==================== seq_pattern_tx
Fig. 1: seq_pattern_tx, clock wires, drivers and flops
The bar under the picture is 20 um long.
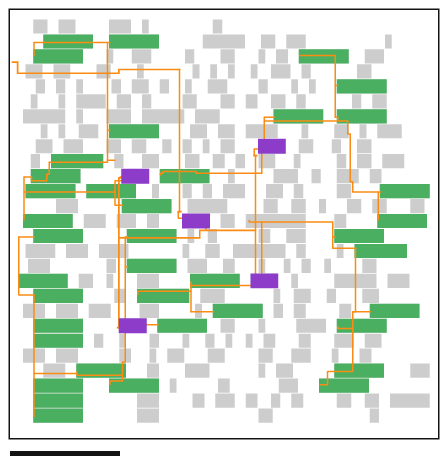
Fig. 2: seq_pattern_tx, logic cells by family
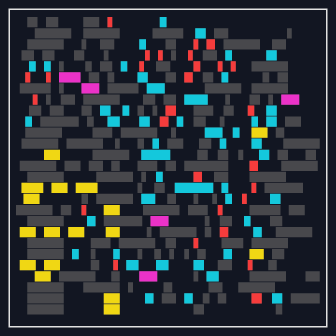
==> src/rtl/seq_pkg.sv <==
// Shared definitions for the serial pattern transmitter.
//   state_e  : FSM state encoding, also visible on the transmitter's debug port
//   PAT_1010 : default 4-bit pattern, matching what the 1010 detectors look for
package seq_pkg;

  typedef enum logic [1:0] {
    IDLE  = 2'd0,
    SHIFT = 2'd1,
    GAP   = 2'd2,
    DONE  = 2'd3
  } state_e;

  localparam logic [3:0] PAT_1010 = 4'b1010;

endpackage

==> src/rtl/seq_piso_shift.sv <==
// Parallel-in / serial-out shift register.
//   clk, reset_n : clock, asynchronous active-low reset
//   load         : capture par_in (has priority over shift_en)
//   shift_en     : shift left by one, filling with 0
//   par_in       : parallel load value
//   ser_out      : current MSB of the register
module seq_piso_shift #(
  parameter int PAT_W = 4
) (
  input  logic             clk,
  input  logic             reset_n,
  input  logic             load,
  input  logic             shift_en,
  input  logic [PAT_W-1:0] par_in,
  output logic             ser_out
);

  logic [PAT_W-1:0] shreg_q;

  always_ff @(posedge clk or negedge reset_n) begin
    if (!reset_n) begin
      shreg_q <= '0;
    end else if (load) begin
      shreg_q <= par_in;
    end else if (shift_en) begin
      shreg_q <= {shreg_q[PAT_W-2:0], 1'b0};
    end
  end

  assign ser_out = shreg_q[PAT_W-1];

endmodule

==> src/rtl/seq_pattern_tx.sv <==
// Serial pattern transmitter. A start request in IDLE latches a pattern, a
// repeat count and a gap length, then sends the pattern MSB-first one bit per
// clock, repeat_cnt times, with gap_cycles idle bit-times between repetitions,
// and finally pulses done for one cycle.
//   clk, reset_n : clock, asynchronous active-low reset
//   start        : burst request, level-sampled only while in IDLE (no ready;
//                  a request outside IDLE is simply dropped)
//   abort        : synchronous abort to IDLE, beats start and everything else
//   pattern_in   : pattern to send, MSB first
//   repeat_cnt   : number of repetitions (0 gives a done pulse and no bits)
//   gap_cycles   : idle bit-times between repetitions
//   out, valid   : serial data and its qualifier (out is 0 when valid is 0)
//   busy         : high in SHIFT and GAP
//   done         : one-cycle pulse after the last bit of a burst
//   state_dbg    : current FSM state
module seq_pattern_tx
  import seq_pkg::*;
#(
  parameter int PAT_W = 4,
  parameter int CNT_W = 8
) (
  input  logic             clk,
  input  logic             reset_n,
  input  logic             start,
  input  logic             abort,
  input  logic [PAT_W-1:0] pattern_in,
  input  logic [CNT_W-1:0] repeat_cnt,
  input  logic [CNT_W-1:0] gap_cycles,
  output logic             out,
  output logic             valid,
  output logic             busy,
  output logic             done,
  output logic [1:0]       state_dbg
);

  localparam int IDX_W = (PAT_W > 2) ? $clog2(PAT_W) : 1;
  localparam logic [IDX_W-1:0] IDX_MAX = IDX_W'(PAT_W - 1);
  localparam logic [CNT_W-1:0] CNT_ONE = CNT_W'(1);

  state_e           state_q, state_d;
  logic [PAT_W-1:0] pat_q, pat_d;
  logic [CNT_W-1:0] rep_q, rep_d;
  logic [CNT_W-1:0] gap_q, gap_d;
  logic [CNT_W-1:0] gcnt_q, gcnt_d;
  logic [IDX_W-1:0] idx_q, idx_d;
  logic             out_q, out_d;
  logic             valid_q, valid_d;
  logic             busy_q, busy_d;
  logic             done_q, done_d;

  logic             piso_load, piso_shift, piso_out;
  logic [PAT_W-1:0] piso_in;

  // The MSB of each repetition goes straight into out_q; the shift register
  // holds the remaining bits, already advanced by one, so its MSB is always
  // the next bit to send.
  seq_piso_shift #(.PAT_W(PAT_W)) u_piso (
    .clk      (clk),
    .reset_n  (reset_n),
    .load     (piso_load),
    .shift_en (piso_shift),
    .par_in   (piso_in),
    .ser_out  (piso_out)
  );

  always_comb begin
    state_d    = state_q;
    pat_d      = pat_q;
    rep_d      = rep_q;
    gap_d      = gap_q;
    gcnt_d     = gcnt_q;
    idx_d      = idx_q;
    out_d      = 1'b0;
    valid_d    = 1'b0;
    busy_d     = 1'b0;
    done_d     = 1'b0;
    piso_load  = 1'b0;
    piso_shift = 1'b0;
    piso_in    = {pat_q[PAT_W-2:0], 1'b0};

    if (abort) begin
      state_d = IDLE;
      rep_d   = '0;
      gcnt_d  = '0;
      idx_d   = '0;
    end else begin
      case (state_q)
        IDLE: begin
          if (start) begin
            pat_d = pattern_in;
            rep_d = repeat_cnt;
            gap_d = gap_cycles;
            if (repeat_cnt == '0) begin
              state_d = DONE;
              done_d  = 1'b1;
            end else begin
              state_d   = SHIFT;
              out_d     = pattern_in[PAT_W-1];
              valid_d   = 1'b1;
              busy_d    = 1'b1;
              idx_d     = IDX_MAX;
              piso_load = 1'b1;
              piso_in   = {pattern_in[PAT_W-2:0], 1'b0};
            end
          end
        end
        SHIFT: begin
          if (idx_q != '0) begin
            out_d      = piso_out;
            valid_d    = 1'b1;
            busy_d     = 1'b1;
            idx_d      = idx_q - 1'b1;
            piso_shift = 1'b1;
          end else if (rep_q > CNT_ONE) begin
            // LSB just sent and more repetitions remain.
            rep_d  = rep_q - CNT_ONE;
            busy_d = 1'b1;
            if (gap_q == '0) begin
              out_d     = pat_q[PAT_W-1];
              valid_d   = 1'b1;
              idx_d     = IDX_MAX;
              piso_load = 1'b1;
            end else begin
              state_d = GAP;
              gcnt_d  = gap_q;
            end
          end else begin
            rep_d   = '0;
            state_d = DONE;
            done_d  = 1'b1;
          end
        end
        GAP: begin
          busy_d = 1'b1;
          // gcnt_q counts the gap cycles still to spend, this one included.
          if (gcnt_q <= CNT_ONE) begin
            state_d   = SHIFT;
            gcnt_d    = '0;
            out_d     = pat_q[PAT_W-1];
            valid_d   = 1'b1;
            idx_d     = IDX_MAX;
            piso_load = 1'b1;
          end else begin
            gcnt_d = gcnt_q - CNT_ONE;
          end
        end
        DONE: begin
          state_d = IDLE;
        end
        default: begin
          state_d = IDLE;
        end
      endcase
    end
  end

  always_ff @(posedge clk or negedge reset_n) begin
    if (!reset_n) begin
      state_q <= IDLE;
      pat_q   <= '0;
      rep_q   <= '0;
      gap_q   <= '0;
      gcnt_q  <= '0;
      idx_q   <= '0;
      out_q   <= 1'b0;
      valid_q <= 1'b0;
      busy_q  <= 1'b0;
      done_q  <= 1'b0;
    end else begin
      state_q <= state_d;
      pat_q   <= pat_d;
      rep_q   <= rep_d;
      gap_q   <= gap_d;
      gcnt_q  <= gcnt_d;
      idx_q   <= idx_d;
      out_q   <= out_d;
      valid_q <= valid_d;
      busy_q  <= busy_d;
      done_q  <= done_d;
    end
  end

  assign out       = out_q;
  assign valid     = valid_q;
  assign busy      = busy_q;
  assign done      = done_q;
  assign state_dbg = state_q;

endmodule
==> config.mk <==
export PLATFORM = sky130hd
export DESIGN_NAME = seq_pattern_tx
export DESIGN_NICKNAME = d
export VERILOG_FILES = /design/src/rtl/seq_pkg.sv /design/src/rtl/seq_piso_shift.sv /design/src/rtl/seq_pattern_tx.sv
export SDC_FILE = /design/constraint.sdc
export NUM_CORES = 1
export LEC_CHECK = 0
export CELL_PAD_IN_SITES_DETAIL_PLACEMENT = 2
export CELL_PAD_IN_SITES_GLOBAL_PLACEMENT = 2
export CORE_UTILIZATION = 40
export DETAILED_ROUTE_END_ITERATION = 16
export DONT_BUFFER_PORTS = 1
export GPL_TIMING_DRIVEN = 0
export PLACE_DENSITY_LB_ADDON = 0.1
export SYNTH_ARGS = -nofsm -noshare
export SYNTH_HDL_FRONTEND = slang
export SYNTH_SLANG_ARGS = --single-unit
==> constraint.sdc <==
create_clock -name clk -period 2.2 [get_ports clk]
set_input_delay 0.44 -clock clk [delete_from_list [all_inputs] [get_ports clk]]
set_output_delay 0.44 -clock clk [all_outputs]
set_load 0.02 [all_outputs]
==> flow_summary.ini <==
; implementation run metrics
[routing]
viasPerCell = 6.10
dr_wl_met3_um = 242
drt-pass1-iter-count = 4
drtIter0Drc = 101

[clock_tree]
path_clk_slew_ps = 80
ctsResizeCount = 12
numCtsBuffers = 5
cts_root_buffer = clkbuf_8

[final_timing]
holdWs_ps = 276
tns_ps = 0
hold_viol_final = 0
relSlewSlack_pct = 47.8
rsz0062_at_grt = yes
period_used_pct = 99.7
slew_violations = 0

[layout]
signal_buffers = 21
nClkBuffers = 5
clock_area_share_pct = 4.21
seq_area_share_pct = 36.6
dominant_cells = multi-input combinational cells
fin_area_um2 = 2680
drive_gt1_share_pct = 24.7
final_util_pct = 48.6

[power_and_ir_drop]
p_seq_mw = 1.22
combPwrFrac_pct = 42.9
p_int_mw = 1.90
p_leak_nw = 1.13
netSwitchingFraction_pct = 40.5

[setup_path]
cp-end-kind = flop
timing.rr.end = u_piso.shreg_q[3]$_DFFE_PN0P_
cp_cell_sequence = buf_6 -> or3b_4 -> a211oi_4 -> mux2_4 -> and3_4 -> a221o_1
crit_type = flop to flop
start_kind = flop

[grt]
grtUsageTotal_pct = 25.4
grt_pass1_wl_mm = 11.5

[synthesis]
syn_nets = 253
simple_gate_area_share_pct = 19.0
async_reset_ff_share_pct = 100
synth_cell_types = 62
synth_seq_share_pct = 42.5
synth_warnings = 0
top_cell_area_share_pct = 42.5

[placed_design]
portBuffers = 0
placed_cells = 296
dp_hpwl_mm = 4.95

[outcome]
status = finished, final reports clean

[floorplanning]
fp.dieH_um = 77.8
Notes on Fig. 1 above:
[purple] clock drivers | count: 5
[green] flip-flops | count: 39
[orange] clock wires | length: 532 um
routed clock nets	6

Notes on Fig. 2 above:
color	family	cells
yellow	multiplexers	17
magenta	adder and majority cells	5
red	NAND gates	28
cyan	inverting AOI/OAI gates	47


==================== nothing_pipe_flat
Fig. 3: nothing_pipe_flat, clock wires, drivers and flops
The bar under the picture is 20 um long.
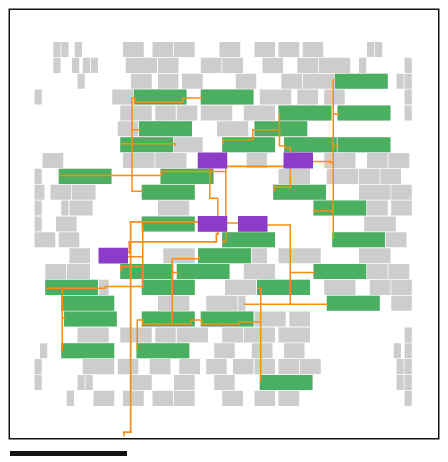
Fig. 4: nothing_pipe_flat, ports around the boundary
The bar under the picture is 20 um long. Pins as bars across the die edge, other pins in gray.
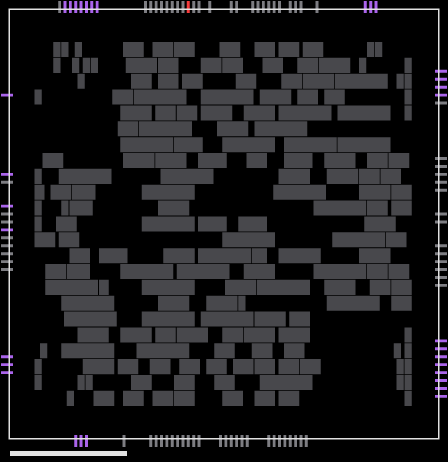
### src/rtl/nothing_pipe_pkg.sv
// nothing_pipe_pkg
//   Shared definitions for the nothing_pipe block: debug message field
//   positions, the formatter FSM state type and the header word builder.
package nothing_pipe_pkg;

  // Payload length field inside the header word.
  localparam int MSG_LEN_LSB = 0;
  localparam int MSG_LEN_MSB = 7;

  // Widest message bus the header builder supports. The header flag sits at
  // bit MSG_WIDTH-1 of the actual bus.
  localparam int MSG_MAX_WIDTH = 64;

  typedef enum logic [1:0] {
    IDLE    = 2'd0,
    HEADER  = 2'd1,
    PAYLOAD = 2'd2
  } msg_state_e;

  // Builds a header word: flag bit at hdr_bit, length in the low byte.
  // The caller truncates the result to its own bus width.
  function automatic logic [MSG_MAX_WIDTH-1:0] msg_header(input logic [5:0] hdr_bit,
                                                          input logic [7:0] len);
    logic [MSG_MAX_WIDTH-1:0] w;
    w = '0;
    w[MSG_LEN_MSB:MSG_LEN_LSB] = len;
    w[hdr_bit] = 1'b1;
    return w;
  endfunction

endpackage

### src/rtl/nothing_pipe_if.sv
// nothing_pipe_if
//   Sample stream bundle: data, new-data strobe and metadata.
//   master : drives the stream (producer side)
//   slave  : receives the stream (consumer side)
interface nothing_pipe_if #(
  parameter int WIDTH  = 32,
  parameter int MWIDTH = 1
);
  logic [WIDTH-1:0]  data;
  logic              nd;
  logic [MWIDTH-1:0] m;

  modport master (output data, output nd, output m);
  modport slave  (input  data, input  nd, input  m);
endinterface

### src/rtl/nothing_msg_fifo.sv
// nothing_msg_fifo
//   Small synchronous FIFO holding samples waiting to be sent as debug
//   messages. Push and pop in the same cycle are accepted even when full.
//   Ports:
//     clk, rst_n    clock and asynchronous active-high reset
//     push, wdata   write request and data (ignored when full without pop)
//     pop, rdata    read request and head-of-queue data (show-ahead)
//     full, empty   occupancy flags
module nothing_msg_fifo #(
  parameter int WIDTH = 32,
  parameter int DEPTH = 4
) (
  input  logic             clk,
  input  logic             rst_n,
  input  logic             push,
  input  logic [WIDTH-1:0] wdata,
  input  logic             pop,
  output logic [WIDTH-1:0] rdata,
  output logic             full,
  output logic             empty
);

  localparam int AW = $clog2(DEPTH);

  logic [WIDTH-1:0] mem [DEPTH];
  logic [AW:0]      wr_ptr_q, wr_ptr_d;
  logic [AW:0]      rd_ptr_q, rd_ptr_d;
  logic             do_push, do_pop;

  // Pointers carry one extra wrap bit so full and empty are distinguishable.
  assign empty = (wr_ptr_q == rd_ptr_q);
  assign full  = (wr_ptr_q[AW] != rd_ptr_q[AW]) &&
                 (wr_ptr_q[AW-1:0] == rd_ptr_q[AW-1:0]);

  assign do_pop  = pop && !empty;
  // When full, a simultaneous pop frees the head slot the write lands in.
  assign do_push = push && (!full || do_pop);
  assign rdata   = mem[rd_ptr_q[AW-1:0]];

  always_comb begin
    wr_ptr_d = wr_ptr_q;
    rd_ptr_d = rd_ptr_q;
    if (do_push) wr_ptr_d = wr_ptr_q + 1'b1;
    if (do_pop)  rd_ptr_d = rd_ptr_q + 1'b1;
  end

  always_ff @(posedge clk or posedge rst_n) begin
    if (rst_n) begin
      wr_ptr_q <= '0;
      rd_ptr_q <= '0;
    end else begin
      wr_ptr_q <= wr_ptr_d;
      rd_ptr_q <= rd_ptr_d;
    end
  end

  // Storage needs no reset: only entries between the pointers are read.
  always_ff @(posedge clk) begin
    if (do_push) mem[wr_ptr_q[AW-1:0]] <= wdata;
  end

endmodule

### src/rtl/nothing_pipe.sv
// nothing_pipe
//   Registered pass-through for a sample stream (1-cycle latency, full
//   throughput, no transformation). With DEBUG=1 every accepted sample is
//   also logged as a header + payload message on out_msg, and loss of a
//   sample from the debug queue sets the sticky error flag.
//   Ports:
//     clk, rst_n   clock and asynchronous active-high reset (1 = reset)
//     in_if        input stream (slave)
//     out_if       registered output stream (master)
//     out_msg      debug message word, holds when out_msg_nd is low
//     out_msg_nd   debug message word valid
//     error        sticky debug queue overflow flag
//
//   Formatter FSM:
//     state   | meaning
//     IDLE    | no word on out_msg; waiting for a queued sample
//     HEADER  | header word on out_msg; payload word follows next cycle
//     PAYLOAD | payload word on out_msg; next header may follow directly
module nothing_pipe
  import nothing_pipe_pkg::*;
#(
  parameter int WIDTH     = 32,
  parameter int MWIDTH    = 1,
  parameter int MSG_WIDTH = 32,
  parameter int DEBUG     = 0,
  parameter int MSG_DEPTH = 4
) (
  input  logic                 clk,
  input  logic                 rst_n,
  nothing_pipe_if.slave        in_if,
  nothing_pipe_if.master       out_if,
  output logic [MSG_WIDTH-1:0] out_msg,
  output logic                 out_msg_nd,
  output logic                 error
);

  localparam int MSG_HDR_BIT = MSG_WIDTH - 1;

  logic [WIDTH-1:0]  out_data_q, out_data_d;
  logic              out_nd_q, out_nd_d;
  logic [MWIDTH-1:0] out_m_q, out_m_d;

  always_comb begin
    out_nd_d   = in_if.nd;
    out_data_d = out_data_q;
    out_m_d    = out_m_q;
    if (in_if.nd) begin
      out_data_d = in_if.data;
      out_m_d    = in_if.m;
    end
  end

  always_ff @(posedge clk or posedge rst_n) begin
    if (rst_n) begin
      out_data_q <= '0;
      out_nd_q   <= 1'b0;
      out_m_q    <= '0;
    end else begin
      out_data_q <= out_data_d;
      out_nd_q   <= out_nd_d;
      out_m_q    <= out_m_d;
    end
  end

  assign out_if.data = out_data_q;
  assign out_if.nd   = out_nd_q;
  assign out_if.m    = out_m_q;

  if (DEBUG != 0) begin : g_debug
    localparam logic [MSG_WIDTH-1:0] HDR_WORD =
      MSG_WIDTH'(msg_header(6'(MSG_HDR_BIT), 8'd1));

    logic                 fifo_pop, fifo_full, fifo_empty;
    logic [WIDTH-1:0]     fifo_head;
    msg_state_e           state_q, state_d;
    logic [WIDTH-1:0]     payload_q, payload_d;
    logic [MSG_WIDTH-1:0] msg_q, msg_d;
    logic                 msg_nd_q, msg_nd_d;
    logic                 error_q, error_d;

    nothing_msg_fifo #(
      .WIDTH (WIDTH),
      .DEPTH (MSG_DEPTH)
    ) u_fifo (
      .clk   (clk),
      .rst_n (rst_n),
      .push  (in_if.nd),
      .wdata (in_if.data),
      .pop   (fifo_pop),
      .rdata (fifo_head),
      .full  (fifo_full),
      .empty (fifo_empty)
    );

    always_comb begin
      state_d   = state_q;
      payload_d = payload_q;
      msg_d     = msg_q;
      msg_nd_d  = 1'b0;
      fifo_pop  = 1'b0;
      // Sample lost from the message channel; the data path is unaffected.
      error_d   = error_q | (in_if.nd && fifo_full && !fifo_pop);
      case (state_q)
        IDLE, PAYLOAD: begin
          if (!fifo_empty) begin
            fifo_pop  = 1'b1;
            payload_d = fifo_head;
            msg_d     = HDR_WORD;
            msg_nd_d  = 1'b1;
            state_d   = HEADER;
          end else begin
            state_d = IDLE;
          end
        end
        HEADER: begin
          msg_d    = {1'b0, (MSG_WIDTH-1)'(payload_q)};
          msg_nd_d = 1'b1;
          state_d  = PAYLOAD;
        end
        default: state_d = IDLE;
      endcase
      // Recomputed after the case so a pop issued this cycle is seen.
      error_d = error_q | (in_if.nd && fifo_full && !fifo_pop);
    end

    always_ff @(posedge clk or posedge rst_n) begin
      if (rst_n) begin
        state_q   <= IDLE;
        payload_q <= '0;
        msg_q     <= '0;
        msg_nd_q  <= 1'b0;
        error_q   <= 1'b0;
      end else begin
        state_q   <= state_d;
        payload_q <= payload_d;
        msg_q     <= msg_d;
        msg_nd_q  <= msg_nd_d;
        error_q   <= error_d;
      end
    end

    assign out_msg    = msg_q;
    assign out_msg_nd = msg_nd_q;
    assign error      = error_q;
  end else begin : g_no_debug
    assign out_msg    = '0;
    assign out_msg_nd = 1'b0;
    assign error      = 1'b0;
  end

endmodule

### src/flat_wrapper.sv
// flat-port wrapper written by rule: the top's interface ports become plain ports
module nothing_pipe_flat import nothing_pipe_pkg::*;
#(
  parameter int WIDTH     = 32,
  parameter int MWIDTH    = 1,
  parameter int MSG_WIDTH = 32,
  parameter int DEBUG     = 0,
  parameter int MSG_DEPTH = 4
)
  (clk, rst_n, out_msg, out_msg_nd, error, in_if_data, in_if_nd, in_if_m, out_if_data, out_if_nd, out_if_m);
  nothing_pipe_if #(.WIDTH(WIDTH), .MWIDTH(MWIDTH)) in_if_i ();
  nothing_pipe_if #(.WIDTH(WIDTH), .MWIDTH(MWIDTH)) out_if_i ();
  input  logic clk;
  input  logic rst_n;
  output logic [MSG_WIDTH-1:0] out_msg;
  output logic out_msg_nd;
  output logic error;
  input wire logic [$bits(in_if_i.data)-1:0] in_if_data;
  input wire logic [$bits(in_if_i.nd)-1:0] in_if_nd;
  input wire logic [$bits(in_if_i.m)-1:0] in_if_m;
  output wire logic [$bits(out_if_i.data)-1:0] out_if_data;
  output wire logic [$bits(out_if_i.nd)-1:0] out_if_nd;
  output wire logic [$bits(out_if_i.m)-1:0] out_if_m;
  assign in_if_i.data = in_if_data;
  assign in_if_i.nd = in_if_nd;
  assign in_if_i.m = in_if_m;
  assign out_if_data = out_if_i.data;
  assign out_if_nd = out_if_i.nd;
  assign out_if_m = out_if_i.m;
  nothing_pipe #(.WIDTH(WIDTH), .MWIDTH(MWIDTH), .MSG_WIDTH(MSG_WIDTH), .DEBUG(DEBUG), .MSG_DEPTH(MSG_DEPTH)) u_core (.clk(clk), .rst_n(rst_n), .in_if(in_if_i), .out_if(out_if_i), .out_msg(out_msg), .out_msg_nd(out_msg_nd), .error(error));
endmodule
### config.mk
export PLATFORM = sky130hd
export DESIGN_NAME = nothing_pipe_flat
export DESIGN_NICKNAME = d
export VERILOG_FILES = /design/src/rtl/nothing_pipe_pkg.sv /design/src/rtl/nothing_pipe_if.sv /design/src/rtl/nothing_msg_fifo.sv /design/src/rtl/nothing_pipe.sv /design/src/flat_wrapper.sv
export SDC_FILE = /design/constraint.sdc
export NUM_CORES = 1
export LEC_CHECK = 0
export CAP_MARGIN = 25
export CORE_MARGIN = 4
export CORE_UTILIZATION = 39
export DETAILED_ROUTE_END_ITERATION = 8
export MAX_ROUTING_LAYER = met4
export PLACE_DENSITY_LB_ADDON = 0.3
export SYNTH_ARGS = -nofsm -noshare
export SYNTH_HDL_FRONTEND = slang
export SYNTH_SLANG_ARGS = --single-unit
### constraint.sdc
create_clock -name clk -period 2.6 [get_ports clk]
set_input_delay 0.52 -clock clk [delete_from_list [all_inputs] [get_ports clk]]
set_output_delay 0.52 -clock clk [all_outputs]
set_load 0.01 [all_outputs]
==> flow_summary.ini <==
; implementation run metrics
[setup_path]
crit_path_start = u_core.out_if.data[18]$_DFFE_PP0P_
slowest_stage = clkdlybuf4s50_1
timing.rr.end = u_core.out_if.data[21]$_DFFE_PP0P_
arrival_ps = 1190
crit_path_max_fanout = 2

[placed_design]
place.gp.congestion = 0.724
place_ws_ps = 949
placed_cells = 223

[floorplanning]
fp.dieH_um = 73.4
ios = 104

[grt]
grtUsageTotal_pct = 12.8
globalRouteMet2Util_pct = 23.3
grt_max_degree = 20
gr-usage-met3_pct = 3.15

[synthesis]
xor_area_share_pct = 0
synth_seq_share_pct = 51.0
synth_cell_types = 8
area_leaders = dfrtp_1 (51%), mux2_4 (27%), buf_4 (15%)
ys_seq_elements = 34
synth_warnings = 0
yosys.area.top_type = dfrtp_1
ys_top_logic_family = multiplexers
simple_gate_area_share_pct = 0

[final_timing]
fin_crit_ps = 1710
rsz0062_at_grt = no
slew_violations = 0
worst_slew_pin_slew_ps = 583
hold_viol_final = 0
tns_ps = 0

[routing]
wl_met2_mm = 1.91
viasPerCell = 4.06
via_count = 937
drt-pass1-iter-count = 3
routed_wl_mm = 3.41
dr_wl_met3_um = 267

[layout]
layout_top_cell = clkdlybuf4s50_1
largest_reg_flops = 32
clock_area_share_pct = 3.91
fill_cells = 334
numSequentialCells = 34

[power_and_ir_drop]
p_per_area_nw_per_um2 = 569
p_leak_nw = 1.10
combPwrFrac_pct = 24.6
p_int_mw = 1.00
total_power_mw = 1.33
clkPwrFrac_pct = 29.3
power_leader = sequential cells

[outcome]
status = finished, final reports clean

[min_path]
min_path_cells = 1

[clock_tree]
cts_tree = built

[flow_run]
tool_warnings = 26
## Picture notes: Fig. 3
[orange] clock wires | length: 410 um
[purple] clock drivers | count: 5
[green] flip-flops | count: 34
routed clock nets	6

## Picture notes: Fig. 4
color	port	pins	direction	edge
purple	`out_msg`	32	output	12 right, 10 top, 7 left, 3 bottom
red	`out_if_nd`	1	output	top
all pins by edge	35 top, 28 bottom, 26 right, 15 left


==================== return_addr_stack
**config.mk**
```make
export PLATFORM = sky130hd
export DESIGN_NAME = return_addr_stack
export DESIGN_NICKNAME = d
export VERILOG_FILES = /design/src/rtl/return_addr_stack_pkg.sv /design/src/rtl/return_addr_stack_mem.sv /design/src/rtl/return_addr_stack.sv
export SDC_FILE = /design/constraint.sdc
export NUM_CORES = 1
export LEC_CHECK = 0
export CAP_MARGIN = 10
export CORE_MARGIN = 10
export CORE_UTILIZATION = 46
export DETAILED_ROUTE_END_ITERATION = 12
export PLACE_DENSITY_LB_ADDON = 0.08
export SLEW_MARGIN = 15
export SYNTH_ARGS = -nofsm -noshare
export SYNTH_HDL_FRONTEND = slang
export SYNTH_SLANG_ARGS = --single-unit
```
**constraint.sdc**
```tcl
create_clock -name clk -period 1.6 [get_ports clk]
set_input_delay 0.24 -clock clk [delete_from_list [all_inputs] [get_ports clk]]
set_output_delay 0.24 -clock clk [all_outputs]
set_load 0.03 [all_outputs]
```
**src/rtl/return_addr_stack_pkg.sv**
```systemverilog
// return_addr_stack_pkg: shared constants and operation decode for the VeryRISC return-address stack
package return_addr_stack_pkg;
  localparam int ADDR_WIDTH = 5;
  localparam int RAS_DEPTH  = 4;
  typedef enum logic [1:0] {
    OP_NONE    = 2'b00,
    OP_POP     = 2'b01,
    OP_PUSH    = 2'b10,
    OP_REPLACE = 2'b11
  } ras_op_t;
  // Encoding is {push, pop}, so the decode is a straight cast.
  function automatic ras_op_t decode_op(input logic push, input logic pop);
    return ras_op_t'({push, pop});
  endfunction
endpackage

```
**src/rtl/return_addr_stack_mem.sv**
```systemverilog
// return_addr_stack_mem: DEPTH x WIDTH register array, one synchronous write port, one asynchronous read port
module return_addr_stack_mem #(
  parameter int WIDTH = 5,
  parameter int DEPTH = 4
) (
  input  logic                     clk,
  input  logic                     we_i,
  input  logic [$clog2(DEPTH)-1:0] waddr_i,
  input  logic [WIDTH-1:0]         wdata_i,
  input  logic [$clog2(DEPTH)-1:0] raddr_i,
  output logic [WIDTH-1:0]         rdata_o
);
  logic [WIDTH-1:0] mem_q [DEPTH];
  // Storage is never reset; validity is tracked by the stack's count.
  always_ff @(posedge clk)
    if (we_i) mem_q[waddr_i] <= wdata_i;
  assign rdata_o = mem_q[raddr_i];
endmodule

```
**src/rtl/return_addr_stack.sv**
```systemverilog
// return_addr_stack: LIFO of return addresses feeding the PC load port; define RSTACK_WRAP_EN to overwrite the oldest entry on a push while full
module return_addr_stack
  import return_addr_stack_pkg::*;
#(
  parameter int WIDTH = ADDR_WIDTH,
  parameter int DEPTH = RAS_DEPTH
) (
  input  logic                     clk,
  input  logic                     rst,
  input  logic                     push,
  input  logic                     pop,
  input  logic [WIDTH-1:0]         push_data,
  input  logic                     err_clr,
  output logic [WIDTH-1:0]         top_data,
  output logic                     empty,
  output logic                     full,
  output logic [$clog2(DEPTH):0]   count,
  output logic                     overflow,
  output logic                     underflow
);
  localparam int AW = $clog2(DEPTH);
  localparam int CW = AW + 1;
  localparam logic [CW-1:0] FULL_CNT = CW'(DEPTH);
`ifdef RSTACK_WRAP_EN
  localparam logic WRAP = 1'b1;
`else
  localparam logic WRAP = 1'b0;
`endif
  logic [AW-1:0] wp_q, wp_d, top_idx, waddr;
  logic [CW-1:0] cnt_q, cnt_d;
  logic          ovf_q, unf_q, ovf_set, unf_set, we, full_w, empty_w;
  logic [WIDTH-1:0] rdata;
  ras_op_t       op;
  assign full_w  = cnt_q == FULL_CNT;
  assign empty_w = cnt_q == '0;
  assign top_idx = wp_q - 1'b1;
  return_addr_stack_mem #(.WIDTH(WIDTH), .DEPTH(DEPTH)) u_mem (
    .clk     (clk),
    .we_i    (we && !rst),
    .waddr_i (waddr),
    .wdata_i (push_data),
    .raddr_i (top_idx),
    .rdata_o (rdata)
  );
  // Next pointer, count, write request and error events for this cycle's operation.
  always_comb begin
    op      = decode_op(push, pop);
    wp_d    = wp_q;
    cnt_d   = cnt_q;
    we      = 1'b0;
    waddr   = wp_q;
    ovf_set = 1'b0;
    unf_set = 1'b0;
    case (op)
      OP_PUSH: begin
        we      = !full_w || WRAP;
        ovf_set = full_w;
        wp_d    = we ? wp_q + 1'b1 : wp_q;
        cnt_d   = full_w ? cnt_q : cnt_q + 1'b1;
      end
      OP_POP: begin
        unf_set = empty_w;
        wp_d    = empty_w ? wp_q : wp_q - 1'b1;
        cnt_d   = empty_w ? cnt_q : cnt_q - 1'b1;
      end
      OP_REPLACE: begin
        we      = 1'b1;
        unf_set = empty_w;
        waddr   = empty_w ? wp_q : top_idx;
        wp_d    = empty_w ? wp_q + 1'b1 : wp_q;
        cnt_d   = empty_w ? cnt_q + 1'b1 : cnt_q;
      end
      default: ;
    endcase
  end
  // State update; a new error in the same cycle as err_clr keeps its flag set.
  always_ff @(posedge clk)
    if (rst) begin
      wp_q  <= '0;
      cnt_q <= '0;
      ovf_q <= 1'b0;
      unf_q <= 1'b0;
    end else begin
      wp_q  <= wp_d;
      cnt_q <= cnt_d;
      ovf_q <= (ovf_q && !err_clr) || ovf_set;
      unf_q <= (unf_q && !err_clr) || unf_set;
    end
  assign top_data  = empty_w ? '0 : rdata;
  assign empty     = empty_w;
  assign full      = full_w;
  assign count     = cnt_q;
  assign overflow  = ovf_q;
  assign underflow = unf_q;
endmodule

```
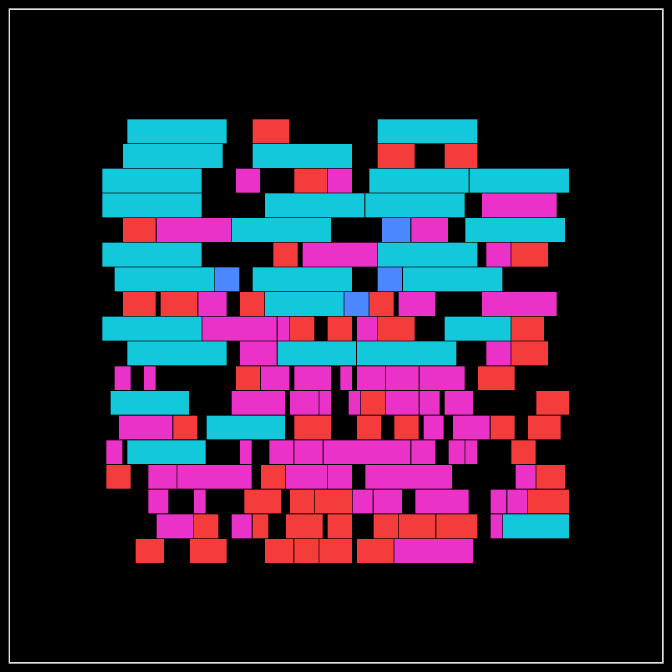
Fig. 5. Cells colored by class (return_addr_stack).
color	class	cells	share of their area
magenta	combinational and other logic	58	33%
red	other buffers and delay cells	47	24%
blue	clock drivers and dummy loads	4	1.7%
cyan	flops	27	42%

==> flow_summary.ini <==
; implementation run metrics
[outcome]
status = finished with violations
violations = setup timing

[final_timing]
setup_viol = 28
setup_slack_ps = -256
slew_violations = 0

[floorplanning]
fp.dieH_um = 71.8
tap_cells = 30

[routing]
via_count = 884
dr_wl_met3_um = 152
wl_met2_mm = 1.44

[setup_path]
timing.rr.end = u_mem.mem_q[2][3]$_DFFE_PP_
crit_path_max_fanout = 6

[grt]
grt_busiest_layer = met2
grtUsageTotal_pct = 11.0

[layout]
drive_gt1_share_pct = 51.5

[placed_design]
place.gp.congestion = 0.751

[clock_tree]
cts_max_path_buffers = 2
ctsResizeCount = 51
cts_tree = built
numCtsBuffers = 3

[synthesis]
syn_nets = 101

[min_path]
hp-start = push

==================== mvm_control_flat
Fig. 6: mvm_control_flat, cells colored by class
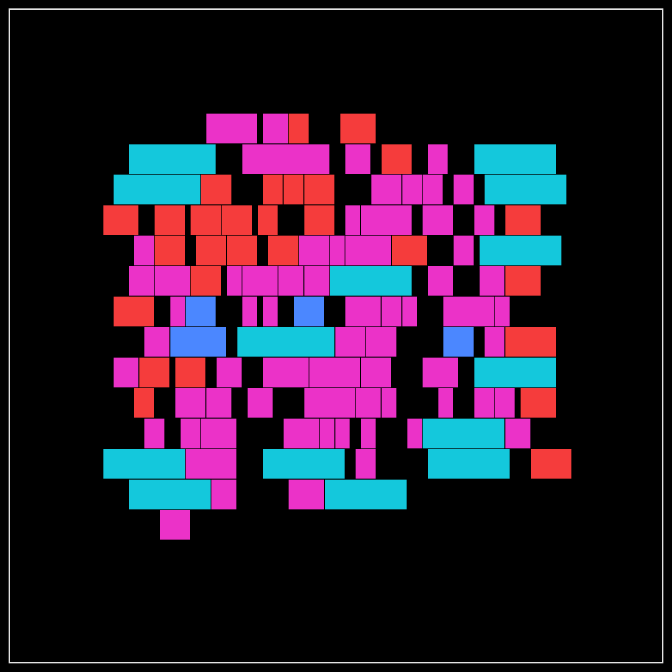
[config.mk]
export PLATFORM = sky130hd
export DESIGN_NAME = mvm_control_flat
export DESIGN_NICKNAME = d
export VERILOG_FILES = /design/src/rtl/mvm_pkg.sv /design/src/rtl/mvm_control_if.sv /design/src/rtl/mvm_control_mod_counter.sv /design/src/rtl/mvm_control.sv /design/src/flat_wrapper.sv
export SDC_FILE = /design/constraint.sdc
export NUM_CORES = 1
export LEC_CHECK = 0
export ABC_AREA = 0
export CORE_MARGIN = 8
export CORE_UTILIZATION = 41
export CTS_CLUSTER_SIZE = 8
export DETAILED_ROUTE_END_ITERATION = 10
export PLACE_DENSITY = 0.69
export SLEW_MARGIN = 25
export SYNTH_ARGS = -nofsm -noshare
export SYNTH_HDL_FRONTEND = slang
export SYNTH_SLANG_ARGS = --single-unit
[constraint.sdc]
create_clock -name clk -period 1.7 [get_ports clk]
set_input_delay 0.51 -clock clk [delete_from_list [all_inputs] [get_ports clk]]
set_output_delay 0.51 -clock clk [all_outputs]
set_load 0.01 [all_outputs]
[src/rtl/mvm_pkg.sv]
// Shared types for the matrix-vector multiply sequencer: FSM state encoding
// and the matrix-ROM address width helper.
package mvm_pkg;

  typedef enum logic [2:0] {
    LOAD  = 3'd0,
    CLEAR = 3'd1,
    MAC   = 3'd2,
    DRAIN = 3'd3,
    OUT   = 3'd4
  } mvm_state_t;

  function automatic int addr_w_bits(input int m, input int n);
    return (m * n > 1) ? $clog2(m * n) : 1;
  endfunction

endpackage

[src/rtl/mvm_control_if.sv]
// Control bundle between the sequencer, the vector/matrix memories, the MAC
// datapath and the upstream/downstream handshakes.
interface mvm_control_if #(
  parameter int M = 4,
  parameter int N = 4
);
  import mvm_pkg::*;

  localparam int XW = $clog2(N);
  localparam int WW = addr_w_bits(M, N);

  logic          input_valid;
  logic          input_ready;
  logic          wr_en_x;
  logic [XW-1:0] addr_x;
  logic [WW-1:0] addr_w;
  logic          clear_acc;
  logic          en_acc;
  logic          output_valid;
  logic          output_ready;

  modport master (
    input  input_valid, output_ready,
    output input_ready, wr_en_x, addr_x, addr_w, clear_acc, en_acc, output_valid
  );

  modport slave (
    output input_valid, output_ready,
    input  input_ready, wr_en_x, addr_x, addr_w, clear_acc, en_acc, output_valid
  );

endinterface

[src/rtl/mvm_control_mod_counter.sv]
// Modulo-MOD up-counter with synchronous clear; wrap flags the increment that
// rolls the count from MOD-1 back to 0.
module mod_counter #(
  parameter  int MOD = 4,
  localparam int W   = (MOD > 1) ? $clog2(MOD) : 1
) (
  input  logic         clk,
  input  logic         reset,
  input  logic         clr,
  input  logic         inc,
  output logic [W-1:0] count,
  output logic         wrap
);

  assign wrap = inc && (count == W'(MOD - 1));

  always_ff @(posedge clk) begin
    if (reset || clr)
      count <= '0;
    else if (inc)
      count <= wrap ? '0 : count + W'(1);
  end

endmodule

[src/rtl/mvm_control.sv]
// Sequencer for the saturating matrix-vector engine: loads an N-element vector,
// then walks M rows issuing ROM/RAM addresses and accumulator strobes.
module mvm_control
  import mvm_pkg::*;
#(
  parameter int M      = 4,
  parameter int N      = 4,
  parameter int DP_LAT = 2
) (
  input  logic          clk,
  input  logic          reset,
  mvm_control_if.master bus
);

  localparam int XW = $clog2(N);
  localparam int WW = addr_w_bits(M, N);
  localparam int RW = (M > 1) ? $clog2(M) : 1;
  localparam int DW = $clog2(DP_LAT + 1);

  mvm_state_t    state, state_nx;
  logic [XW-1:0] col;
  logic          col_wrap;
  logic [RW-1:0] row;
  logic          row_wrap;
  logic [WW-1:0] aw;
  logic [DW-1:0] drain_cnt;
  logic          en_q;
  logic          accept, issue, handoff;

  assign accept  = (state == LOAD) && bus.input_valid;
  assign issue   = (state == MAC);
  assign handoff = (state == OUT) && bus.output_ready;

  // One counter serves as element index while loading and column while computing.
  mod_counter #(.MOD(N)) u_col (
    .clk   (clk),
    .reset (reset),
    .clr   (state == CLEAR),
    .inc   (accept || issue),
    .count (col),
    .wrap  (col_wrap)
  );

  mod_counter #(.MOD(M)) u_row (
    .clk   (clk),
    .reset (reset),
    .clr   (state == LOAD),
    .inc   (handoff),
    .count (row),
    .wrap  (row_wrap)
  );

  always_ff @(posedge clk) begin
    if (reset) state <= LOAD;
    else       state <= state_nx;
  end

  always_comb begin
    state_nx = state;
    case (state)
      LOAD:    if (col_wrap) state_nx = CLEAR;
      CLEAR:   state_nx = MAC;
      MAC:     if (col_wrap) state_nx = DRAIN;
      DRAIN:   if (drain_cnt == '0) state_nx = OUT;
      OUT:     if (handoff) state_nx = row_wrap ? LOAD : CLEAR;
      default: state_nx = LOAD;
    endcase
  end

  // en_acc trails the address issue by one cycle to match the memory read latency.
  always_ff @(posedge clk) begin
    if (reset) begin
      aw        <= '0;
      drain_cnt <= '0;
      en_q      <= 1'b0;
    end else begin
      en_q <= issue;
      if (state == LOAD)
        aw <= '0;
      else if (issue)
        aw <= (col_wrap && row == RW'(M - 1)) ? '0 : aw + WW'(1);
      if (issue && col_wrap)
        drain_cnt <= DW'(DP_LAT - 1);
      else if (state == DRAIN && drain_cnt != '0)
        drain_cnt <= drain_cnt - DW'(1);
    end
  end

  always_comb begin
    bus.input_ready  = 1'b0;
    bus.wr_en_x      = 1'b0;
    bus.clear_acc    = 1'b0;
    bus.output_valid = 1'b0;
    bus.addr_x       = col;
    bus.addr_w       = aw;
    bus.en_acc       = en_q;
    case (state)
      LOAD: begin
        bus.input_ready = !reset;
        bus.wr_en_x     = bus.input_valid && !reset;
      end
      CLEAR:   bus.clear_acc    = 1'b1;
      OUT:     bus.output_valid = 1'b1;
      default: ;
    endcase
  end

endmodule

[src/flat_wrapper.sv]
// flat-port wrapper written by rule: the top's interface ports become plain ports
module mvm_control_flat import mvm_pkg::*;
#(
  parameter int M      = 4,
  parameter int N      = 4,
  parameter int DP_LAT = 2
)
  (clk, reset, bus_input_valid, bus_output_ready, bus_input_ready, bus_wr_en_x, bus_addr_x, bus_addr_w, bus_clear_acc, bus_en_acc, bus_output_valid);
  mvm_control_if #(.M(M), .N(N)) bus_i ();
  input  logic clk;
  input  logic reset;
  input wire logic [$bits(bus_i.input_valid)-1:0] bus_input_valid;
  input wire logic [$bits(bus_i.output_ready)-1:0] bus_output_ready;
  output wire logic [$bits(bus_i.input_ready)-1:0] bus_input_ready;
  output wire logic [$bits(bus_i.wr_en_x)-1:0] bus_wr_en_x;
  output wire logic [$bits(bus_i.addr_x)-1:0] bus_addr_x;
  output wire logic [$bits(bus_i.addr_w)-1:0] bus_addr_w;
  output wire logic [$bits(bus_i.clear_acc)-1:0] bus_clear_acc;
  output wire logic [$bits(bus_i.en_acc)-1:0] bus_en_acc;
  output wire logic [$bits(bus_i.output_valid)-1:0] bus_output_valid;
  assign bus_i.input_valid = bus_input_valid;
  assign bus_i.output_ready = bus_output_ready;
  assign bus_input_ready = bus_i.input_ready;
  assign bus_wr_en_x = bus_i.wr_en_x;
  assign bus_addr_x = bus_i.addr_x;
  assign bus_addr_w = bus_i.addr_w;
  assign bus_clear_acc = bus_i.clear_acc;
  assign bus_en_acc = bus_i.en_acc;
  assign bus_output_valid = bus_i.output_valid;
  mvm_control #(.M(M), .N(N), .DP_LAT(DP_LAT)) u_core (.clk(clk), .reset(reset), .bus(bus_i));
endmodule
==> flow_summary.ini <==
; implementation run metrics
[outcome]
status = finished, final reports clean

[clock_tree]
ctsResizeCount = 30
cts_root_buffer = clkbuf_4
path_clk_slew_ps = 90
cts_tree = built

[final_timing]
period_used_pct = 99.5
slew_violations = 0
hold_viol_final = 0
setup_slack_ps = 8.22
worst_slew_pin_slew_ps = 369

[routing]
wl_met2_um = 841
ant_nets = 0
viasPerCell = 5.26
drt-pass1-iter-count = 6
via_count = 726
drtIter0Drc = 13

[layout]
seq_area_share_pct = 27.9
fin_area_um2 = 1030
lay_top_cells = buf_4 (14), dfxtp_1 (11), a21oi_1 (8), dlygate4sd2_1 (6)
fill_cells = 167
numSequentialCells = 14
nonClockInverterCount = 4
largest_reg_flops = 4
layout.nets = 122
comb_area_um2 = 442

[floorplanning]
chip_area_um2 = 3380
die_w_um = 58.2
fp-utilization_pct = 42.7
ios = 15
rows = 15
core_area_um2 = 1710

[power_and_ir_drop]
combPwrFrac_pct = 10.7
comb_cell_power_mw = 0.0695
power_leader = sequential cells
p_seq_mw = 0.338
seq_power_share_pct = 52.0
p_per_area_nw_per_um2 = 633

[setup_path]
arrival_ps = 1180
r2r_cells = 5
cp.depth = 4
start_kind = primary input
crit_path_frequent_cell = buf_2
cp_num_buf_inv = 2
r2r_slack_ps = 150
crit_path_max_fanout = 2
cp-end-kind = output port
endpoint = bus_wr_en_x

[synthesis]
syn_nets = 93
synth-adder-area-share_pct = 6.86
syn_area_um2 = 729
async_reset_ff_share_pct = 0
synth.most_common_cell = dfxtp_1
synth_cells = 85
compound_area_share_pct = 17.8
ys.flop_type = dfxtp_1
synth_warnings = 0
ys_cells = 85
ys_top_logic_family = simple AND/OR/NAND/NOR gates

[min_path]
hp-start = u_core.u_row.count[1]$_SDFFE_PP0P_

[placed_design]
dp_hpwl_mm = 1.39
portBuffers = 14
placed_cells = 134
place.gp.congestion = 0.756

[grt]
met1_usage_pct = 12.5
grt_pass1_vias = 669
gr-usage-met3_pct = 4.42

[flow_run]
maxCapViolCount = 0
Notes on Fig. 6 above:
color	class	cells	share of their area
cyan	flops	14	29%
red	other buffers and delay cells	28	22%
blue	clock drivers and dummy loads	4	3.6%
magenta	combinational and other logic	67	46%


==================== fa_cache_lease_table_loader
**config.mk**
```make
export PLATFORM = sky130hd
export DESIGN_NAME = fa_cache_lease_table_loader
export DESIGN_NICKNAME = d
export VERILOG_FILES = /design/src/rtl/fa_cache_lease_table_loader.sv
export SDC_FILE = /design/constraint.sdc
export NUM_CORES = 1
export LEC_CHECK = 0
export ABC_AREA = 1
export CAP_MARGIN = 5
export CORE_ASPECT_RATIO = 1.2
export CORE_MARGIN = 8
export CORE_UTILIZATION = 40
export CTS_CLUSTER_DIAMETER = 200
export DETAILED_ROUTE_END_ITERATION = 6
export PLACE_DENSITY_LB_ADDON = 0.12
export REMOVE_ABC_BUFFERS = 1
export SLEW_MARGIN = 10
export SYNTH_ARGS = -nofsm -noshare
export SYNTH_HDL_FRONTEND = slang
export SYNTH_SLANG_ARGS = --single-unit
```
**constraint.sdc**
```tcl
create_clock -name clock_i -period 1.7 [get_ports clock_i]
set_input_delay 0.425 -clock clock_i [delete_from_list [all_inputs] [get_ports clock_i]]
set_output_delay 0.425 -clock clock_i [all_outputs]
set_load 0.005 [all_outputs]
```
**src/rtl/fa_cache_lease_table_loader.sv**
```systemverilog
// Lease table image loader for the fully-associative lease cache.
// Turns a word stream into config and LLT writes for the policy controller.
module fa_cache_lease_table_loader #(
    parameter int N_ENTRIES     = 128,
    parameter int BW_LEASE      = 24,
    parameter int BW_PERCENTAGE = 9,
    localparam int BW_ENTRIES    = $clog2(N_ENTRIES),
    localparam int BW_ADDR_SPACE = BW_ENTRIES + 2
) (
    input  logic                     clock_i,
    input  logic                     resetn_i,
    input  logic                     start_i,
    input  logic [31:0]              data_i,
    input  logic                     data_valid_i,
    output logic                     data_ready_o,
    output logic                     con_wren_o,
    output logic                     llt_wren_o,
    output logic [BW_ADDR_SPACE-1:0] llt_addr_o,
    output logic [31:0]              llt_data_o,
    output logic                     busy_o,
    output logic                     done_o,
    output logic                     error_o,
    output logic [BW_ENTRIES:0]      entries_loaded_o
);

    typedef enum logic [2:0] {
        S_IDLE,
        S_CFG,
        S_COUNT,
        S_ENTRY,
        S_DONE,
        S_ERROR
    } state_t;

    state_t                   state_q, state_d;
    logic [BW_ENTRIES-1:0]    idx_q, idx_d;
    logic [1:0]               field_q, field_d;
    logic [BW_ENTRIES:0]      n_q, n_d;
    logic                     con_wren_q, con_wren_d;
    logic                     llt_wren_q, llt_wren_d;
    logic [BW_ADDR_SPACE-1:0] llt_addr_q, llt_addr_d;
    logic [31:0]              llt_data_q, llt_data_d;
    logic                     busy_q, busy_d;
    logic                     done_q, done_d;
    logic                     error_q, error_d;
    logic [BW_ENTRIES:0]      entries_q, entries_d;

    logic        accept;
    logic        last_entry;
    logic [31:0] lease_ext;
    logic [31:0] prob_ext;
    logic [31:0] entry_data;

    assign data_ready_o = (state_q == S_CFG) ||
                          (state_q == S_COUNT) ||
                          (state_q == S_ENTRY);
    assign accept = data_valid_i && data_ready_o;

    assign lease_ext = {{(32-BW_LEASE){1'b0}}, data_i[BW_LEASE-1:0]};
    assign prob_ext  = {{(32-BW_PERCENTAGE){1'b0}},
                        data_i[BW_PERCENTAGE-1:0]};

    assign last_entry = ({1'b0, idx_q} ==
                         (n_q - (BW_ENTRIES+1)'(1)));

    // Field 0 is a full address; leases and prob drop unused high bits.
    always_comb begin
        entry_data = lease_ext;
        unique case (field_q)
            2'd0:    entry_data = data_i;
            2'd3:    entry_data = prob_ext;
            default: entry_data = lease_ext;
        endcase
    end

    // Next-state and registered-output computation.
    always_comb begin
        state_d    = state_q;
        idx_d      = idx_q;
        field_d    = field_q;
        n_d        = n_q;
        con_wren_d = 1'b0;
        llt_wren_d = 1'b0;
        llt_addr_d = llt_addr_q;
        llt_data_d = llt_data_q;
        busy_d     = busy_q;
        done_d     = 1'b0;
        error_d    = error_q;
        entries_d  = entries_q;
        unique case (state_q)
            S_IDLE: begin
                if (start_i) begin
                    state_d   = S_CFG;
                    busy_d    = 1'b1;
                    error_d   = 1'b0;
                    entries_d = '0;
                end
            end
            S_CFG: begin
                if (accept) begin
                    con_wren_d = 1'b1;
                    llt_addr_d = '0;
                    llt_data_d = lease_ext;
                    state_d    = S_COUNT;
                end
            end
            S_COUNT: begin
                if (accept) begin
                    n_d = data_i[BW_ENTRIES:0];
                    if (data_i == 32'd0) begin
                        state_d = S_DONE;
                    end else if (data_i > 32'(N_ENTRIES)) begin
                        state_d = S_ERROR;
                    end else begin
                        idx_d   = '0;
                        field_d = '0;
                        state_d = S_ENTRY;
                    end
                end
            end
            S_ENTRY: begin
                if (accept) begin
                    llt_wren_d = 1'b1;
                    llt_addr_d = {field_q, idx_q};
                    llt_data_d = entry_data;
                    field_d    = field_q + 2'd1;
                    if (field_q == 2'd3) begin
                        idx_d     = idx_q + BW_ENTRIES'(1);
                        entries_d = entries_q + (BW_ENTRIES+1)'(1);
                        if (last_entry) begin
                            state_d = S_DONE;
                        end
                    end
                end
            end
            S_DONE: begin
                done_d  = 1'b1;
                busy_d  = 1'b0;
                state_d = S_IDLE;
            end
            S_ERROR: begin
                error_d = 1'b1;
                done_d  = 1'b1;
                busy_d  = 1'b0;
                state_d = S_IDLE;
            end
            default: begin
                state_d = S_IDLE;
            end
        endcase
    end

    // State, counters and registered write port.
    always_ff @(posedge clock_i or negedge resetn_i) begin
        if (!resetn_i) begin
            state_q    <= S_IDLE;
            idx_q      <= '0;
            field_q    <= '0;
            n_q        <= '0;
            con_wren_q <= 1'b0;
            llt_wren_q <= 1'b0;
            llt_addr_q <= '0;
            llt_data_q <= '0;
            busy_q     <= 1'b0;
            done_q     <= 1'b0;
            error_q    <= 1'b0;
            entries_q  <= '0;
        end else begin
            state_q    <= state_d;
            idx_q      <= idx_d;
            field_q    <= field_d;
            n_q        <= n_d;
            con_wren_q <= con_wren_d;
            llt_wren_q <= llt_wren_d;
            llt_addr_q <= llt_addr_d;
            llt_data_q <= llt_data_d;
            busy_q     <= busy_d;
            done_q     <= done_d;
            error_q    <= error_d;
            entries_q  <= entries_d;
        end
    end

    assign con_wren_o       = con_wren_q;
    assign llt_wren_o       = llt_wren_q;
    assign llt_addr_o       = llt_addr_q;
    assign llt_data_o       = llt_data_q;
    assign busy_o           = busy_q;
    assign done_o           = done_q;
    assign error_o          = error_q;
    assign entries_loaded_o = entries_q;

endmodule
```
==> flow_summary.ini <==
; implementation run metrics
[synthesis]
synth-adder-area-share_pct = 1.70
top_cell_area_share_pct = 50.3
yosys.area.top_type = dfrtp_1

[power_and_ir_drop]
p_leak_nw = 2.72
p_per_area_nw_per_um2 = 1520
p_int_mw = 5.26

[outcome]
status = finished, final reports clean

[grt]
met1_usage_pct = 18.3
antenna_found_initial = 0
gr-usage-met3_pct = 4.62

[final_timing]
setup_viol = 0
slew_violations = 0
fmax_ghz = 0.590
fin_crit_ps = 1690

[clock_tree]
path_clk_slew_ps = 70
cts_max_path_buffers = 2

[routing]
drt-pass1-iter-count = 4
wl_met1_mm = 4.32

[layout]
multi_input_comb_cells = 303
final-nonclk-buf-share_pct = 26.9

[floorplanning]
fp-utilization_pct = 40.9
ios = 91
tap_cells = 120

[placed_design]
placed_cells = 687

[setup_path]
crit_path_max_fanout = 4
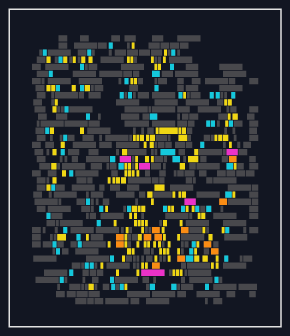
Fig. 7. Logic cells by family (fa_cache_lease_table_loader).
color	family	cells
cyan	inverting AOI/OAI gates	68
magenta	adder and majority cells	5
orange	XOR/XNOR gates	12
yellow	NAND gates	142


==================== rpsc_on_sequencer
Fig. 8: rpsc_on_sequencer, logic cells by family
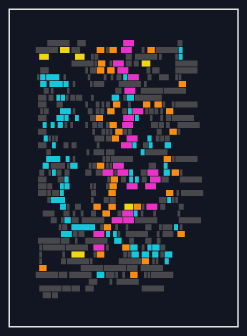
Fig. 9: rpsc_on_sequencer, sequential cells colored by netlist name
Other sequential cells in the stronger gray, the rest of the logic in the fainter gray.
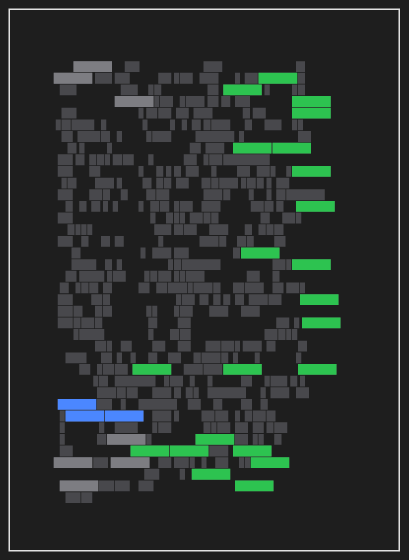
Fig. 10: rpsc_on_sequencer, cells colored by class
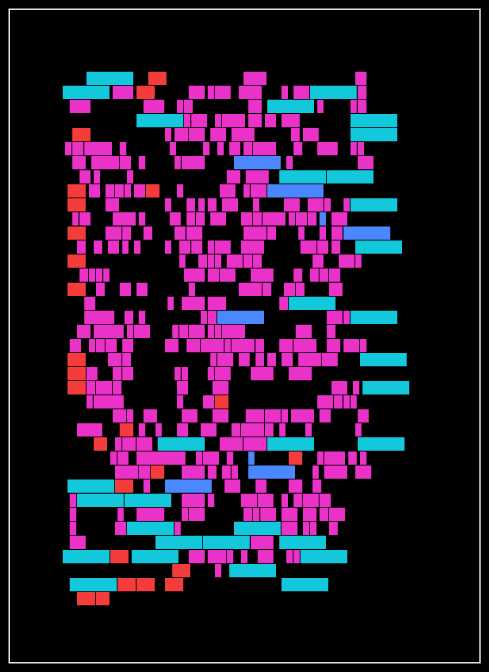
$ cat src/rtl/rpsc_pkg.sv
// Shared definitions for the RPSC ON sequencer: state and fault-code
// encodings, counter width and the default timeout constants.
package rpsc_pkg;

  // Width of the shared timeout counter and its largest usable value
  localparam int unsigned CNT_W   = 22;
  localparam int unsigned CNT_MAX = 32'h003F_FFFF;

  // Default timeouts in clock cycles (781.25 kHz clock)
  localparam int unsigned DEF_PERM_TIMEOUT = 781250;   // 1 s
  localparam int unsigned DEF_G2_TIMEOUT   = 2343750;  // 3 s, card timer is 2 s
  localparam int unsigned DEF_DR_TIMEOUT   = 78125;    // 100 ms
  localparam int unsigned DEF_DR_OFF_DELAY = 39063;    // 50 ms

  // Sequencer states, encoding is visible on state_o
  typedef enum logic [2:0] {
    ST_IDLE      = 3'd0,
    ST_WAIT_PERM = 3'd1,
    ST_G2_RAMP   = 3'd2,
    ST_DR_ON     = 3'd3,
    ST_RUN       = 3'd4,
    ST_SHUTDOWN  = 3'd5,
    ST_FAULT     = 3'd6
  } state_e;

  // Latched fault causes, encoding is visible on fault_code
  typedef enum logic [2:0] {
    FC_NONE         = 3'd0,
    FC_PERM_TIMEOUT = 3'd1,
    FC_G2_TIMEOUT   = 3'd2,
    FC_PERM_LOST    = 3'd3,
    FC_DR_TIMEOUT   = 3'd4,
    FC_G2_LOST      = 3'd5,
    FC_DR_LOST      = 3'd6
  } fault_code_e;

  // G2 supply is commanded on from ramp-up through the end of the off delay
  function automatic logic g2_active(input state_e s);
    return (s == ST_G2_RAMP) || (s == ST_DR_ON) || (s == ST_RUN) ||
           (s == ST_SHUTDOWN);
  endfunction

  // Drive amp is commanded on only once G2 is confirmed good
  function automatic logic dr_active(input state_e s);
    return (s == ST_DR_ON) || (s == ST_RUN);
  endfunction

  // States in which the timeout counter advances
  function automatic logic is_timed(input state_e s);
    return (s == ST_WAIT_PERM) || (s == ST_G2_RAMP) || (s == ST_DR_ON) ||
           (s == ST_SHUTDOWN);
  endfunction

endpackage

$ cat src/rtl/seq_timer.sv
// Saturating cycle counter shared by all timed sequencer states.
// expired rises in the last cycle before the target count is reached so the
// owning state machine leaves the state exactly target cycles after entry.
module seq_timer
  import rpsc_pkg::*;
#(
  parameter int unsigned WIDTH = CNT_W
) (
  input  logic             clk,
  input  logic             reset,
  input  logic             clear,
  input  logic             enable,
  input  logic [WIDTH-1:0] target,
  output logic [WIDTH-1:0] count,
  output logic             expired
);

  localparam logic [WIDTH-1:0] ONE     = {{(WIDTH-1){1'b0}}, 1'b1};
  localparam logic [WIDTH-1:0] ALL_ONE = {WIDTH{1'b1}};

  // Count up while enabled, restart on clear, stick at all-ones instead of wrapping
  always_ff @(posedge clk or negedge reset) begin
    if (!reset) begin
      count <= '0;
    end else if (clear) begin
      count <= '0;
    end else if (enable && (count != ALL_ONE)) begin
      count <= count + ONE;
    end
  end

  assign expired = (count >= (target - ONE));

endmodule

$ cat src/rtl/rpsc_on_sequencer.sv
// RPSC power-on sequencer: obtains permission from card3, ramps the G2
// supply, enables the drive amplifier and supervises the running state.
// Any loss of permission or supply health latches a fault code; an operator
// stop performs an ordered shutdown (drive amp off, then G2 after a delay).
module rpsc_on_sequencer
  import rpsc_pkg::*;
#(
  parameter int unsigned PERM_TIMEOUT = DEF_PERM_TIMEOUT,
  parameter int unsigned G2_TIMEOUT   = DEF_G2_TIMEOUT,
  parameter int unsigned DR_TIMEOUT   = DEF_DR_TIMEOUT,
  parameter int unsigned DR_OFF_DELAY = DEF_DR_OFF_DELAY
) (
  input  logic       clk,
  input  logic       reset,
  input  logic       start_req,
  input  logic       stop_req,
  input  logic       clear_req,
  input  logic       ground_hold_ok,
  input  logic       not_alarm2,
  input  logic       not_g2_ok,
  input  logic       not_dr_amp_ok,
  output logic       g2_ps_act,
  output logic       dr_amp_cmd,
  output logic       ready,
  output logic       fault,
  output logic [2:0] fault_code,
  output logic [2:0] state_o
);

  // Reject timeouts the 22-bit counter cannot represent, and zero timeouts
  if (PERM_TIMEOUT == 0 || PERM_TIMEOUT > CNT_MAX) begin : g_bad_perm_timeout
    $error("PERM_TIMEOUT must be within 1 .. 2^22-1");
  end
  if (G2_TIMEOUT == 0 || G2_TIMEOUT > CNT_MAX) begin : g_bad_g2_timeout
    $error("G2_TIMEOUT must be within 1 .. 2^22-1");
  end
  if (DR_TIMEOUT == 0 || DR_TIMEOUT > CNT_MAX) begin : g_bad_dr_timeout
    $error("DR_TIMEOUT must be within 1 .. 2^22-1");
  end
  if (DR_OFF_DELAY == 0 || DR_OFF_DELAY > CNT_MAX) begin : g_bad_dr_off_delay
    $error("DR_OFF_DELAY must be within 1 .. 2^22-1");
  end

  localparam logic [CNT_W-1:0] PERM_T   = PERM_TIMEOUT[CNT_W-1:0];
  localparam logic [CNT_W-1:0] G2_T     = G2_TIMEOUT[CNT_W-1:0];
  localparam logic [CNT_W-1:0] DR_T     = DR_TIMEOUT[CNT_W-1:0];
  localparam logic [CNT_W-1:0] OFF_T    = DR_OFF_DELAY[CNT_W-1:0];

  state_e           state_q;
  state_e           state_nxt;
  fault_code_e      code_q;
  fault_code_e      code_nxt;

  logic             perm_ok;
  logic             g2_good;
  logic             dr_good;

  logic             tmr_clear;
  logic             tmr_enable;
  logic [CNT_W-1:0] tmr_target;
  logic [CNT_W-1:0] tmr_count_unused;
  logic             tmr_expired;

  assign perm_ok = ground_hold_ok & not_alarm2;
  assign g2_good = ~not_g2_ok;
  assign dr_good = ~not_dr_amp_ok;

  // Next-state and fault-cause selection; permission loss outranks supply
  // loss, supply loss outranks timeouts, and every fault outranks a stop
  always_comb begin
    state_nxt = state_q;
    code_nxt  = code_q;
    case (state_q)
      ST_IDLE: begin
        if (start_req && !stop_req) begin
          state_nxt = ST_WAIT_PERM;
        end
      end
      ST_WAIT_PERM: begin
        if (perm_ok) begin
          state_nxt = stop_req ? ST_SHUTDOWN : ST_G2_RAMP;
        end else if (tmr_expired) begin
          state_nxt = ST_FAULT;
          code_nxt  = FC_PERM_TIMEOUT;
        end else if (stop_req) begin
          state_nxt = ST_SHUTDOWN;
        end
      end
      ST_G2_RAMP: begin
        if (!perm_ok) begin
          state_nxt = ST_FAULT;
          code_nxt  = FC_PERM_LOST;
        end else if (g2_good) begin
          state_nxt = stop_req ? ST_SHUTDOWN : ST_DR_ON;
        end else if (tmr_expired) begin
          state_nxt = ST_FAULT;
          code_nxt  = FC_G2_TIMEOUT;
        end else if (stop_req) begin
          state_nxt = ST_SHUTDOWN;
        end
      end
      ST_DR_ON: begin
        if (!perm_ok) begin
          state_nxt = ST_FAULT;
          code_nxt  = FC_PERM_LOST;
        end else if (!g2_good) begin
          state_nxt = ST_FAULT;
          code_nxt  = FC_G2_LOST;
        end else if (dr_good) begin
          state_nxt = stop_req ? ST_SHUTDOWN : ST_RUN;
        end else if (tmr_expired) begin
          state_nxt = ST_FAULT;
          code_nxt  = FC_DR_TIMEOUT;
        end else if (stop_req) begin
          state_nxt = ST_SHUTDOWN;
        end
      end
      ST_RUN: begin
        if (!perm_ok) begin
          state_nxt = ST_FAULT;
          code_nxt  = FC_PERM_LOST;
        end else if (!g2_good) begin
          state_nxt = ST_FAULT;
          code_nxt  = FC_G2_LOST;
        end else if (!dr_good) begin
          state_nxt = ST_FAULT;
          code_nxt  = FC_DR_LOST;
        end else if (stop_req) begin
          state_nxt = ST_SHUTDOWN;
        end
      end
      ST_SHUTDOWN: begin
        if (tmr_expired) begin
          state_nxt = ST_IDLE;
        end
      end
      ST_FAULT: begin
        if (clear_req && !start_req) begin
          state_nxt = ST_IDLE;
          code_nxt  = FC_NONE;
        end
      end
      default: begin
        state_nxt = ST_IDLE;
        code_nxt  = FC_NONE;
      end
    endcase
  end

  // Pick the timeout that applies to the current state
  always_comb begin
    tmr_target = PERM_T;
    case (state_q)
      ST_WAIT_PERM: tmr_target = PERM_T;
      ST_G2_RAMP:   tmr_target = G2_T;
      ST_DR_ON:     tmr_target = DR_T;
      ST_SHUTDOWN:  tmr_target = OFF_T;
      default:      tmr_target = PERM_T;
    endcase
  end

  assign tmr_clear  = (state_nxt != state_q);
  assign tmr_enable = is_timed(state_q);

  seq_timer #(
    .WIDTH (CNT_W)
  ) u_timer (
    .clk     (clk),
    .reset   (reset),
    .clear   (tmr_clear),
    .enable  (tmr_enable),
    .target  (tmr_target),
    .count   (tmr_count_unused),
    .expired (tmr_expired)
  );

  // State register with outputs decoded from the next state, so every
  // command changes on the same edge as the state it belongs to
  always_ff @(posedge clk or negedge reset) begin
    if (!reset) begin
      state_q    <= ST_IDLE;
      code_q     <= FC_NONE;
      g2_ps_act  <= 1'b0;
      dr_amp_cmd <= 1'b0;
      ready      <= 1'b0;
      fault      <= 1'b0;
    end else begin
      state_q    <= state_nxt;
      code_q     <= code_nxt;
      g2_ps_act  <= g2_active(state_nxt);
      dr_amp_cmd <= dr_active(state_nxt);
      ready      <= (state_nxt == ST_RUN);
      fault      <= (state_nxt == ST_FAULT);
    end
  end

  assign state_o    = state_q;
  assign fault_code = code_q;

endmodule

$ cat config.mk
export PLATFORM = sky130hd
export DESIGN_NAME = rpsc_on_sequencer
export DESIGN_NICKNAME = d
export VERILOG_FILES = /design/src/rtl/rpsc_pkg.sv /design/src/rtl/seq_timer.sv /design/src/rtl/rpsc_on_sequencer.sv
export SDC_FILE = /design/constraint.sdc
export NUM_CORES = 1
export LEC_CHECK = 0
export CORE_ASPECT_RATIO = 1.5
export CORE_MARGIN = 10
export CORE_UTILIZATION = 39
export CTS_BUF_LIST = sky130_fd_sc_hd__clkbuf_16
export DETAILED_ROUTE_END_ITERATION = 8
export PLACE_DENSITY_LB_ADDON = 0.12
export SETUP_SLACK_MARGIN = 0.15
export SLEW_MARGIN = 30
export SYNTH_ARGS = -nofsm -noshare
export SYNTH_HDL_FRONTEND = slang
export SYNTH_HIERARCHICAL = 1
export SYNTH_SLANG_ARGS = --single-unit
$ cat constraint.sdc
create_clock -name clk -period 6.3 [get_ports clk]
set_input_delay 1.26 -clock clk [delete_from_list [all_inputs] [get_ports clk]]
set_output_delay 1.26 -clock clk [all_outputs]
set_load 0.005 [all_outputs]
==> flow_summary.ini <==
; implementation run metrics
[outcome]
status = finished, final reports clean

[layout]
largest_register = u_timer/count
nonClockInverterCount = 17
dominant_cells = multi-input combinational cells
multi_input_comb_cells = 295
layout.nets = 409
final_util_pct = 47.2
numSequentialCells = 32

[synthesis]
ys_area_um2 = 2930
async_reset_ff_share_pct = 100
synth_cell_types = 67
simple_gate_area_share_pct = 26.9
compound_area_share_pct = 17.9
edf_count = 0
synth_warnings = 6

[power_and_ir_drop]
total_power_mw = 1.08

[grt]
met1_usage_pct = 13.9
grt_busiest_layer = met2
grt_pass1_vias = 2612
grt_pass1_wl_mm = 13.0
gr-usage-met3_pct = 2.32

[setup_path]
cp_cell_sequence = nor2b_1 -> nand2_1 -> inv_1 -> nor2_2 -> inv_1 -> inv_1 -> ha_1 -> or4b_2 -> nor2_1 -> nand3_1 -> xor2_1 -> ha_1 -> nand4_1 -> a21oi_1 -> a2111oi_0 -> o21a_1 -> o41ai_1 -> buf_4 -> o41ai_2 -> a21oi_1 -> o31ai_1 -> o221ai_4 -> a311oi_1 -> a41o_1
worstReg2RegStart = state_o[1]$_DFF_PN0_
cp.depth = 24
critPathMaxStageDelay_ps = 670
required_ps = 6520
crit_path_frequent_cell = inv_1
start_kind = flop

[clock_tree]
ctsResizeCount = 0
clk_latency_ps = 280

[placed_design]
place_area_um2 = 3250
dp_hpwl_mm = 6.12
place.gp.congestion = 0.925
portBuffers = 18

[routing]
top_layer_used = met4
routedWlPerCell_um = 16.2
viasPerCell = 5.55
routed_wl_mm = 7.75
wl_met1_mm = 3.02

[final_timing]
relSlewSlack_pct = 60.0
tns_ps = 0
fin_crit_ps = 5720

[min_path]
hp-start = fault_code[1]$_DFFE_PN0P_

[floorplanning]
rows = 38
chip_area_um2 = 11400

[flow_run]
tool_warnings = 26
## Picture notes: Fig. 8
color	family	cells
yellow	multiplexers	6
cyan	inverting AOI/OAI gates	62
magenta	adder and majority cells	24
orange	XOR/XNOR gates	35

## Picture notes: Fig. 9
color	signal	flops
blue	`state_o`	3
green	`u_timer/count`	22
not colored	7

## Picture notes: Fig. 10
color	class	cells	share of their area
magenta	combinational and other logic	312	64%
cyan	flops	32	24%
red	other buffers and delay cells	25	7.0%
blue	clock drivers and dummy loads	8	4.9%


==================== buffered_serializer_flat
**src/rtl/buffered_serializer_pkg.sv**
```systemverilog
// Shared UART definitions: idle line level, serializer FSM states and the
// bit-counter width helper.
package buffered_serializer_pkg;

    // Level driven on the serial line whenever no data bit is being sent.
    localparam logic LINE_IDLE = 1'b1;

    // Shift-stage states: IDLE has no word in flight, SHIFT is sending one.
    typedef enum logic {
        ST_IDLE  = 1'b0,
        ST_SHIFT = 1'b1
    } ser_state_e;

    // Width of a counter that indexes bits 0..width-1 of a data word.
    function automatic int bit_cnt_w(input int width);
        return (width < 2) ? 1 : $clog2(width);
    endfunction

endpackage

```
**src/rtl/buffered_serializer_if.sv**
```systemverilog
// Handshake and serial-side signals between the UART TX frame FSM (master)
// and the buffered serializer (slave).
interface buffered_serializer_if #(
    parameter int P_DATA_WIDTH = 8
);
    logic [P_DATA_WIDTH-1:0] P_Data;
    logic                    Msb_First;
    logic                    Data_Valid;
    logic                    Data_Ready;
    logic                    Ser_En;
    logic                    Ser_Data;
    logic                    Ser_Active;
    logic                    Finish;

    // Frame FSM side: offers words, strobes bits, watches the serial line.
    modport master (
        output P_Data, Msb_First, Data_Valid, Ser_En,
        input  Data_Ready, Ser_Data, Ser_Active, Finish
    );

    // Serializer side.
    modport slave (
        input  P_Data, Msb_First, Data_Valid, Ser_En,
        output Data_Ready, Ser_Data, Ser_Active, Finish
    );
endinterface

```
**src/rtl/buffered_serializer.sv**
```systemverilog
// Double-buffered parallel-to-serial converter. A holding register accepts a
// word over valid/ready while the shift stage sends the previous one, so
// consecutive words leave back-to-back with no idle bit between them.
module buffered_serializer
    import buffered_serializer_pkg::*;
#(
    parameter int P_DATA_WIDTH = 8
) (
    input  logic                  Clk,
    input  logic                  Reset,
    buffered_serializer_if.slave  bus
);

    localparam int                    BIT_CNT_W = bit_cnt_w(P_DATA_WIDTH);
    localparam logic [BIT_CNT_W-1:0]  LAST_CNT  = BIT_CNT_W'(P_DATA_WIDTH - 1);

    // Holding stage
    logic [P_DATA_WIDTH-1:0] r_hold_reg;
    logic                    r_hold_msb;
    logic                    r_hold_full;

    // Shift stage
    logic [P_DATA_WIDTH-1:0] r_shift_reg;
    logic                    r_cur_msb;
    logic [BIT_CNT_W-1:0]    r_bit_cnt;
    logic                    r_ser_data;
    logic                    r_finish;
    ser_state_e              r_state;

    // Decoded controls
    ser_state_e              w_next_state;
    logic                    w_accept;
    logic                    w_last;
    logic                    w_load;
    logic                    w_advance;
    logic                    w_finish_next;
    logic [P_DATA_WIDTH-1:0] w_shifted;

    assign w_accept  = bus.Data_Valid && !r_hold_full;
    assign w_last    = (r_bit_cnt == LAST_CNT);
    // Move the next bit toward whichever end the current word drains from.
    assign w_shifted = r_cur_msb ? (r_shift_reg << 1) : (r_shift_reg >> 1);

    // Next-state and datapath controls; nothing moves without a bit strobe.
    always_comb begin
        // NOTE: every output gets a default before any branch, so no path
        // leaves a signal unassigned and no latch is inferred.
        w_next_state  = r_state;
        w_load        = 1'b0;
        w_advance     = 1'b0;
        w_finish_next = 1'b0;
        if (bus.Ser_En) begin
            case (r_state)
                ST_IDLE: begin
                    if (r_hold_full) begin
                        w_load       = 1'b1;
                        w_next_state = ST_SHIFT;
                    end
                end
                ST_SHIFT: begin
                    if (!w_last) begin
                        w_advance = 1'b1;
                    end else begin
                        w_finish_next = 1'b1;
                        if (r_hold_full) begin
                            w_load = 1'b1;
                        end else begin
                            w_next_state = ST_IDLE;
                        end
                    end
                end
                default: w_next_state = ST_IDLE;
            endcase
        end
    end

    // FSM state register.
    always_ff @(posedge Clk) begin
        // NOTE: clocked blocks use non-blocking (<=) so every register
        // samples pre-edge values regardless of statement order.
        if (Reset) begin
            r_state <= ST_IDLE;
        end else begin
            r_state <= w_next_state;
        end
    end

    // Holding stage: accept a word when empty, release it to the shifter on load.
    always_ff @(posedge Clk) begin
        // NOTE: data registers are cleared on reset as well, so a reset
        // discards any pending word instead of leaving it to leak out later.
        if (Reset) begin
            r_hold_reg  <= '0;
            r_hold_msb  <= 1'b0;
            r_hold_full <= 1'b0;
        end else if (w_load) begin
            r_hold_full <= 1'b0;
        end else if (w_accept) begin
            r_hold_reg  <= bus.P_Data;
            r_hold_msb  <= bus.Msb_First;
            r_hold_full <= 1'b1;
        end
    end

    // Shift stage: load a word, step through its bits, return the line to idle.
    always_ff @(posedge Clk) begin
        if (Reset) begin
            r_shift_reg <= '0;
            r_cur_msb   <= 1'b0;
            r_bit_cnt   <= '0;
            r_ser_data  <= LINE_IDLE;
            r_finish    <= 1'b0;
        end else begin
            r_finish <= w_finish_next;
            if (w_load) begin
                r_shift_reg <= r_hold_reg;
                r_cur_msb   <= r_hold_msb;
                r_bit_cnt   <= '0;
                r_ser_data  <= r_hold_msb ? r_hold_reg[P_DATA_WIDTH-1] : r_hold_reg[0];
            end else if (w_advance) begin
                r_shift_reg <= w_shifted;
                r_bit_cnt   <= r_bit_cnt + BIT_CNT_W'(1);
                r_ser_data  <= r_cur_msb ? w_shifted[P_DATA_WIDTH-1] : w_shifted[0];
            end else if (w_finish_next) begin
                r_ser_data  <= LINE_IDLE;
            end
        end
    end

    assign bus.Data_Ready = !r_hold_full;
    assign bus.Ser_Data   = r_ser_data;
    assign bus.Ser_Active = (r_state == ST_SHIFT);
    assign bus.Finish     = r_finish;

endmodule

```
**src/flat_wrapper.sv**
```systemverilog
// flat-port wrapper written by rule: the top's interface ports become plain ports
module buffered_serializer_flat import buffered_serializer_pkg::*;
#(
    parameter int P_DATA_WIDTH = 8
)
  (Clk, Reset, bus_P_Data, bus_Msb_First, bus_Data_Valid, bus_Ser_En, bus_Data_Ready, bus_Ser_Data, bus_Ser_Active, bus_Finish);
  buffered_serializer_if #(.P_DATA_WIDTH(P_DATA_WIDTH)) bus_i ();
  input  logic Clk;
  input  logic Reset;
  input wire logic [$bits(bus_i.P_Data)-1:0] bus_P_Data;
  input wire logic [$bits(bus_i.Msb_First)-1:0] bus_Msb_First;
  input wire logic [$bits(bus_i.Data_Valid)-1:0] bus_Data_Valid;
  input wire logic [$bits(bus_i.Ser_En)-1:0] bus_Ser_En;
  output wire logic [$bits(bus_i.Data_Ready)-1:0] bus_Data_Ready;
  output wire logic [$bits(bus_i.Ser_Data)-1:0] bus_Ser_Data;
  output wire logic [$bits(bus_i.Ser_Active)-1:0] bus_Ser_Active;
  output wire logic [$bits(bus_i.Finish)-1:0] bus_Finish;
  assign bus_i.P_Data = bus_P_Data;
  assign bus_i.Msb_First = bus_Msb_First;
  assign bus_i.Data_Valid = bus_Data_Valid;
  assign bus_i.Ser_En = bus_Ser_En;
  assign bus_Data_Ready = bus_i.Data_Ready;
  assign bus_Ser_Data = bus_i.Ser_Data;
  assign bus_Ser_Active = bus_i.Ser_Active;
  assign bus_Finish = bus_i.Finish;
  buffered_serializer #(.P_DATA_WIDTH(P_DATA_WIDTH)) u_core (.Clk(Clk), .Reset(Reset), .bus(bus_i));
endmodule
```
**config.mk**
```make
export PLATFORM = sky130hd
export DESIGN_NAME = buffered_serializer_flat
export DESIGN_NICKNAME = d
export VERILOG_FILES = /design/src/rtl/buffered_serializer_pkg.sv /design/src/rtl/buffered_serializer_if.sv /design/src/rtl/buffered_serializer.sv /design/src/flat_wrapper.sv
export SDC_FILE = /design/constraint.sdc
export NUM_CORES = 1
export LEC_CHECK = 0
export ABC_AREA = 1
export CORE_MARGIN = 2
export CORE_UTILIZATION = 38
export CTS_BUF_LIST = sky130_fd_sc_hd__clkbuf_4
export CTS_CLUSTER_SIZE = 14
export DETAILED_ROUTE_END_ITERATION = 10
export MAX_ROUTING_LAYER = met4
export PLACE_DENSITY = 0.59
export SLEW_MARGIN = 15
export SYNTH_ARGS = -nofsm -noshare
export SYNTH_HDL_FRONTEND = slang
export SYNTH_SLANG_ARGS = --single-unit
```
**constraint.sdc**
```tcl
create_clock -name Clk -period 1.55 [get_ports Clk]
set_input_delay 0.31 -clock Clk [delete_from_list [all_inputs] [get_ports Clk]]
set_output_delay 0.31 -clock Clk [all_outputs]
set_load 0.05 [all_outputs]
```
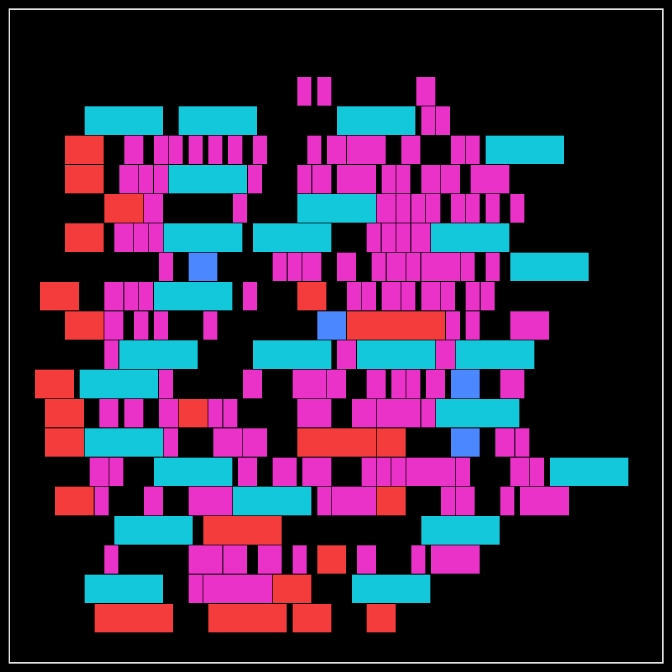
Fig. 11. Cells colored by class (buffered_serializer_flat).
color	class	cells	share of their area
blue	clock drivers and dummy loads	4	2.0%
magenta	combinational and other logic	134	46%
red	other buffers and delay cells	23	18%
cyan	flops	25	34%

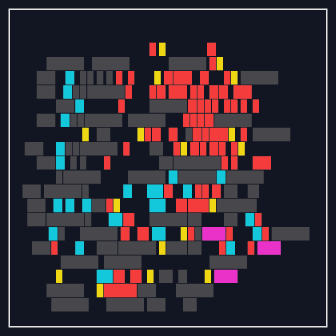
Fig. 12. Logic cells by family (buffered_serializer_flat).
color	family	cells
cyan	inverting AOI/OAI gates	23
yellow	inverters	17
magenta	adder and majority cells	3
red	NAND gates	69

==> flow_summary.ini <==
; implementation run metrics
[outcome]
status = finished, final reports clean

[setup_path]
crit_path_frequent_cell = ha_1
crit_type = flop to flop
slowest_stage = dfxtp_2
r2r_cells = 8
arrival_ps = 1750
endpoint = u_core.r_shift_reg[7]$_SDFFE_PP0P_

[routing]
routedWlPerCell_um = 10.3
via_count = 1049

[floorplanning]
fp.dieH_um = 60.6
chip_area_um2 = 3670

[final_timing]
setup_slack_ps = 79.1
slew_violations = 0
holdWs_ps = 488
setup_viol = 0

[synthesis]
mux_share_pct = 0
synth-adder-area-share_pct = 3.08
compound_area_share_pct = 10.8
top_cell_area_share_pct = 41.1
syn_area_um2 = 1220
synth_warnings = 0
synth.most_common_cell = nand2_1
ys_seq_elements = 25

[layout]
comb_share_pct = 40.0
final-nonclk-buf-share_pct = 17.6
clock_area_share_pct = 1.96
dominant_cells = multi-input combinational cells
ff_latch_area_um2 = 502
drive_gt1_share_pct = 18.3
seq_area_share_pct = 32.7

[placed_design]
placed_cells = 225
portBuffers = 16
dp_hpwl_mm = 1.72

[power_and_ir_drop]
comb_cell_power_mw = 0.248

[grt]
globalRouteMet2Util_pct = 21.7
grtUsageTotal_pct = 15.5
overflow = 0

[clock_tree]
holdBufCountCts = 0
ctsResizeCount = 0
clk_latency_ps = 320

[flow_run]
maxCapViolCount = 0

[min_path]
hp-class = flop to flop

==================== top
<file path="src/rtl/top.sv">
// Cartridge-bus command sniffer: synchronizes ntr_clk/ntr_data, frames 8-byte commands
// and latches led when a frame equals MATCH_CMD. Optional idle timeout via NTR_TIMEOUT_EN.
module top #(
    parameter logic [63:0] MATCH_CMD      = 64'hFF00_0000_0000_01FF,
    parameter int          TIMEOUT_CYCLES = 16
) (
    input  logic       clk,
    input  logic       rst,
    input  logic [7:0] ntr_data,
    input  logic       ntr_clk,
    output logic       led
);

    logic [2:0]  sync_reg;
    logic [2:0]  valid_reg;
    logic [7:0]  data_s1_reg;
    logic [7:0]  data_s2_reg;
    logic [63:0] shift_reg;
    logic [2:0]  byte_cnt_reg;
    logic        led_reg;

    logic        strobe;
    logic        timed_out;
    logic [2:0]  byte_cnt_eff;
    logic [63:0] shift_next;
    logic        frame_done;

    // valid_reg tracks which sync stages hold real samples since reset, so an ntr_clk
    // already high at reset release is seen as a level, not as a rising edge.
    assign strobe       = valid_reg[2] & sync_reg[1] & ~sync_reg[2];
    assign byte_cnt_eff = timed_out ? 3'd0 : byte_cnt_reg;
    assign shift_next   = {shift_reg[55:0], data_s2_reg};
    assign frame_done   = strobe && (byte_cnt_eff == 3'd7);
    assign led          = led_reg;

    always_ff @(posedge clk) begin
        if (rst) begin
            sync_reg    <= '0;
            valid_reg   <= '0;
            data_s1_reg <= '0;
            data_s2_reg <= '0;
        end else begin
            sync_reg    <= {sync_reg[1:0], ntr_clk};
            valid_reg   <= {valid_reg[1:0], 1'b1};
            data_s1_reg <= ntr_data;
            data_s2_reg <= data_s1_reg;
        end
    end

    always_ff @(posedge clk) begin
        if (rst) begin
            shift_reg    <= '0;
            byte_cnt_reg <= '0;
            led_reg      <= 1'b0;
        end else if (strobe) begin
            shift_reg    <= shift_next;
            byte_cnt_reg <= byte_cnt_eff + 3'd1;
            if (frame_done && (shift_next == MATCH_CMD)) begin
                led_reg <= 1'b1;
            end
        end else if (timed_out) begin
            byte_cnt_reg <= '0;
        end
    end

`ifdef NTR_TIMEOUT_EN
    localparam int IDLE_W = $clog2(TIMEOUT_CYCLES + 1);

    logic [IDLE_W-1:0] idle_reg;

    assign timed_out = (idle_reg == IDLE_W'(TIMEOUT_CYCLES));

    // Saturates at TIMEOUT_CYCLES; a strobe in the saturated cycle starts a new frame.
    always_ff @(posedge clk) begin
        if (rst) begin
            idle_reg <= '0;
        end else if (strobe) begin
            idle_reg <= '0;
        end else if (!timed_out) begin
            idle_reg <= idle_reg + IDLE_W'(1);
        end
    end
`else
    assign timed_out = 1'b0;
`endif

endmodule

</file>
<file path="config.mk">
export PLATFORM = sky130hd
export DESIGN_NAME = top
export DESIGN_NICKNAME = d
export VERILOG_FILES = /design/src/rtl/top.sv
export SDC_FILE = /design/constraint.sdc
export NUM_CORES = 1
export LEC_CHECK = 0
export CAP_MARGIN = 20
export CORE_MARGIN = 2
export CORE_UTILIZATION = 53
export CTS_CLUSTER_DIAMETER = 80
export DETAILED_ROUTE_END_ITERATION = 10
export PLACE_DENSITY = 0.83
export SETUP_SLACK_MARGIN = 0.15
export SLEW_MARGIN = 20
export SYNTH_ARGS = -nofsm -noshare
export SYNTH_HDL_FRONTEND = slang
export SYNTH_SLANG_ARGS = --single-unit
</file>
<file path="constraint.sdc">
create_clock -name clk -period 1.3 [get_ports clk]
set_input_delay 0.195 -clock clk [delete_from_list [all_inputs] [get_ports clk]]
set_output_delay 0.195 -clock clk [all_outputs]
set_load 0.03 [all_outputs]
</file>
==> flow_summary.ini <==
; implementation run metrics
[outcome]
status = finished with violations
violations = setup timing

[layout]
multi_input_comb_cells = 226
area_growth_pct = 35.5
drive_gt1_share_pct = 35.2
comb_area_um2 = 1550

[final_timing]
fin_skew_ps = 19.4
fmax_ghz = 0.698
setup_viol = 8
worst_slew_pin_slew_ps = 449
setup_slack_ps = -133

[placed_design]
dp_hpwl_mm = 3.17
place.gp.congestion = 0.763

[grt]
grt_max_degree = 82
overflow = 0
grt_busiest_layer = met2
antenna_found_initial = 0

[power_and_ir_drop]
netSwitchingFraction_pct = 22.8
comb_cell_power_mw = 0.151
p_sw_mw = 1.03
p_int_mw = 3.49

[setup_path]
critPathMaxStageDelay_ps = 410
crit_path_start = shift_reg[47]$_SDFFE_PP0P_
slowest_stage = nor4b_1
r2r_cells = 4
cp-end-kind = flop
crit_type = flop to flop

[routing]
routed_wl_mm = 7.80
drtIter0Drc = 217
viasPerCell = 5.78

[synthesis]
synth.most_common_cell = nand2_1
top_cell_area_share_pct = 57.4

[clock_tree]
post_cts_buffers = 1
holdBufCountCts = 0

[floorplanning]
fp-utilization_pct = 55.6
core_area_um2 = 5140
chip_area_um2 = 6000
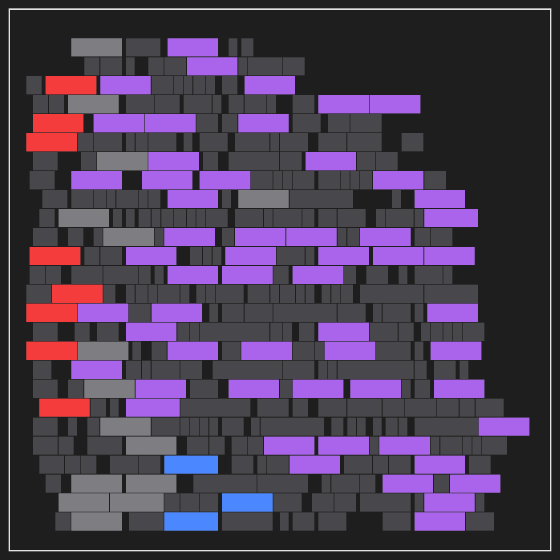
Fig. 13. Sequential cells colored by netlist name (top).
Other sequential cells in the stronger gray, the rest of the logic in the fainter gray.
color	signal	flops
red	`data_s1_reg`	8
purple	`shift_reg`	56
blue	`byte_cnt_eff`	3
not colored	15

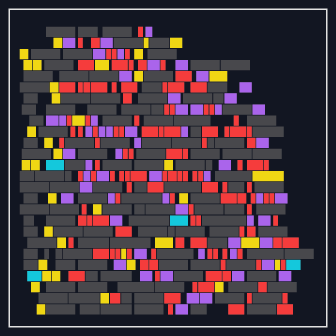
Fig. 14. Logic cells by family (top).
color	family	cells
cyan	AND and OR gates	4
red	NAND gates	123
purple	inverting AOI/OAI gates	58
yellow	NOR gates	37


==================== alu_exec_unit
Fig. 15: alu_exec_unit, sequential cells colored by netlist name
Other sequential cells in the stronger gray, the rest of the logic in the fainter gray.
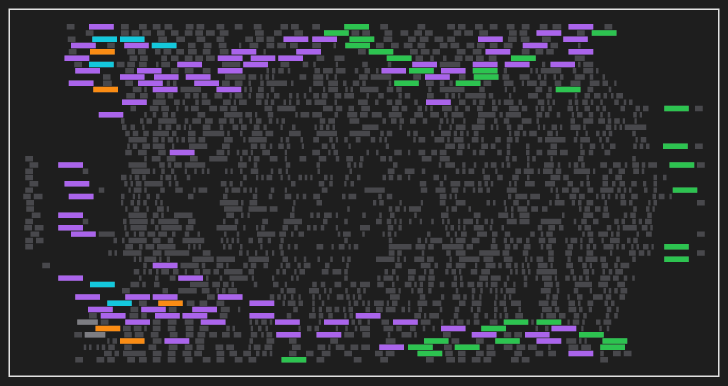
**config.mk**
```make
export PLATFORM = sky130hd
export DESIGN_NAME = alu_exec_unit
export DESIGN_NICKNAME = d
export VERILOG_FILES = /design/src/rtl/instruction_pkg.sv /design/src/rtl/alu_core.sv /design/src/rtl/alu_exec_unit.sv
export SDC_FILE = /design/constraint.sdc
export NUM_CORES = 1
export LEC_CHECK = 0
export CAP_MARGIN = 20
export CELL_PAD_IN_SITES_DETAIL_PLACEMENT = 1
export CELL_PAD_IN_SITES_GLOBAL_PLACEMENT = 2
export CORE_ASPECT_RATIO = 0.5
export CORE_MARGIN = 5
export CORE_UTILIZATION = 30
export CTS_CLUSTER_SIZE = 28
export DETAILED_ROUTE_END_ITERATION = 8
export GPL_ROUTABILITY_DRIVEN = 1
export GPL_TIMING_DRIVEN = 0
export PLACE_DENSITY = 0.81
export SLEW_MARGIN = 20
export SYNTH_ARGS = -nofsm -noshare
export SYNTH_HDL_FRONTEND = slang
export SYNTH_SLANG_ARGS = --single-unit
```
**constraint.sdc**
```tcl
create_clock -name clk -period 3.9 [get_ports clk]
set_input_delay 0.78 -clock clk [delete_from_list [all_inputs] [get_ports clk]]
set_output_delay 0.78 -clock clk [all_outputs]
set_load 0.02 [all_outputs]
```
**src/rtl/instruction_pkg.sv**
```systemverilog
// Shared instruction encodings, ALU control codes and pipeline payload types for the integer execute unit.
package instruction_pkg;

    localparam int DATA_W    = 32;
    localparam int TAG_W     = 6;
    localparam int ROB_IDX_W = 5;

    localparam logic [6:0] OPC_OP     = 7'b0110011;
    localparam logic [6:0] OPC_OP_IMM = 7'b0010011;
    localparam logic [6:0] OPC_LUI    = 7'b0110111;
    localparam logic [6:0] OPC_AUIPC  = 7'b0010111;

    localparam logic [2:0] F3_ADD  = 3'd0;
    localparam logic [2:0] F3_SLL  = 3'd1;
    localparam logic [2:0] F3_SLT  = 3'd2;
    localparam logic [2:0] F3_SLTU = 3'd3;
    localparam logic [2:0] F3_XOR  = 3'd4;
    localparam logic [2:0] F3_SRL  = 3'd5;
    localparam logic [2:0] F3_OR   = 3'd6;
    localparam logic [2:0] F3_AND  = 3'd7;

    typedef enum logic [3:0] {
        ALU_ADD, ALU_SUB, ALU_SLL, ALU_SLT, ALU_SLTU, ALU_XOR,
        ALU_SRL, ALU_SRA, ALU_OR, ALU_AND, ALU_PASS_B
    } alu_ctrl_e;

    typedef struct packed {
        alu_ctrl_e              ctrl;
        logic [DATA_W-1:0]      a;
        logic [DATA_W-1:0]      b;
        logic [TAG_W-1:0]       rd;
        logic [ROB_IDX_W-1:0]   rob;
    } s1_pay_t;

    typedef struct packed {
        logic [DATA_W-1:0]      result;
        logic [TAG_W-1:0]       rd;
        logic [ROB_IDX_W-1:0]   rob;
    } s2_pay_t;

    // alt is funct7[5]: selects SUB (register form only) and SRA (both forms)
    function automatic alu_ctrl_e decode_alu(input logic [6:0] opcode,
                                             input logic       alt,
                                             input logic [2:0] funct3);
        alu_ctrl_e c;
        c = ALU_ADD;
        if (opcode == OPC_LUI) begin
            c = ALU_PASS_B;
        end else if (opcode == OPC_OP || opcode == OPC_OP_IMM) begin
            case (funct3)
                F3_ADD:  c = (opcode == OPC_OP && alt) ? ALU_SUB : ALU_ADD;
                F3_SLL:  c = ALU_SLL;
                F3_SLT:  c = ALU_SLT;
                F3_SLTU: c = ALU_SLTU;
                F3_XOR:  c = ALU_XOR;
                F3_SRL:  c = alt ? ALU_SRA : ALU_SRL;
                F3_OR:   c = ALU_OR;
                F3_AND:  c = ALU_AND;
                default: c = ALU_ADD;
            endcase
        end
        return c;
    endfunction

endpackage

```
**src/rtl/alu_core.sv**
```systemverilog
// Purpose: combinational integer ALU between the decode and result stages.
// Latency: 0 cycles (pure logic).
// Backpressure: none; the surrounding pipeline registers hold operands stable.
module alu_core
    import instruction_pkg::*;
#(
    parameter int XLEN = DATA_W
) (
    input  alu_ctrl_e        ctrl,
    input  logic [XLEN-1:0]  a,
    input  logic [XLEN-1:0]  b,
    output logic [XLEN-1:0]  result
);

    logic [4:0] shamt;
    assign shamt = b[4:0];

    always_comb begin
        result = '0;
        case (ctrl)
            ALU_ADD:    result = a + b;
            ALU_SUB:    result = a - b;
            ALU_SLL:    result = a << shamt;
            ALU_SLT:    result = {{(XLEN-1){1'b0}}, ($signed(a) < $signed(b))};
            ALU_SLTU:   result = {{(XLEN-1){1'b0}}, (a < b)};
            ALU_XOR:    result = a ^ b;
            ALU_SRL:    result = a >> shamt;
            ALU_SRA:    result = $signed(a) >>> shamt;
            ALU_OR:     result = a | b;
            ALU_AND:    result = a & b;
            ALU_PASS_B: result = b;
            default:    result = a + b;
        endcase
    end

endmodule

```
**src/rtl/alu_exec_unit.sv**
```systemverilog
// Purpose: two-stage integer execute unit (S1 decode/operand select, S2 result) feeding writeback.
// Latency: 2 cycles accept-to-wb_valid, one uop per cycle sustained.
// Backpressure: wb_ready low stalls S2, then S1; issue_ready drops only when both are full.
module alu_exec_unit
    import instruction_pkg::*;
#(
    parameter int XLEN   = DATA_W,
    parameter int PREG_W = TAG_W,
    parameter int ROB_W  = ROB_IDX_W
) (
    input  logic              clk,
    input  logic              rst_n,
    input  logic              flush,
    input  logic              issue_valid,
    output logic              issue_ready,
    input  logic [6:0]        issue_opcode,
    input  logic [6:0]        issue_funct7,
    input  logic [2:0]        issue_funct3,
    input  logic [XLEN-1:0]   issue_rs1,
    input  logic [XLEN-1:0]   issue_rs2,
    input  logic [XLEN-1:0]   issue_imm,
    input  logic [XLEN-1:0]   issue_pc,
    input  logic [PREG_W-1:0] issue_rd,
    input  logic [ROB_W-1:0]  issue_rob,
    output logic              wb_valid,
    input  logic              wb_ready,
    output logic [XLEN-1:0]   wb_result,
    output logic [PREG_W-1:0] wb_rd,
    output logic [ROB_W-1:0]  wb_rob
);

    // Payload structs are sized by the package, so parameters must agree with it
    if (XLEN != DATA_W || PREG_W != TAG_W || ROB_W != ROB_IDX_W) begin : g_width_check
        $error("alu_exec_unit parameters must match instruction_pkg widths");
    end

    logic    s1_valid, s2_valid, s1_advance;
    s1_pay_t s1_q, s1_d;
    s2_pay_t s2_q;
    logic [XLEN-1:0] alu_result;

    logic unused_funct7;
    assign unused_funct7 = ^{issue_funct7[6], issue_funct7[4:0]};

    assign s1_advance  = !s2_valid || wb_ready;
    assign issue_ready = !s1_valid || s1_advance;

    always_comb begin
        s1_d      = '0;
        s1_d.ctrl = decode_alu(issue_opcode, issue_funct7[5], issue_funct3);
        s1_d.a    = (issue_opcode == OPC_AUIPC) ? issue_pc : issue_rs1;
        case (issue_opcode)
            OPC_OP_IMM, OPC_LUI, OPC_AUIPC: s1_d.b = issue_imm;
            default:                        s1_d.b = issue_rs2;
        endcase
        s1_d.rd   = issue_rd;
        s1_d.rob  = issue_rob;
    end

    always_ff @(posedge clk or negedge rst_n) begin
        if (!rst_n) begin
            s1_valid <= 1'b0;
            s2_valid <= 1'b0;
        end else if (flush) begin
            s1_valid <= 1'b0;
            s2_valid <= 1'b0;
        end else begin
            if (s1_advance) s2_valid <= s1_valid;
            if (issue_ready) s1_valid <= issue_valid;
        end
    end

    always_ff @(posedge clk) begin
        if (issue_ready && issue_valid) s1_q <= s1_d;
        if (s1_advance) begin
            s2_q.result <= alu_result;
            s2_q.rd     <= s1_q.rd;
            s2_q.rob    <= s1_q.rob;
        end
    end

    alu_core #(.XLEN(XLEN)) u_alu_core (
        .ctrl   (s1_q.ctrl),
        .a      (s1_q.a),
        .b      (s1_q.b),
        .result (alu_result)
    );

    assign wb_valid  = s2_valid;
    assign wb_result = s2_q.result;
    assign wb_rd     = s2_q.rd;
    assign wb_rob    = s2_q.rob;

endmodule

```
==> flow_summary.ini <==
; implementation run metrics
[layout]
drive_gt1_share_pct = 17.3
final_util_pct = 40.0
multi_input_comb_cells = 1188
nClkBuffers = 18
largest_reg_flops = 79
ff_latch_area_um2 = 3710
fin_area_um2 = 17400
area_growth_pct = 32.1
dominant_cells = multi-input combinational cells

[placed_design]
place.gp.congestion = 1.01
place_ws_ps = -1340
placed_cells = 2305

[synthesis]
synth_cells = 1516
synth_seq_share_pct = 28.2
synth-adder-area-share_pct = 9.51
edf_count = 122
synth_cell_types = 83
ys_cells = 1516
async_reset_ff_share_pct = 1.61

[min_path]
hp-class = flop to flop
min_path_cells = 0
holdPathEnd = wb_rd[3]$_DFFE_PP_

[power_and_ir_drop]
pg_clk_mw = 1.70
p_leak_nw = 6.81
p_seq_mw = 1.72

[grt]
grt_pass1_wl_mm = 100
grt_max_degree = 53
grt_pass1_vias = 14000
met1_usage_pct = 42.0

[setup_path]
start_kind = flop
crit_path_max_fanout = 10
timing.rr.end = wb_result[30]$_DFFE_PP_
crit_type = flop to flop
r2r_slack_ps = -50

[routing]
routed_wl_mm = 71.6
ant_nets = 0
routedWlPerCell_um = 30.0
viasPerCell = 6.07

[final_timing]
setup_viol = 2
setup_slack_ps = -47.6
worst_slew_pin_slew_ps = 1130

[clock_tree]
holdBufCountCts = 0
post_cts_buffers = 30
numCtsBuffers = 17
clk_latency_ps = 470
htree_levels = 4

[floorplanning]
ios = 206
tap_cells = 588
core_area_um2 = 43500
fp.dieH_um = 158
die_w_um = 306

[outcome]
status = finished with violations
violations = setup timing
Notes on Fig. 15 above:
color	signal	flops
purple	`s1_q`	79
green	`wb_result`	32
orange	`wb_rob`	5
cyan	`wb_rd`	6
not colored	2


==================== uart_rom_loader_flat
$ cat config.mk
export PLATFORM = sky130hd
export DESIGN_NAME = uart_rom_loader_flat
export DESIGN_NICKNAME = d
export VERILOG_FILES = /design/src/rtl/uart_rom_loader_if.sv /design/src/rtl/uart_rom_loader.sv /design/src/flat_wrapper.sv
export SDC_FILE = /design/constraint.sdc
export NUM_CORES = 1
export LEC_CHECK = 0
export CORE_MARGIN = 2
export CORE_UTILIZATION = 35
export CTS_BUF_LIST = sky130_fd_sc_hd__clkbuf_16
export CTS_CLUSTER_SIZE = 14
export DETAILED_ROUTE_END_ITERATION = 10
export PLACE_DENSITY = 0.58
export RECOVER_POWER = 25
export SYNTH_ARGS = -nofsm -noshare
export SYNTH_HDL_FRONTEND = slang
export SYNTH_SLANG_ARGS = --single-unit
$ cat constraint.sdc
create_clock -name clk -period 2.9 [get_ports clk]
set_input_delay 0.435 -clock clk [delete_from_list [all_inputs] [get_ports clk]]
set_output_delay 0.435 -clock clk [all_outputs]
set_load 0.01 [all_outputs]
$ cat src/rtl/uart_rom_loader_if.sv
// uart_rom_loader_if: word handoff between the UART ROM loader and the ROM consumer
interface uart_rom_loader_if;
    logic        load;
    logic [15:0] data;
    logic        valid;
    logic        ack;
    logic        load_received;

    modport master (output load, data, valid, input ack, load_received);
    modport slave  (input load, data, valid, output ack, load_received);
endinterface

$ cat src/rtl/uart_rom_loader.sv
// uart_rom_loader: receives framed ROM words over 8N1 UART and hands them to a consumer one at a time
module uart_rom_loader #(
    parameter int CLKS_PER_BIT      = 4,
    parameter int INSTRUCTION_WIDTH = 16
) (
    input  logic              clk,
    input  logic              reset_n,
    input  logic              uart_rx,
    uart_rom_loader_if.master rom_loader,
    output logic              hack_external_reset,
    output logic              busy,
    output logic              error
);
    localparam int HALF = CLKS_PER_BIT / 2;
    localparam int CW   = $clog2(CLKS_PER_BIT + 1);

    typedef enum logic [2:0] {R_IDLE, R_START, R_DATA, R_STOP, R_HOLD} rx_state_t;
    typedef enum logic [2:0] {IDLE, CNT_LO, CNT_HI, WAIT_RECV, DATA_LO, DATA_HI, WAIT_ACK, DONE} state_t;

    rx_state_t rx_state, rx_next;
    state_t    state, state_n;
    logic                         s1, s2, s3, tick, byte_valid, frame_err;
    logic [CW-1:0]                rx_cnt;
    logic [2:0]                   rx_bit;
    logic [7:0]                   rx_byte, buf_data, cnt_lo, lo_byte, cur;
    logic [15:0]                  remaining;
    logic [INSTRUCTION_WIDTH-1:0] data_q;
    logic buf_valid, word_pending, done_cnt, have, consuming, overrun, abort, loading;

    assign tick       = rx_cnt == ((rx_state == R_START) ? CW'(HALF - 1) : CW'(CLKS_PER_BIT - 1));
    assign byte_valid = rx_state == R_STOP && tick && s2;
    assign frame_err  = rx_state == R_STOP && tick && !s2;

    // Two-flop synchronizer plus one extra stage for falling-edge detection
    always_ff @(posedge clk or negedge reset_n)
        if (!reset_n) {s1, s2, s3} <= 3'b111;
        else {s1, s2, s3} <= {uart_rx, s1, s2};

    // RX next state: mid-start glitch check, 8 data bits, stop check, wait for idle after a bad stop
    always_comb begin
        rx_next = rx_state;
        case (rx_state)
            R_IDLE:  if (s3 && !s2) rx_next = R_START;
            R_START: if (tick) rx_next = s2 ? R_IDLE : R_DATA;
            R_DATA:  if (tick && rx_bit == 3'd7) rx_next = R_STOP;
            R_STOP:  if (tick) rx_next = s2 ? R_IDLE : R_HOLD;
            R_HOLD:  if (s2) rx_next = R_IDLE;
            default: rx_next = R_IDLE;
        endcase
    end

    // RX state, bit timer and LSB-first shift register
    always_ff @(posedge clk or negedge reset_n)
        if (!reset_n) begin
            rx_state <= R_IDLE;
            rx_cnt   <= '0;
            rx_bit   <= '0;
            rx_byte  <= '0;
        end else begin
            rx_state <= rx_next;
            rx_cnt   <= (rx_state == R_IDLE || tick) ? '0 : rx_cnt + 1'b1;
            if (rx_state == R_DATA && tick) begin
                rx_byte <= {s2, rx_byte[7:1]};
                rx_bit  <= rx_bit + 1'b1;
            end
        end

    // Byte-consuming states take the buffered byte first; the others only stash into the 1-byte buffer
    assign consuming = state inside {IDLE, CNT_LO, CNT_HI, DATA_LO, DATA_HI};
    assign have      = buf_valid || byte_valid;
    assign cur       = buf_valid ? buf_data : rx_byte;
    assign overrun   = !consuming && buf_valid && byte_valid;
    assign abort     = state != IDLE && (frame_err || overrun);
    assign loading   = state inside {WAIT_RECV, DATA_LO, DATA_HI, WAIT_ACK, DONE};

    assign rom_loader.load  = loading;
    assign rom_loader.data  = data_q;
    assign rom_loader.valid = word_pending;
    assign hack_external_reset = loading;
    assign busy = state != IDLE;

    // Session FSM next state; any abort returns to IDLE
    always_comb begin
        state_n = state;
        case (state)
            IDLE:      if (have && cur == 8'hA5) state_n = CNT_LO;
            CNT_LO:    if (have) state_n = CNT_HI;
            CNT_HI:    if (have) state_n = ({cur, cnt_lo} == 16'd0) ? IDLE : WAIT_RECV;
            WAIT_RECV: if (rom_loader.load_received) state_n = DATA_LO;
            DATA_LO:   if (have) state_n = DATA_HI;
            DATA_HI:   if (have) state_n = WAIT_ACK;
            WAIT_ACK:  if (rom_loader.ack && word_pending) state_n = (remaining > 16'd1) ? DATA_LO : DONE;
            DONE:      if (done_cnt) state_n = IDLE;
            default:   state_n = IDLE;
        endcase
        if (abort) state_n = IDLE;
    end

    // Session FSM state register
    always_ff @(posedge clk or negedge reset_n)
        if (!reset_n) state <= IDLE;
        else state <= state_n;

    // Byte buffer, count, word assembly, handshake and sticky error
    always_ff @(posedge clk or negedge reset_n)
        if (!reset_n) begin
            buf_valid    <= 1'b0;
            buf_data     <= '0;
            cnt_lo       <= '0;
            lo_byte      <= '0;
            remaining    <= '0;
            data_q       <= '0;
            word_pending <= 1'b0;
            done_cnt     <= 1'b0;
            error        <= 1'b0;
        end else if (abort) begin
            buf_valid    <= 1'b0;
            word_pending <= 1'b0;
            error        <= 1'b1;
            done_cnt     <= 1'b0;
        end else begin
            if (consuming && buf_valid) buf_valid <= byte_valid;
            if (byte_valid && (buf_valid || !consuming)) buf_data <= rx_byte;
            if (!consuming && byte_valid) buf_valid <= 1'b1;
            if (state == IDLE && have && cur == 8'hA5) error <= 1'b0;
            if (state == CNT_LO && have) cnt_lo <= cur;
            if (state == CNT_HI && have) remaining <= {cur, cnt_lo};
            if (state == DATA_LO && have) lo_byte <= cur;
            if (state == DATA_HI && have) begin
                data_q       <= {cur, lo_byte};
                word_pending <= 1'b1;
            end
            if (state == WAIT_ACK && rom_loader.ack && word_pending) begin
                word_pending <= 1'b0;
                remaining    <= remaining - 16'(remaining != 16'd0);
            end
            done_cnt <= state == DONE && !done_cnt;
        end
endmodule

$ cat src/flat_wrapper.sv
// flat-port wrapper written by rule: the top's interface ports become plain ports
module uart_rom_loader_flat 
#(
    parameter int CLKS_PER_BIT      = 4,
    parameter int INSTRUCTION_WIDTH = 16
)
  (clk, reset_n, uart_rx, hack_external_reset, busy, error, rom_loader_load, rom_loader_data, rom_loader_valid, rom_loader_ack, rom_loader_load_received);
  uart_rom_loader_if rom_loader_i ();
  input  logic clk;
  input  logic reset_n;
  input  logic uart_rx;
  output logic hack_external_reset;
  output logic busy;
  output logic error;
  output wire logic [$bits(rom_loader_i.load)-1:0] rom_loader_load;
  output wire logic [$bits(rom_loader_i.data)-1:0] rom_loader_data;
  output wire logic [$bits(rom_loader_i.valid)-1:0] rom_loader_valid;
  input wire logic [$bits(rom_loader_i.ack)-1:0] rom_loader_ack;
  input wire logic [$bits(rom_loader_i.load_received)-1:0] rom_loader_load_received;
  assign rom_loader_load = rom_loader_i.load;
  assign rom_loader_data = rom_loader_i.data;
  assign rom_loader_valid = rom_loader_i.valid;
  assign rom_loader_i.ack = rom_loader_ack;
  assign rom_loader_i.load_received = rom_loader_load_received;
  uart_rom_loader #(.CLKS_PER_BIT(CLKS_PER_BIT), .INSTRUCTION_WIDTH(INSTRUCTION_WIDTH)) u_core (.clk(clk), .reset_n(reset_n), .uart_rx(uart_rx), .rom_loader(rom_loader_i), .hack_external_reset(hack_external_reset), .busy(busy), .error(error));
endmodule
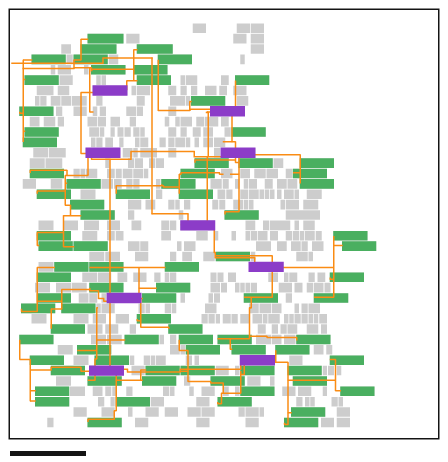
Fig. 16. Clock wires, drivers and flops (uart_rom_loader_flat).
The bar under the picture is 20 um long.
[orange] clock wires | length: 1070 um
[green] flip-flops | count: 83
[purple] clock drivers | count: 9
routed clock nets	10

==> flow_summary.ini <==
; implementation run metrics
[clock_tree]
cts_tree = built

[layout]
clock_area_share_pct = 5.54
seq_area_share_pct = 42.7
numSequentialCells = 83

[flow_run]
maxCapViolCount = 1

[outcome]
status = finished with violations
violations = capacitance limit, slew limit

[synthesis]
syn_area_um2 = 4100
xor_area_share_pct = 0.641
async_reset_ff_share_pct = 100
synth_seq_share_pct = 50.7

[floorplanning]
core_area_um2 = 11400

[min_path]
hp-class = flop to flop

[setup_path]
r2r_cells = 10
crit_type = flop to flop
required_ps = 3120

[final_timing]
slew_violations = 83
setup_slack_ps = 157

[routing]
drc = 0

==================== pkt_gen
$ cat src/rtl/pkt_gen_pkg.sv
// pkt_gen_pkg: shared definitions for the synthetic traffic generator.
//   - pkt_gen_state_t : generator FSM states
//   - *_MSB/*_LSB     : metadata word field positions
//   - ADDR_*          : configuration register addresses
//   - LFSR_TAPS       : tap mask of the 16-bit Fibonacci LFSR (taps 16,14,13,11)
//   - lfsr_step()     : one LFSR shift
package pkt_gen_pkg;

    typedef enum logic [1:0] {
        ST_IDLE = 2'd0,
        ST_EMIT = 2'd1,
        ST_GAP  = 2'd2,
        ST_DONE = 2'd3
    } pkt_gen_state_t;

    localparam int SRC_MSB = 31;
    localparam int SRC_LSB = 30;
    localparam int DST_MSB = 29;
    localparam int DST_LSB = 28;
    localparam int LEN_MSB = 27;
    localparam int LEN_LSB = 22;
    localparam int TS_MSB  = 21;
    localparam int TS_LSB  = 11;
    localparam int SEQ_MSB = 10;
    localparam int SEQ_LSB = 0;

    localparam logic [1:0] ADDR_TOTAL    = 2'd0;
    localparam logic [1:0] ADDR_INTERVAL = 2'd1;
    localparam logic [1:0] ADDR_DEST     = 2'd2;
    localparam logic [1:0] ADDR_SEED     = 2'd3;

    // Bit i set = tap at stage i+1 (stages 16, 14, 13, 11).
    localparam logic [15:0] LFSR_TAPS = 16'hB400;

    function automatic logic [15:0] lfsr_step(input logic [15:0] s);
        return {s[14:0], ^(s & LFSR_TAPS)};
    endfunction

endpackage

$ cat src/rtl/pkt_gen_dest_pick.sv
// dest_pick: combinational "first enabled port strictly after N" picker.
//   mask  [3:0] : enabled egress ports (must be non-zero)
//   after [1:0] : search starts at after+1 and wraps; after itself is tried last
//   port  [1:0] : selected port
module dest_pick (
    input  logic [3:0] mask,
    input  logic [1:0] after,
    output logic [1:0] port
);
    logic [1:0] cand [4];
    logic [3:0] hit;

    for (genvar gi = 0; gi < 4; gi++) begin : g_cand
        assign cand[gi] = after + 2'(gi + 1);
        assign hit[gi]  = mask[cand[gi]];
    end

    // Descending scan so the closest enabled candidate is the one that sticks.
    always_comb begin
        port = after;
        for (int i = 3; i >= 0; i--) begin
            if (hit[i]) port = cand[i];
        end
    end
endmodule

$ cat src/rtl/pkt_gen.sv
// pkt_gen: per-port synthetic traffic generator feeding the ingress stage.
// Optional feature macro: PKT_GEN_LFSR_EN (LFSR-driven destination choice;
// when undefined the seed register is absent and selection is round-robin).
// Ports:
//   clk, reset            : clock, synchronous active-high reset
//   cfg_we/addr/wdata     : register writes (0 total, 1 interval, 2 mask/len, 3 seed)
//   start, stop           : experiment control pulses (stop wins)
//   ingress_in[_en]       : registered metadata word and its valid pulse
//   busy, done, sent_cnt  : status
module pkt_gen
    import pkt_gen_pkg::*;
#(
    parameter int SRC_PORT   = 0,
    parameter int META_WIDTH = 32,
    parameter int SEQ_WIDTH  = 11
) (
    input  logic                  clk,
    input  logic                  reset,
    input  logic                  cfg_we,
    input  logic [1:0]            cfg_addr,
    input  logic [31:0]           cfg_wdata,
    input  logic                  start,
    input  logic                  stop,
    output logic [META_WIDTH-1:0] ingress_in,
    output logic                  ingress_in_en,
    output logic                  busy,
    output logic                  done,
    output logic [15:0]           sent_cnt
);
    pkt_gen_state_t        state_q, state_d;
    logic [15:0]           total_q, total_d;
    logic [15:0]           interval_q, interval_d;
    logic [3:0]            mask_q, mask_d;
    logic [5:0]            len_q, len_d;
    logic [15:0]           gap_q, gap_d;
    logic [15:0]           cnt_q, cnt_d;
    logic [SEQ_WIDTH-1:0]  seq_q, seq_d;
    logic [1:0]            ptr_q, ptr_d;
    logic [META_WIDTH-1:0] word_q, word_d;
    logic                  en_q, en_d;

    logic                  idle_like;
    logic                  launch;
    logic [3:0]            mask_eff;
    logic [1:0]            ptr_base;
    logic [1:0]            pick_after;
    logic [1:0]            pick;

    assign idle_like = (state_q == ST_IDLE) || (state_q == ST_DONE);
    // A launch restarts the per-experiment counters in the same cycle the
    // first word is built, so the first word sees the cleared values.
    assign launch    = idle_like && start && !stop && (total_q != 16'd0);
    assign mask_eff  = (mask_q == 4'd0) ? 4'hF : mask_q;
    assign ptr_base  = launch ? 2'd3 : ptr_q;

`ifdef PKT_GEN_LFSR_EN
    logic [15:0] seed_q, seed_d;
    logic [15:0] lfsr_q, lfsr_d;
    logic [15:0] lfsr_base;

    assign lfsr_base  = launch ? ((seed_q == 16'd0) ? 16'h0001 : seed_q) : lfsr_q;
    // Candidate lfsr[1:0] itself is accepted, so search starts just before it.
    assign pick_after = lfsr_base[1:0] - 2'd1;

    always_comb begin
        seed_d = seed_q;
        lfsr_d = lfsr_q;
        if (cfg_we && idle_like && (cfg_addr == ADDR_SEED)) seed_d = cfg_wdata[15:0];
        if (en_d) lfsr_d = lfsr_step(lfsr_base);
    end

    always_ff @(posedge clk) begin
        if (reset) begin
            seed_q <= '0;
            lfsr_q <= '0;
        end else begin
            seed_q <= seed_d;
            lfsr_q <= lfsr_d;
        end
    end
`else
    assign pick_after = ptr_base;
`endif

    dest_pick u_dest_pick (
        .mask  (mask_eff),
        .after (pick_after),
        .port  (pick)
    );

    always_comb begin
        state_d    = state_q;
        total_d    = total_q;
        interval_d = interval_q;
        mask_d     = mask_q;
        len_d      = len_q;
        gap_d      = gap_q;
        cnt_d      = cnt_q;
        seq_d      = seq_q;
        ptr_d      = ptr_q;
        word_d     = word_q;
        en_d       = 1'b0;

        if (cfg_we && idle_like) begin
            case (cfg_addr)
                ADDR_TOTAL:    total_d    = cfg_wdata[15:0];
                ADDR_INTERVAL: interval_d = cfg_wdata[15:0];
                ADDR_DEST: begin
                    mask_d = cfg_wdata[3:0];
                    len_d  = cfg_wdata[13:8];
                end
                default: ;
            endcase
        end

        case (state_q)
            ST_IDLE, ST_DONE: begin
                if (start) begin
                    if (total_q != 16'd0) begin
                        state_d = ST_EMIT;
                        en_d    = 1'b1;
                    end else begin
                        state_d = ST_DONE;
                        cnt_d   = 16'd0;
                    end
                end
            end
            ST_EMIT: begin
                if (cnt_q == total_q) begin
                    state_d = ST_DONE;
                end else if (interval_q <= 16'd1) begin
                    en_d = 1'b1;
                end else begin
                    state_d = ST_GAP;
                    gap_d   = interval_q - 16'd2;
                end
            end
            ST_GAP: begin
                if (gap_q == 16'd0) begin
                    state_d = ST_EMIT;
                    en_d    = 1'b1;
                end else begin
                    gap_d = gap_q - 16'd1;
                end
            end
            default: state_d = ST_IDLE;
        endcase

        if (stop) begin
            state_d = ST_IDLE;
            cnt_d   = cnt_q;
            en_d    = 1'b0;
        end

        // The word is built on the edge entering EMIT so it is visible
        // during the EMIT cycle together with its valid pulse.
        if (en_d) begin
            word_d                          = '0;
            word_d[SRC_MSB:SRC_LSB]         = 2'(SRC_PORT);
            word_d[DST_MSB:DST_LSB]         = pick;
            word_d[LEN_MSB:LEN_LSB]         = len_q;
            word_d[SEQ_LSB +: SEQ_WIDTH]    = launch ? '0 : seq_q;
            seq_d                           = (launch ? '0 : seq_q) + SEQ_WIDTH'(1);
            cnt_d                           = (launch ? 16'd0 : cnt_q) + 16'd1;
            ptr_d                           = pick;
        end
    end

    always_ff @(posedge clk) begin
        if (reset) begin
            state_q    <= ST_IDLE;
            total_q    <= '0;
            interval_q <= '0;
            mask_q     <= '0;
            len_q      <= '0;
            gap_q      <= '0;
            cnt_q      <= '0;
            seq_q      <= '0;
            ptr_q      <= '0;
            word_q     <= '0;
            en_q       <= 1'b0;
        end else begin
            state_q    <= state_d;
            total_q    <= total_d;
            interval_q <= interval_d;
            mask_q     <= mask_d;
            len_q      <= len_d;
            gap_q      <= gap_d;
            cnt_q      <= cnt_d;
            seq_q      <= seq_d;
            ptr_q      <= ptr_d;
            word_q     <= word_d;
            en_q       <= en_d;
        end
    end

    assign ingress_in    = word_q;
    assign ingress_in_en = en_q;
    assign busy          = (state_q == ST_EMIT) || (state_q == ST_GAP);
    assign done          = (state_q == ST_DONE);
    assign sent_cnt      = cnt_q;

endmodule

$ cat config.mk
export PLATFORM = sky130hd
export DESIGN_NAME = pkt_gen
export DESIGN_NICKNAME = d
export VERILOG_FILES = /design/src/rtl/pkt_gen_pkg.sv /design/src/rtl/pkt_gen_dest_pick.sv /design/src/rtl/pkt_gen.sv
export SDC_FILE = /design/constraint.sdc
export NUM_CORES = 1
export LEC_CHECK = 0
export CORE_MARGIN = 5
export CORE_UTILIZATION = 40
export CTS_CLUSTER_DIAMETER = 150
export DETAILED_ROUTE_END_ITERATION = 12
export GPL_TIMING_DRIVEN = 0
export PLACE_DENSITY = 0.67
export SYNTH_ARGS = -nofsm -noshare
export SYNTH_HDL_FRONTEND = slang
export SYNTH_SLANG_ARGS = --single-unit
$ cat constraint.sdc
create_clock -name clk -period 3.8 [get_ports clk]
set_clock_uncertainty 0.15 [all_clocks]
set_input_delay 0.76 -clock clk [delete_from_list [all_inputs] [get_ports clk]]
set_output_delay 0.76 -clock clk [all_outputs]
set_load 0.05 [all_outputs]
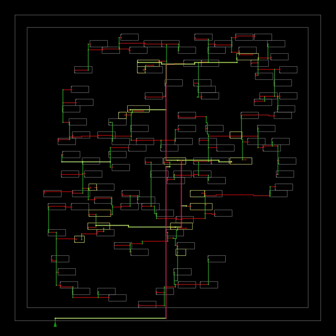
Fig. 17. The clock network (pkt_gen).
clk pwr: 0.951 mW
CTS sink cnt: 107
Clock buffer cells: 10

==> flow_summary.ini <==
; implementation run metrics
[layout]
final_cell_count_no_fill = 1009
signal_buffers = 113
layout.nets = 870
final_util_pct = 49.1
multi_input_comb_cells = 582
antennaDiodeCount = 0
comb_area_um2 = 3170
lay_top_cells = nand2_1 (173), dfxtp_1 (107), a21oi_1 (100), clkdlybuf4s50_1 (60), nor2_1 (47)
fill_cells = 1422
largest_reg_flops = 17
drive_gt1_share_pct = 5.19
layout_top_cell = nand2_1
fin_area_um2 = 6730

[flow_run]
tool_warnings = 44

[grt]
overflow = 0
grt_pass1_vias = 5028
globalRouteMet2Util_pct = 30.6
grtUsageTotal_pct = 19.3

[routing]
drt-pass1-iter-count = 6
drc = 0
wl_met2_mm = 6.96
wl_met1_mm = 7.16
top_layer_used = met4

[final_timing]
hold_viol_final = 0
relSlewSlack_pct = 10.7
rsz0062_at_grt = no
holdWs_ps = 304
fin_crit_ps = 3630

[synthesis]
yosys.area.top_type = dfxtp_1
compound_area_share_pct = 19.9
avgSynthCellArea_um2 = 7.46
area_leaders = dfxtp_1 (39%), nand2_1 (12%), a21oi_1 (9.0%)
ys_top_logic_family = simple AND/OR/NAND/NOR gates
simple_gate_area_share_pct = 29.0
synth_warnings = 0
synth.cells.most_frequent = nand2_1 (174), dfxtp_1 (107), a21oi_1 (100)
synth_seq_share_pct = 38.7
edf_count = 0
ys_area_um2 = 5530
ys_seq_elements = 107
async_reset_ff_share_pct = 0
ys_cells = 741

[power_and_ir_drop]
p_leak_nw = 2.26
p_int_mw = 1.96
comb_cell_power_mw = 0.839
ir_worst_vdd_uv = 239
netSwitchingFraction_pct = 35.4
power_leader = sequential cells
p_sw_mw = 1.08

[setup_path]
arrival_ps = 3780
worstReg2RegStart = interval_q[1]$_SDFFE_PP0P_
required_ps = 3950
start_kind = flop
timing.rr.end = seq_q[9]$_SDFFE_PP0P_
cpLargestDelayFamily = simple AND/OR/NAND/NOR gates

[clock_tree]
post_cts_buffers = 0
ctsResizeCount = 2
cts_root_buffer = clkbuf_16
htree_levels = 3

[outcome]
status = finished, final reports clean

[min_path]
hp-start = ingress_in[3]$_SDFFE_PP0P_
hp-class = flop to flop

[floorplanning]
chip_area_um2 = 16300
die_w_um = 128
ios = 90
core_area_um2 = 13700

[placed_design]
dp_hpwl_mm = 11.7


==> gallery <==
Sequential cells colored by netlist name.
Other sequential cells in the stronger gray, the rest of the logic in the fainter gray.
shot_01.png
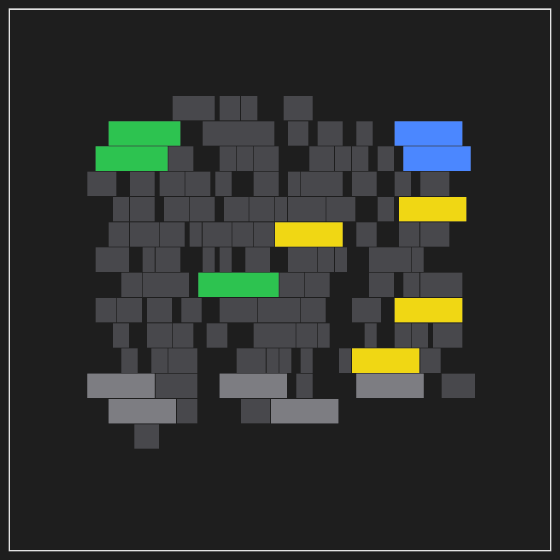
shot_02.png
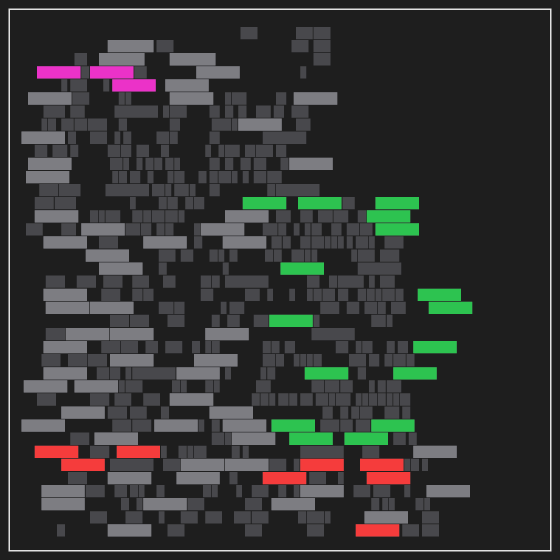
shot_03.png
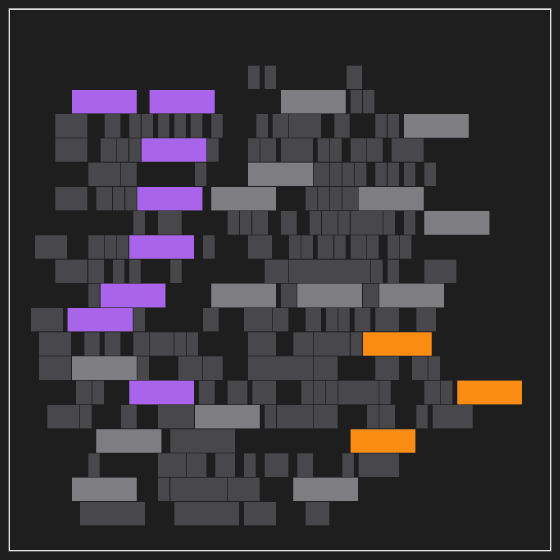
shot_04.png
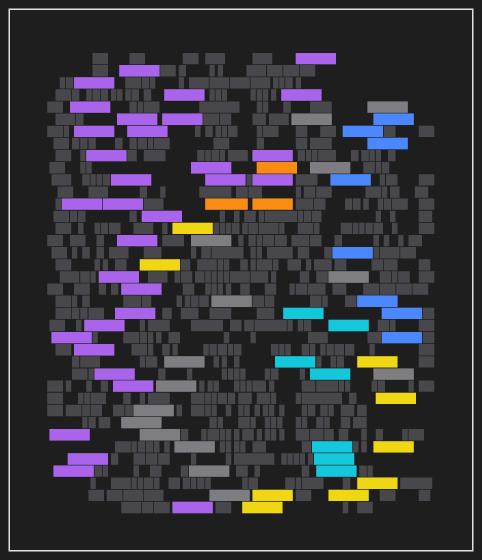
shot_05.png
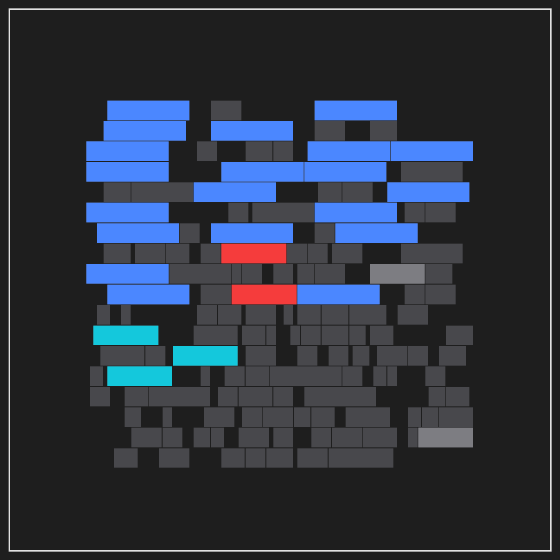
shot_06.png
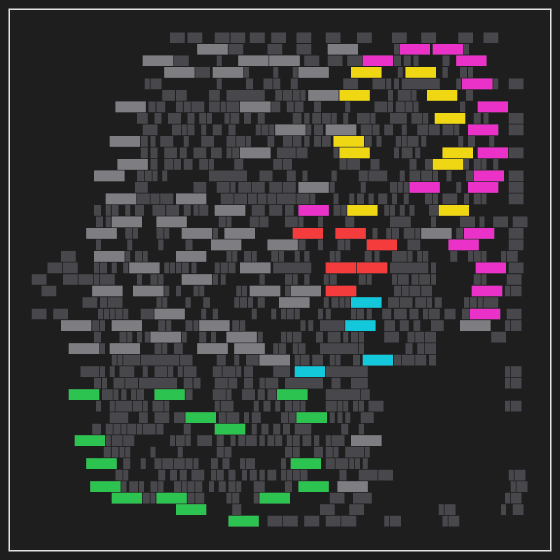
buffered_serializer_flat is shot_03.png.
return_addr_stack is shot_05.png.
fa_cache_lease_table_loader is shot_04.png.
mvm_control_flat is shot_01.png.
pkt_gen is shot_06.png.
uart_rom_loader_flat is shot_02.png.

Key to shot_02.png:
color	signal	flops
red	`u_core.lo_byte`	8
green	`u_core.remaining`	16
magenta	`u_core.rx_state`	3
not colored	56


## Gallery

Cells colored by class.
panel A
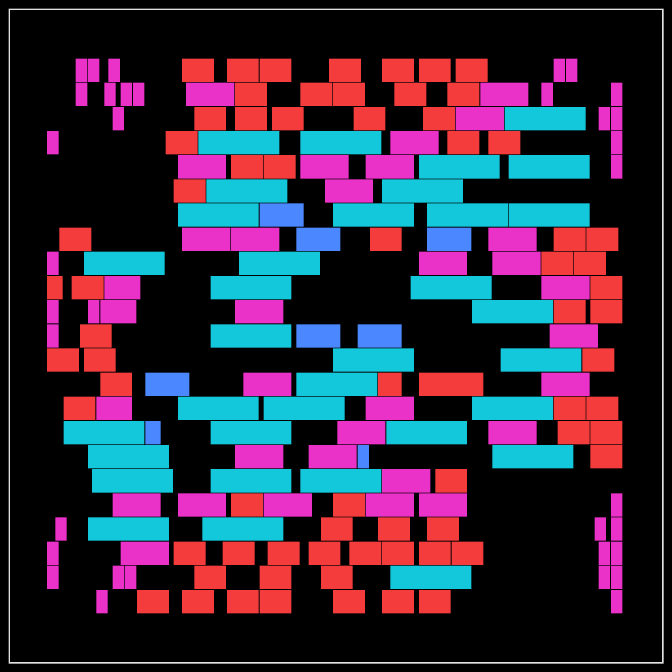
panel B
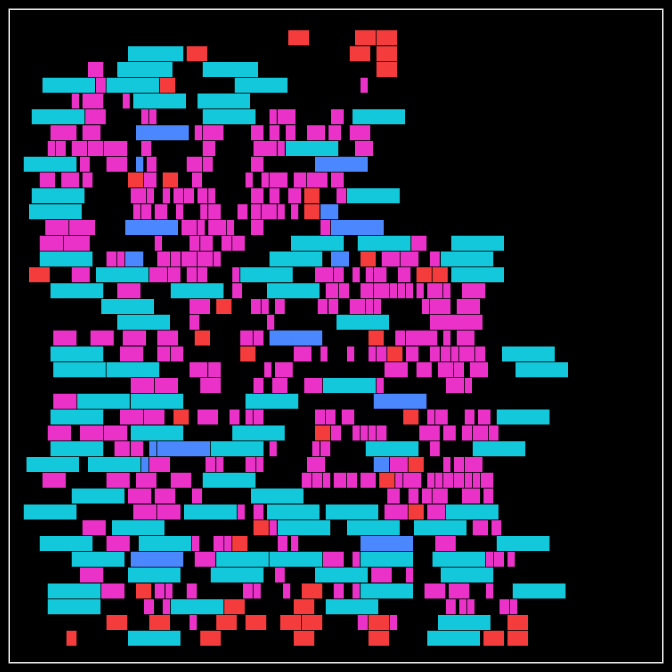
panel C
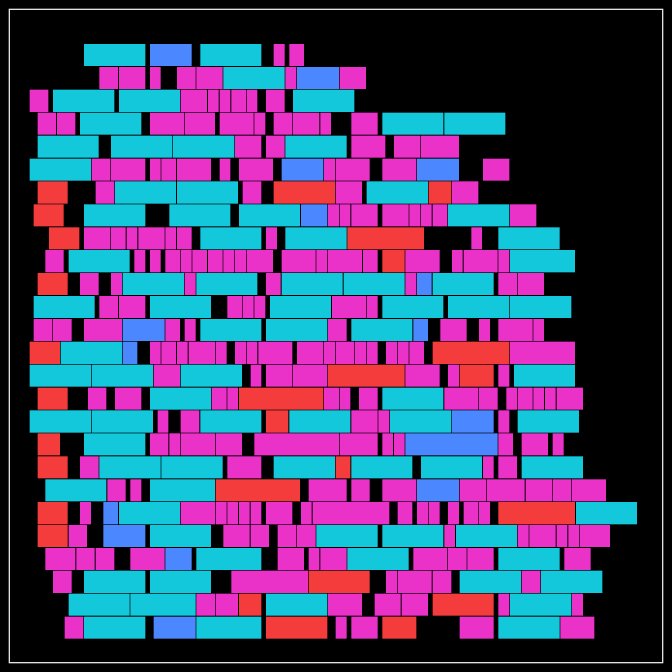
panel D
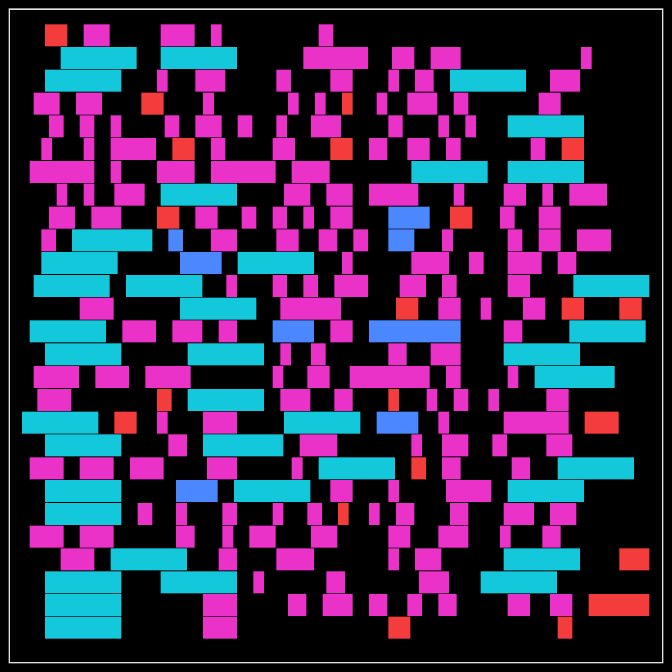
panel E
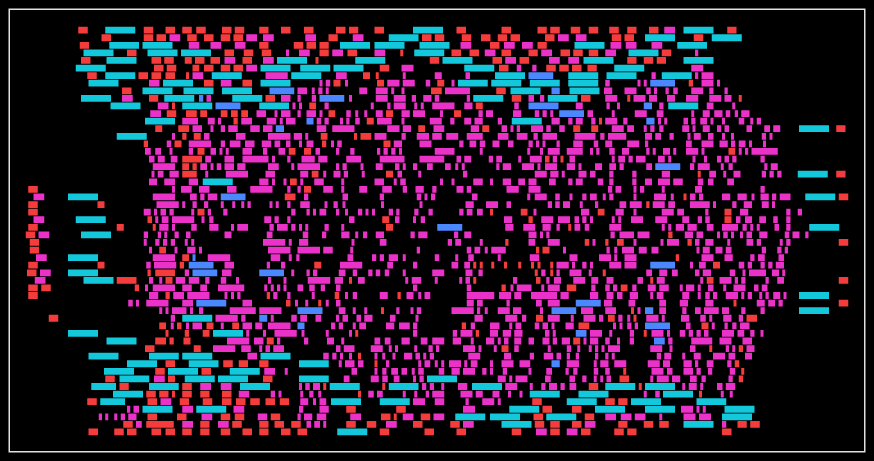
panel F
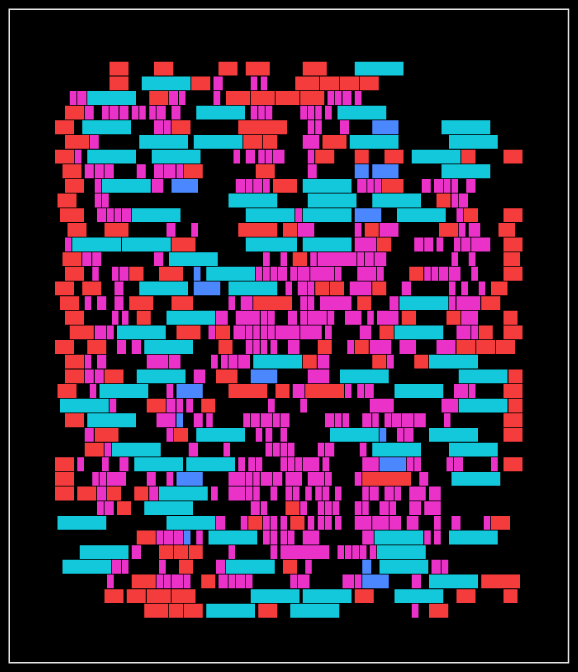
- top = panel C
- nothing_pipe_flat = panel A
- fa_cache_lease_table_loader = panel F
- uart_rom_loader_flat = panel B
- alu_exec_unit = panel E
- seq_pattern_tx = panel D
The one with the most cells is panel E.
The one with the highest utilization is panel C.

Power figures rest on the tool's default switching activity, not on a simulated workload.
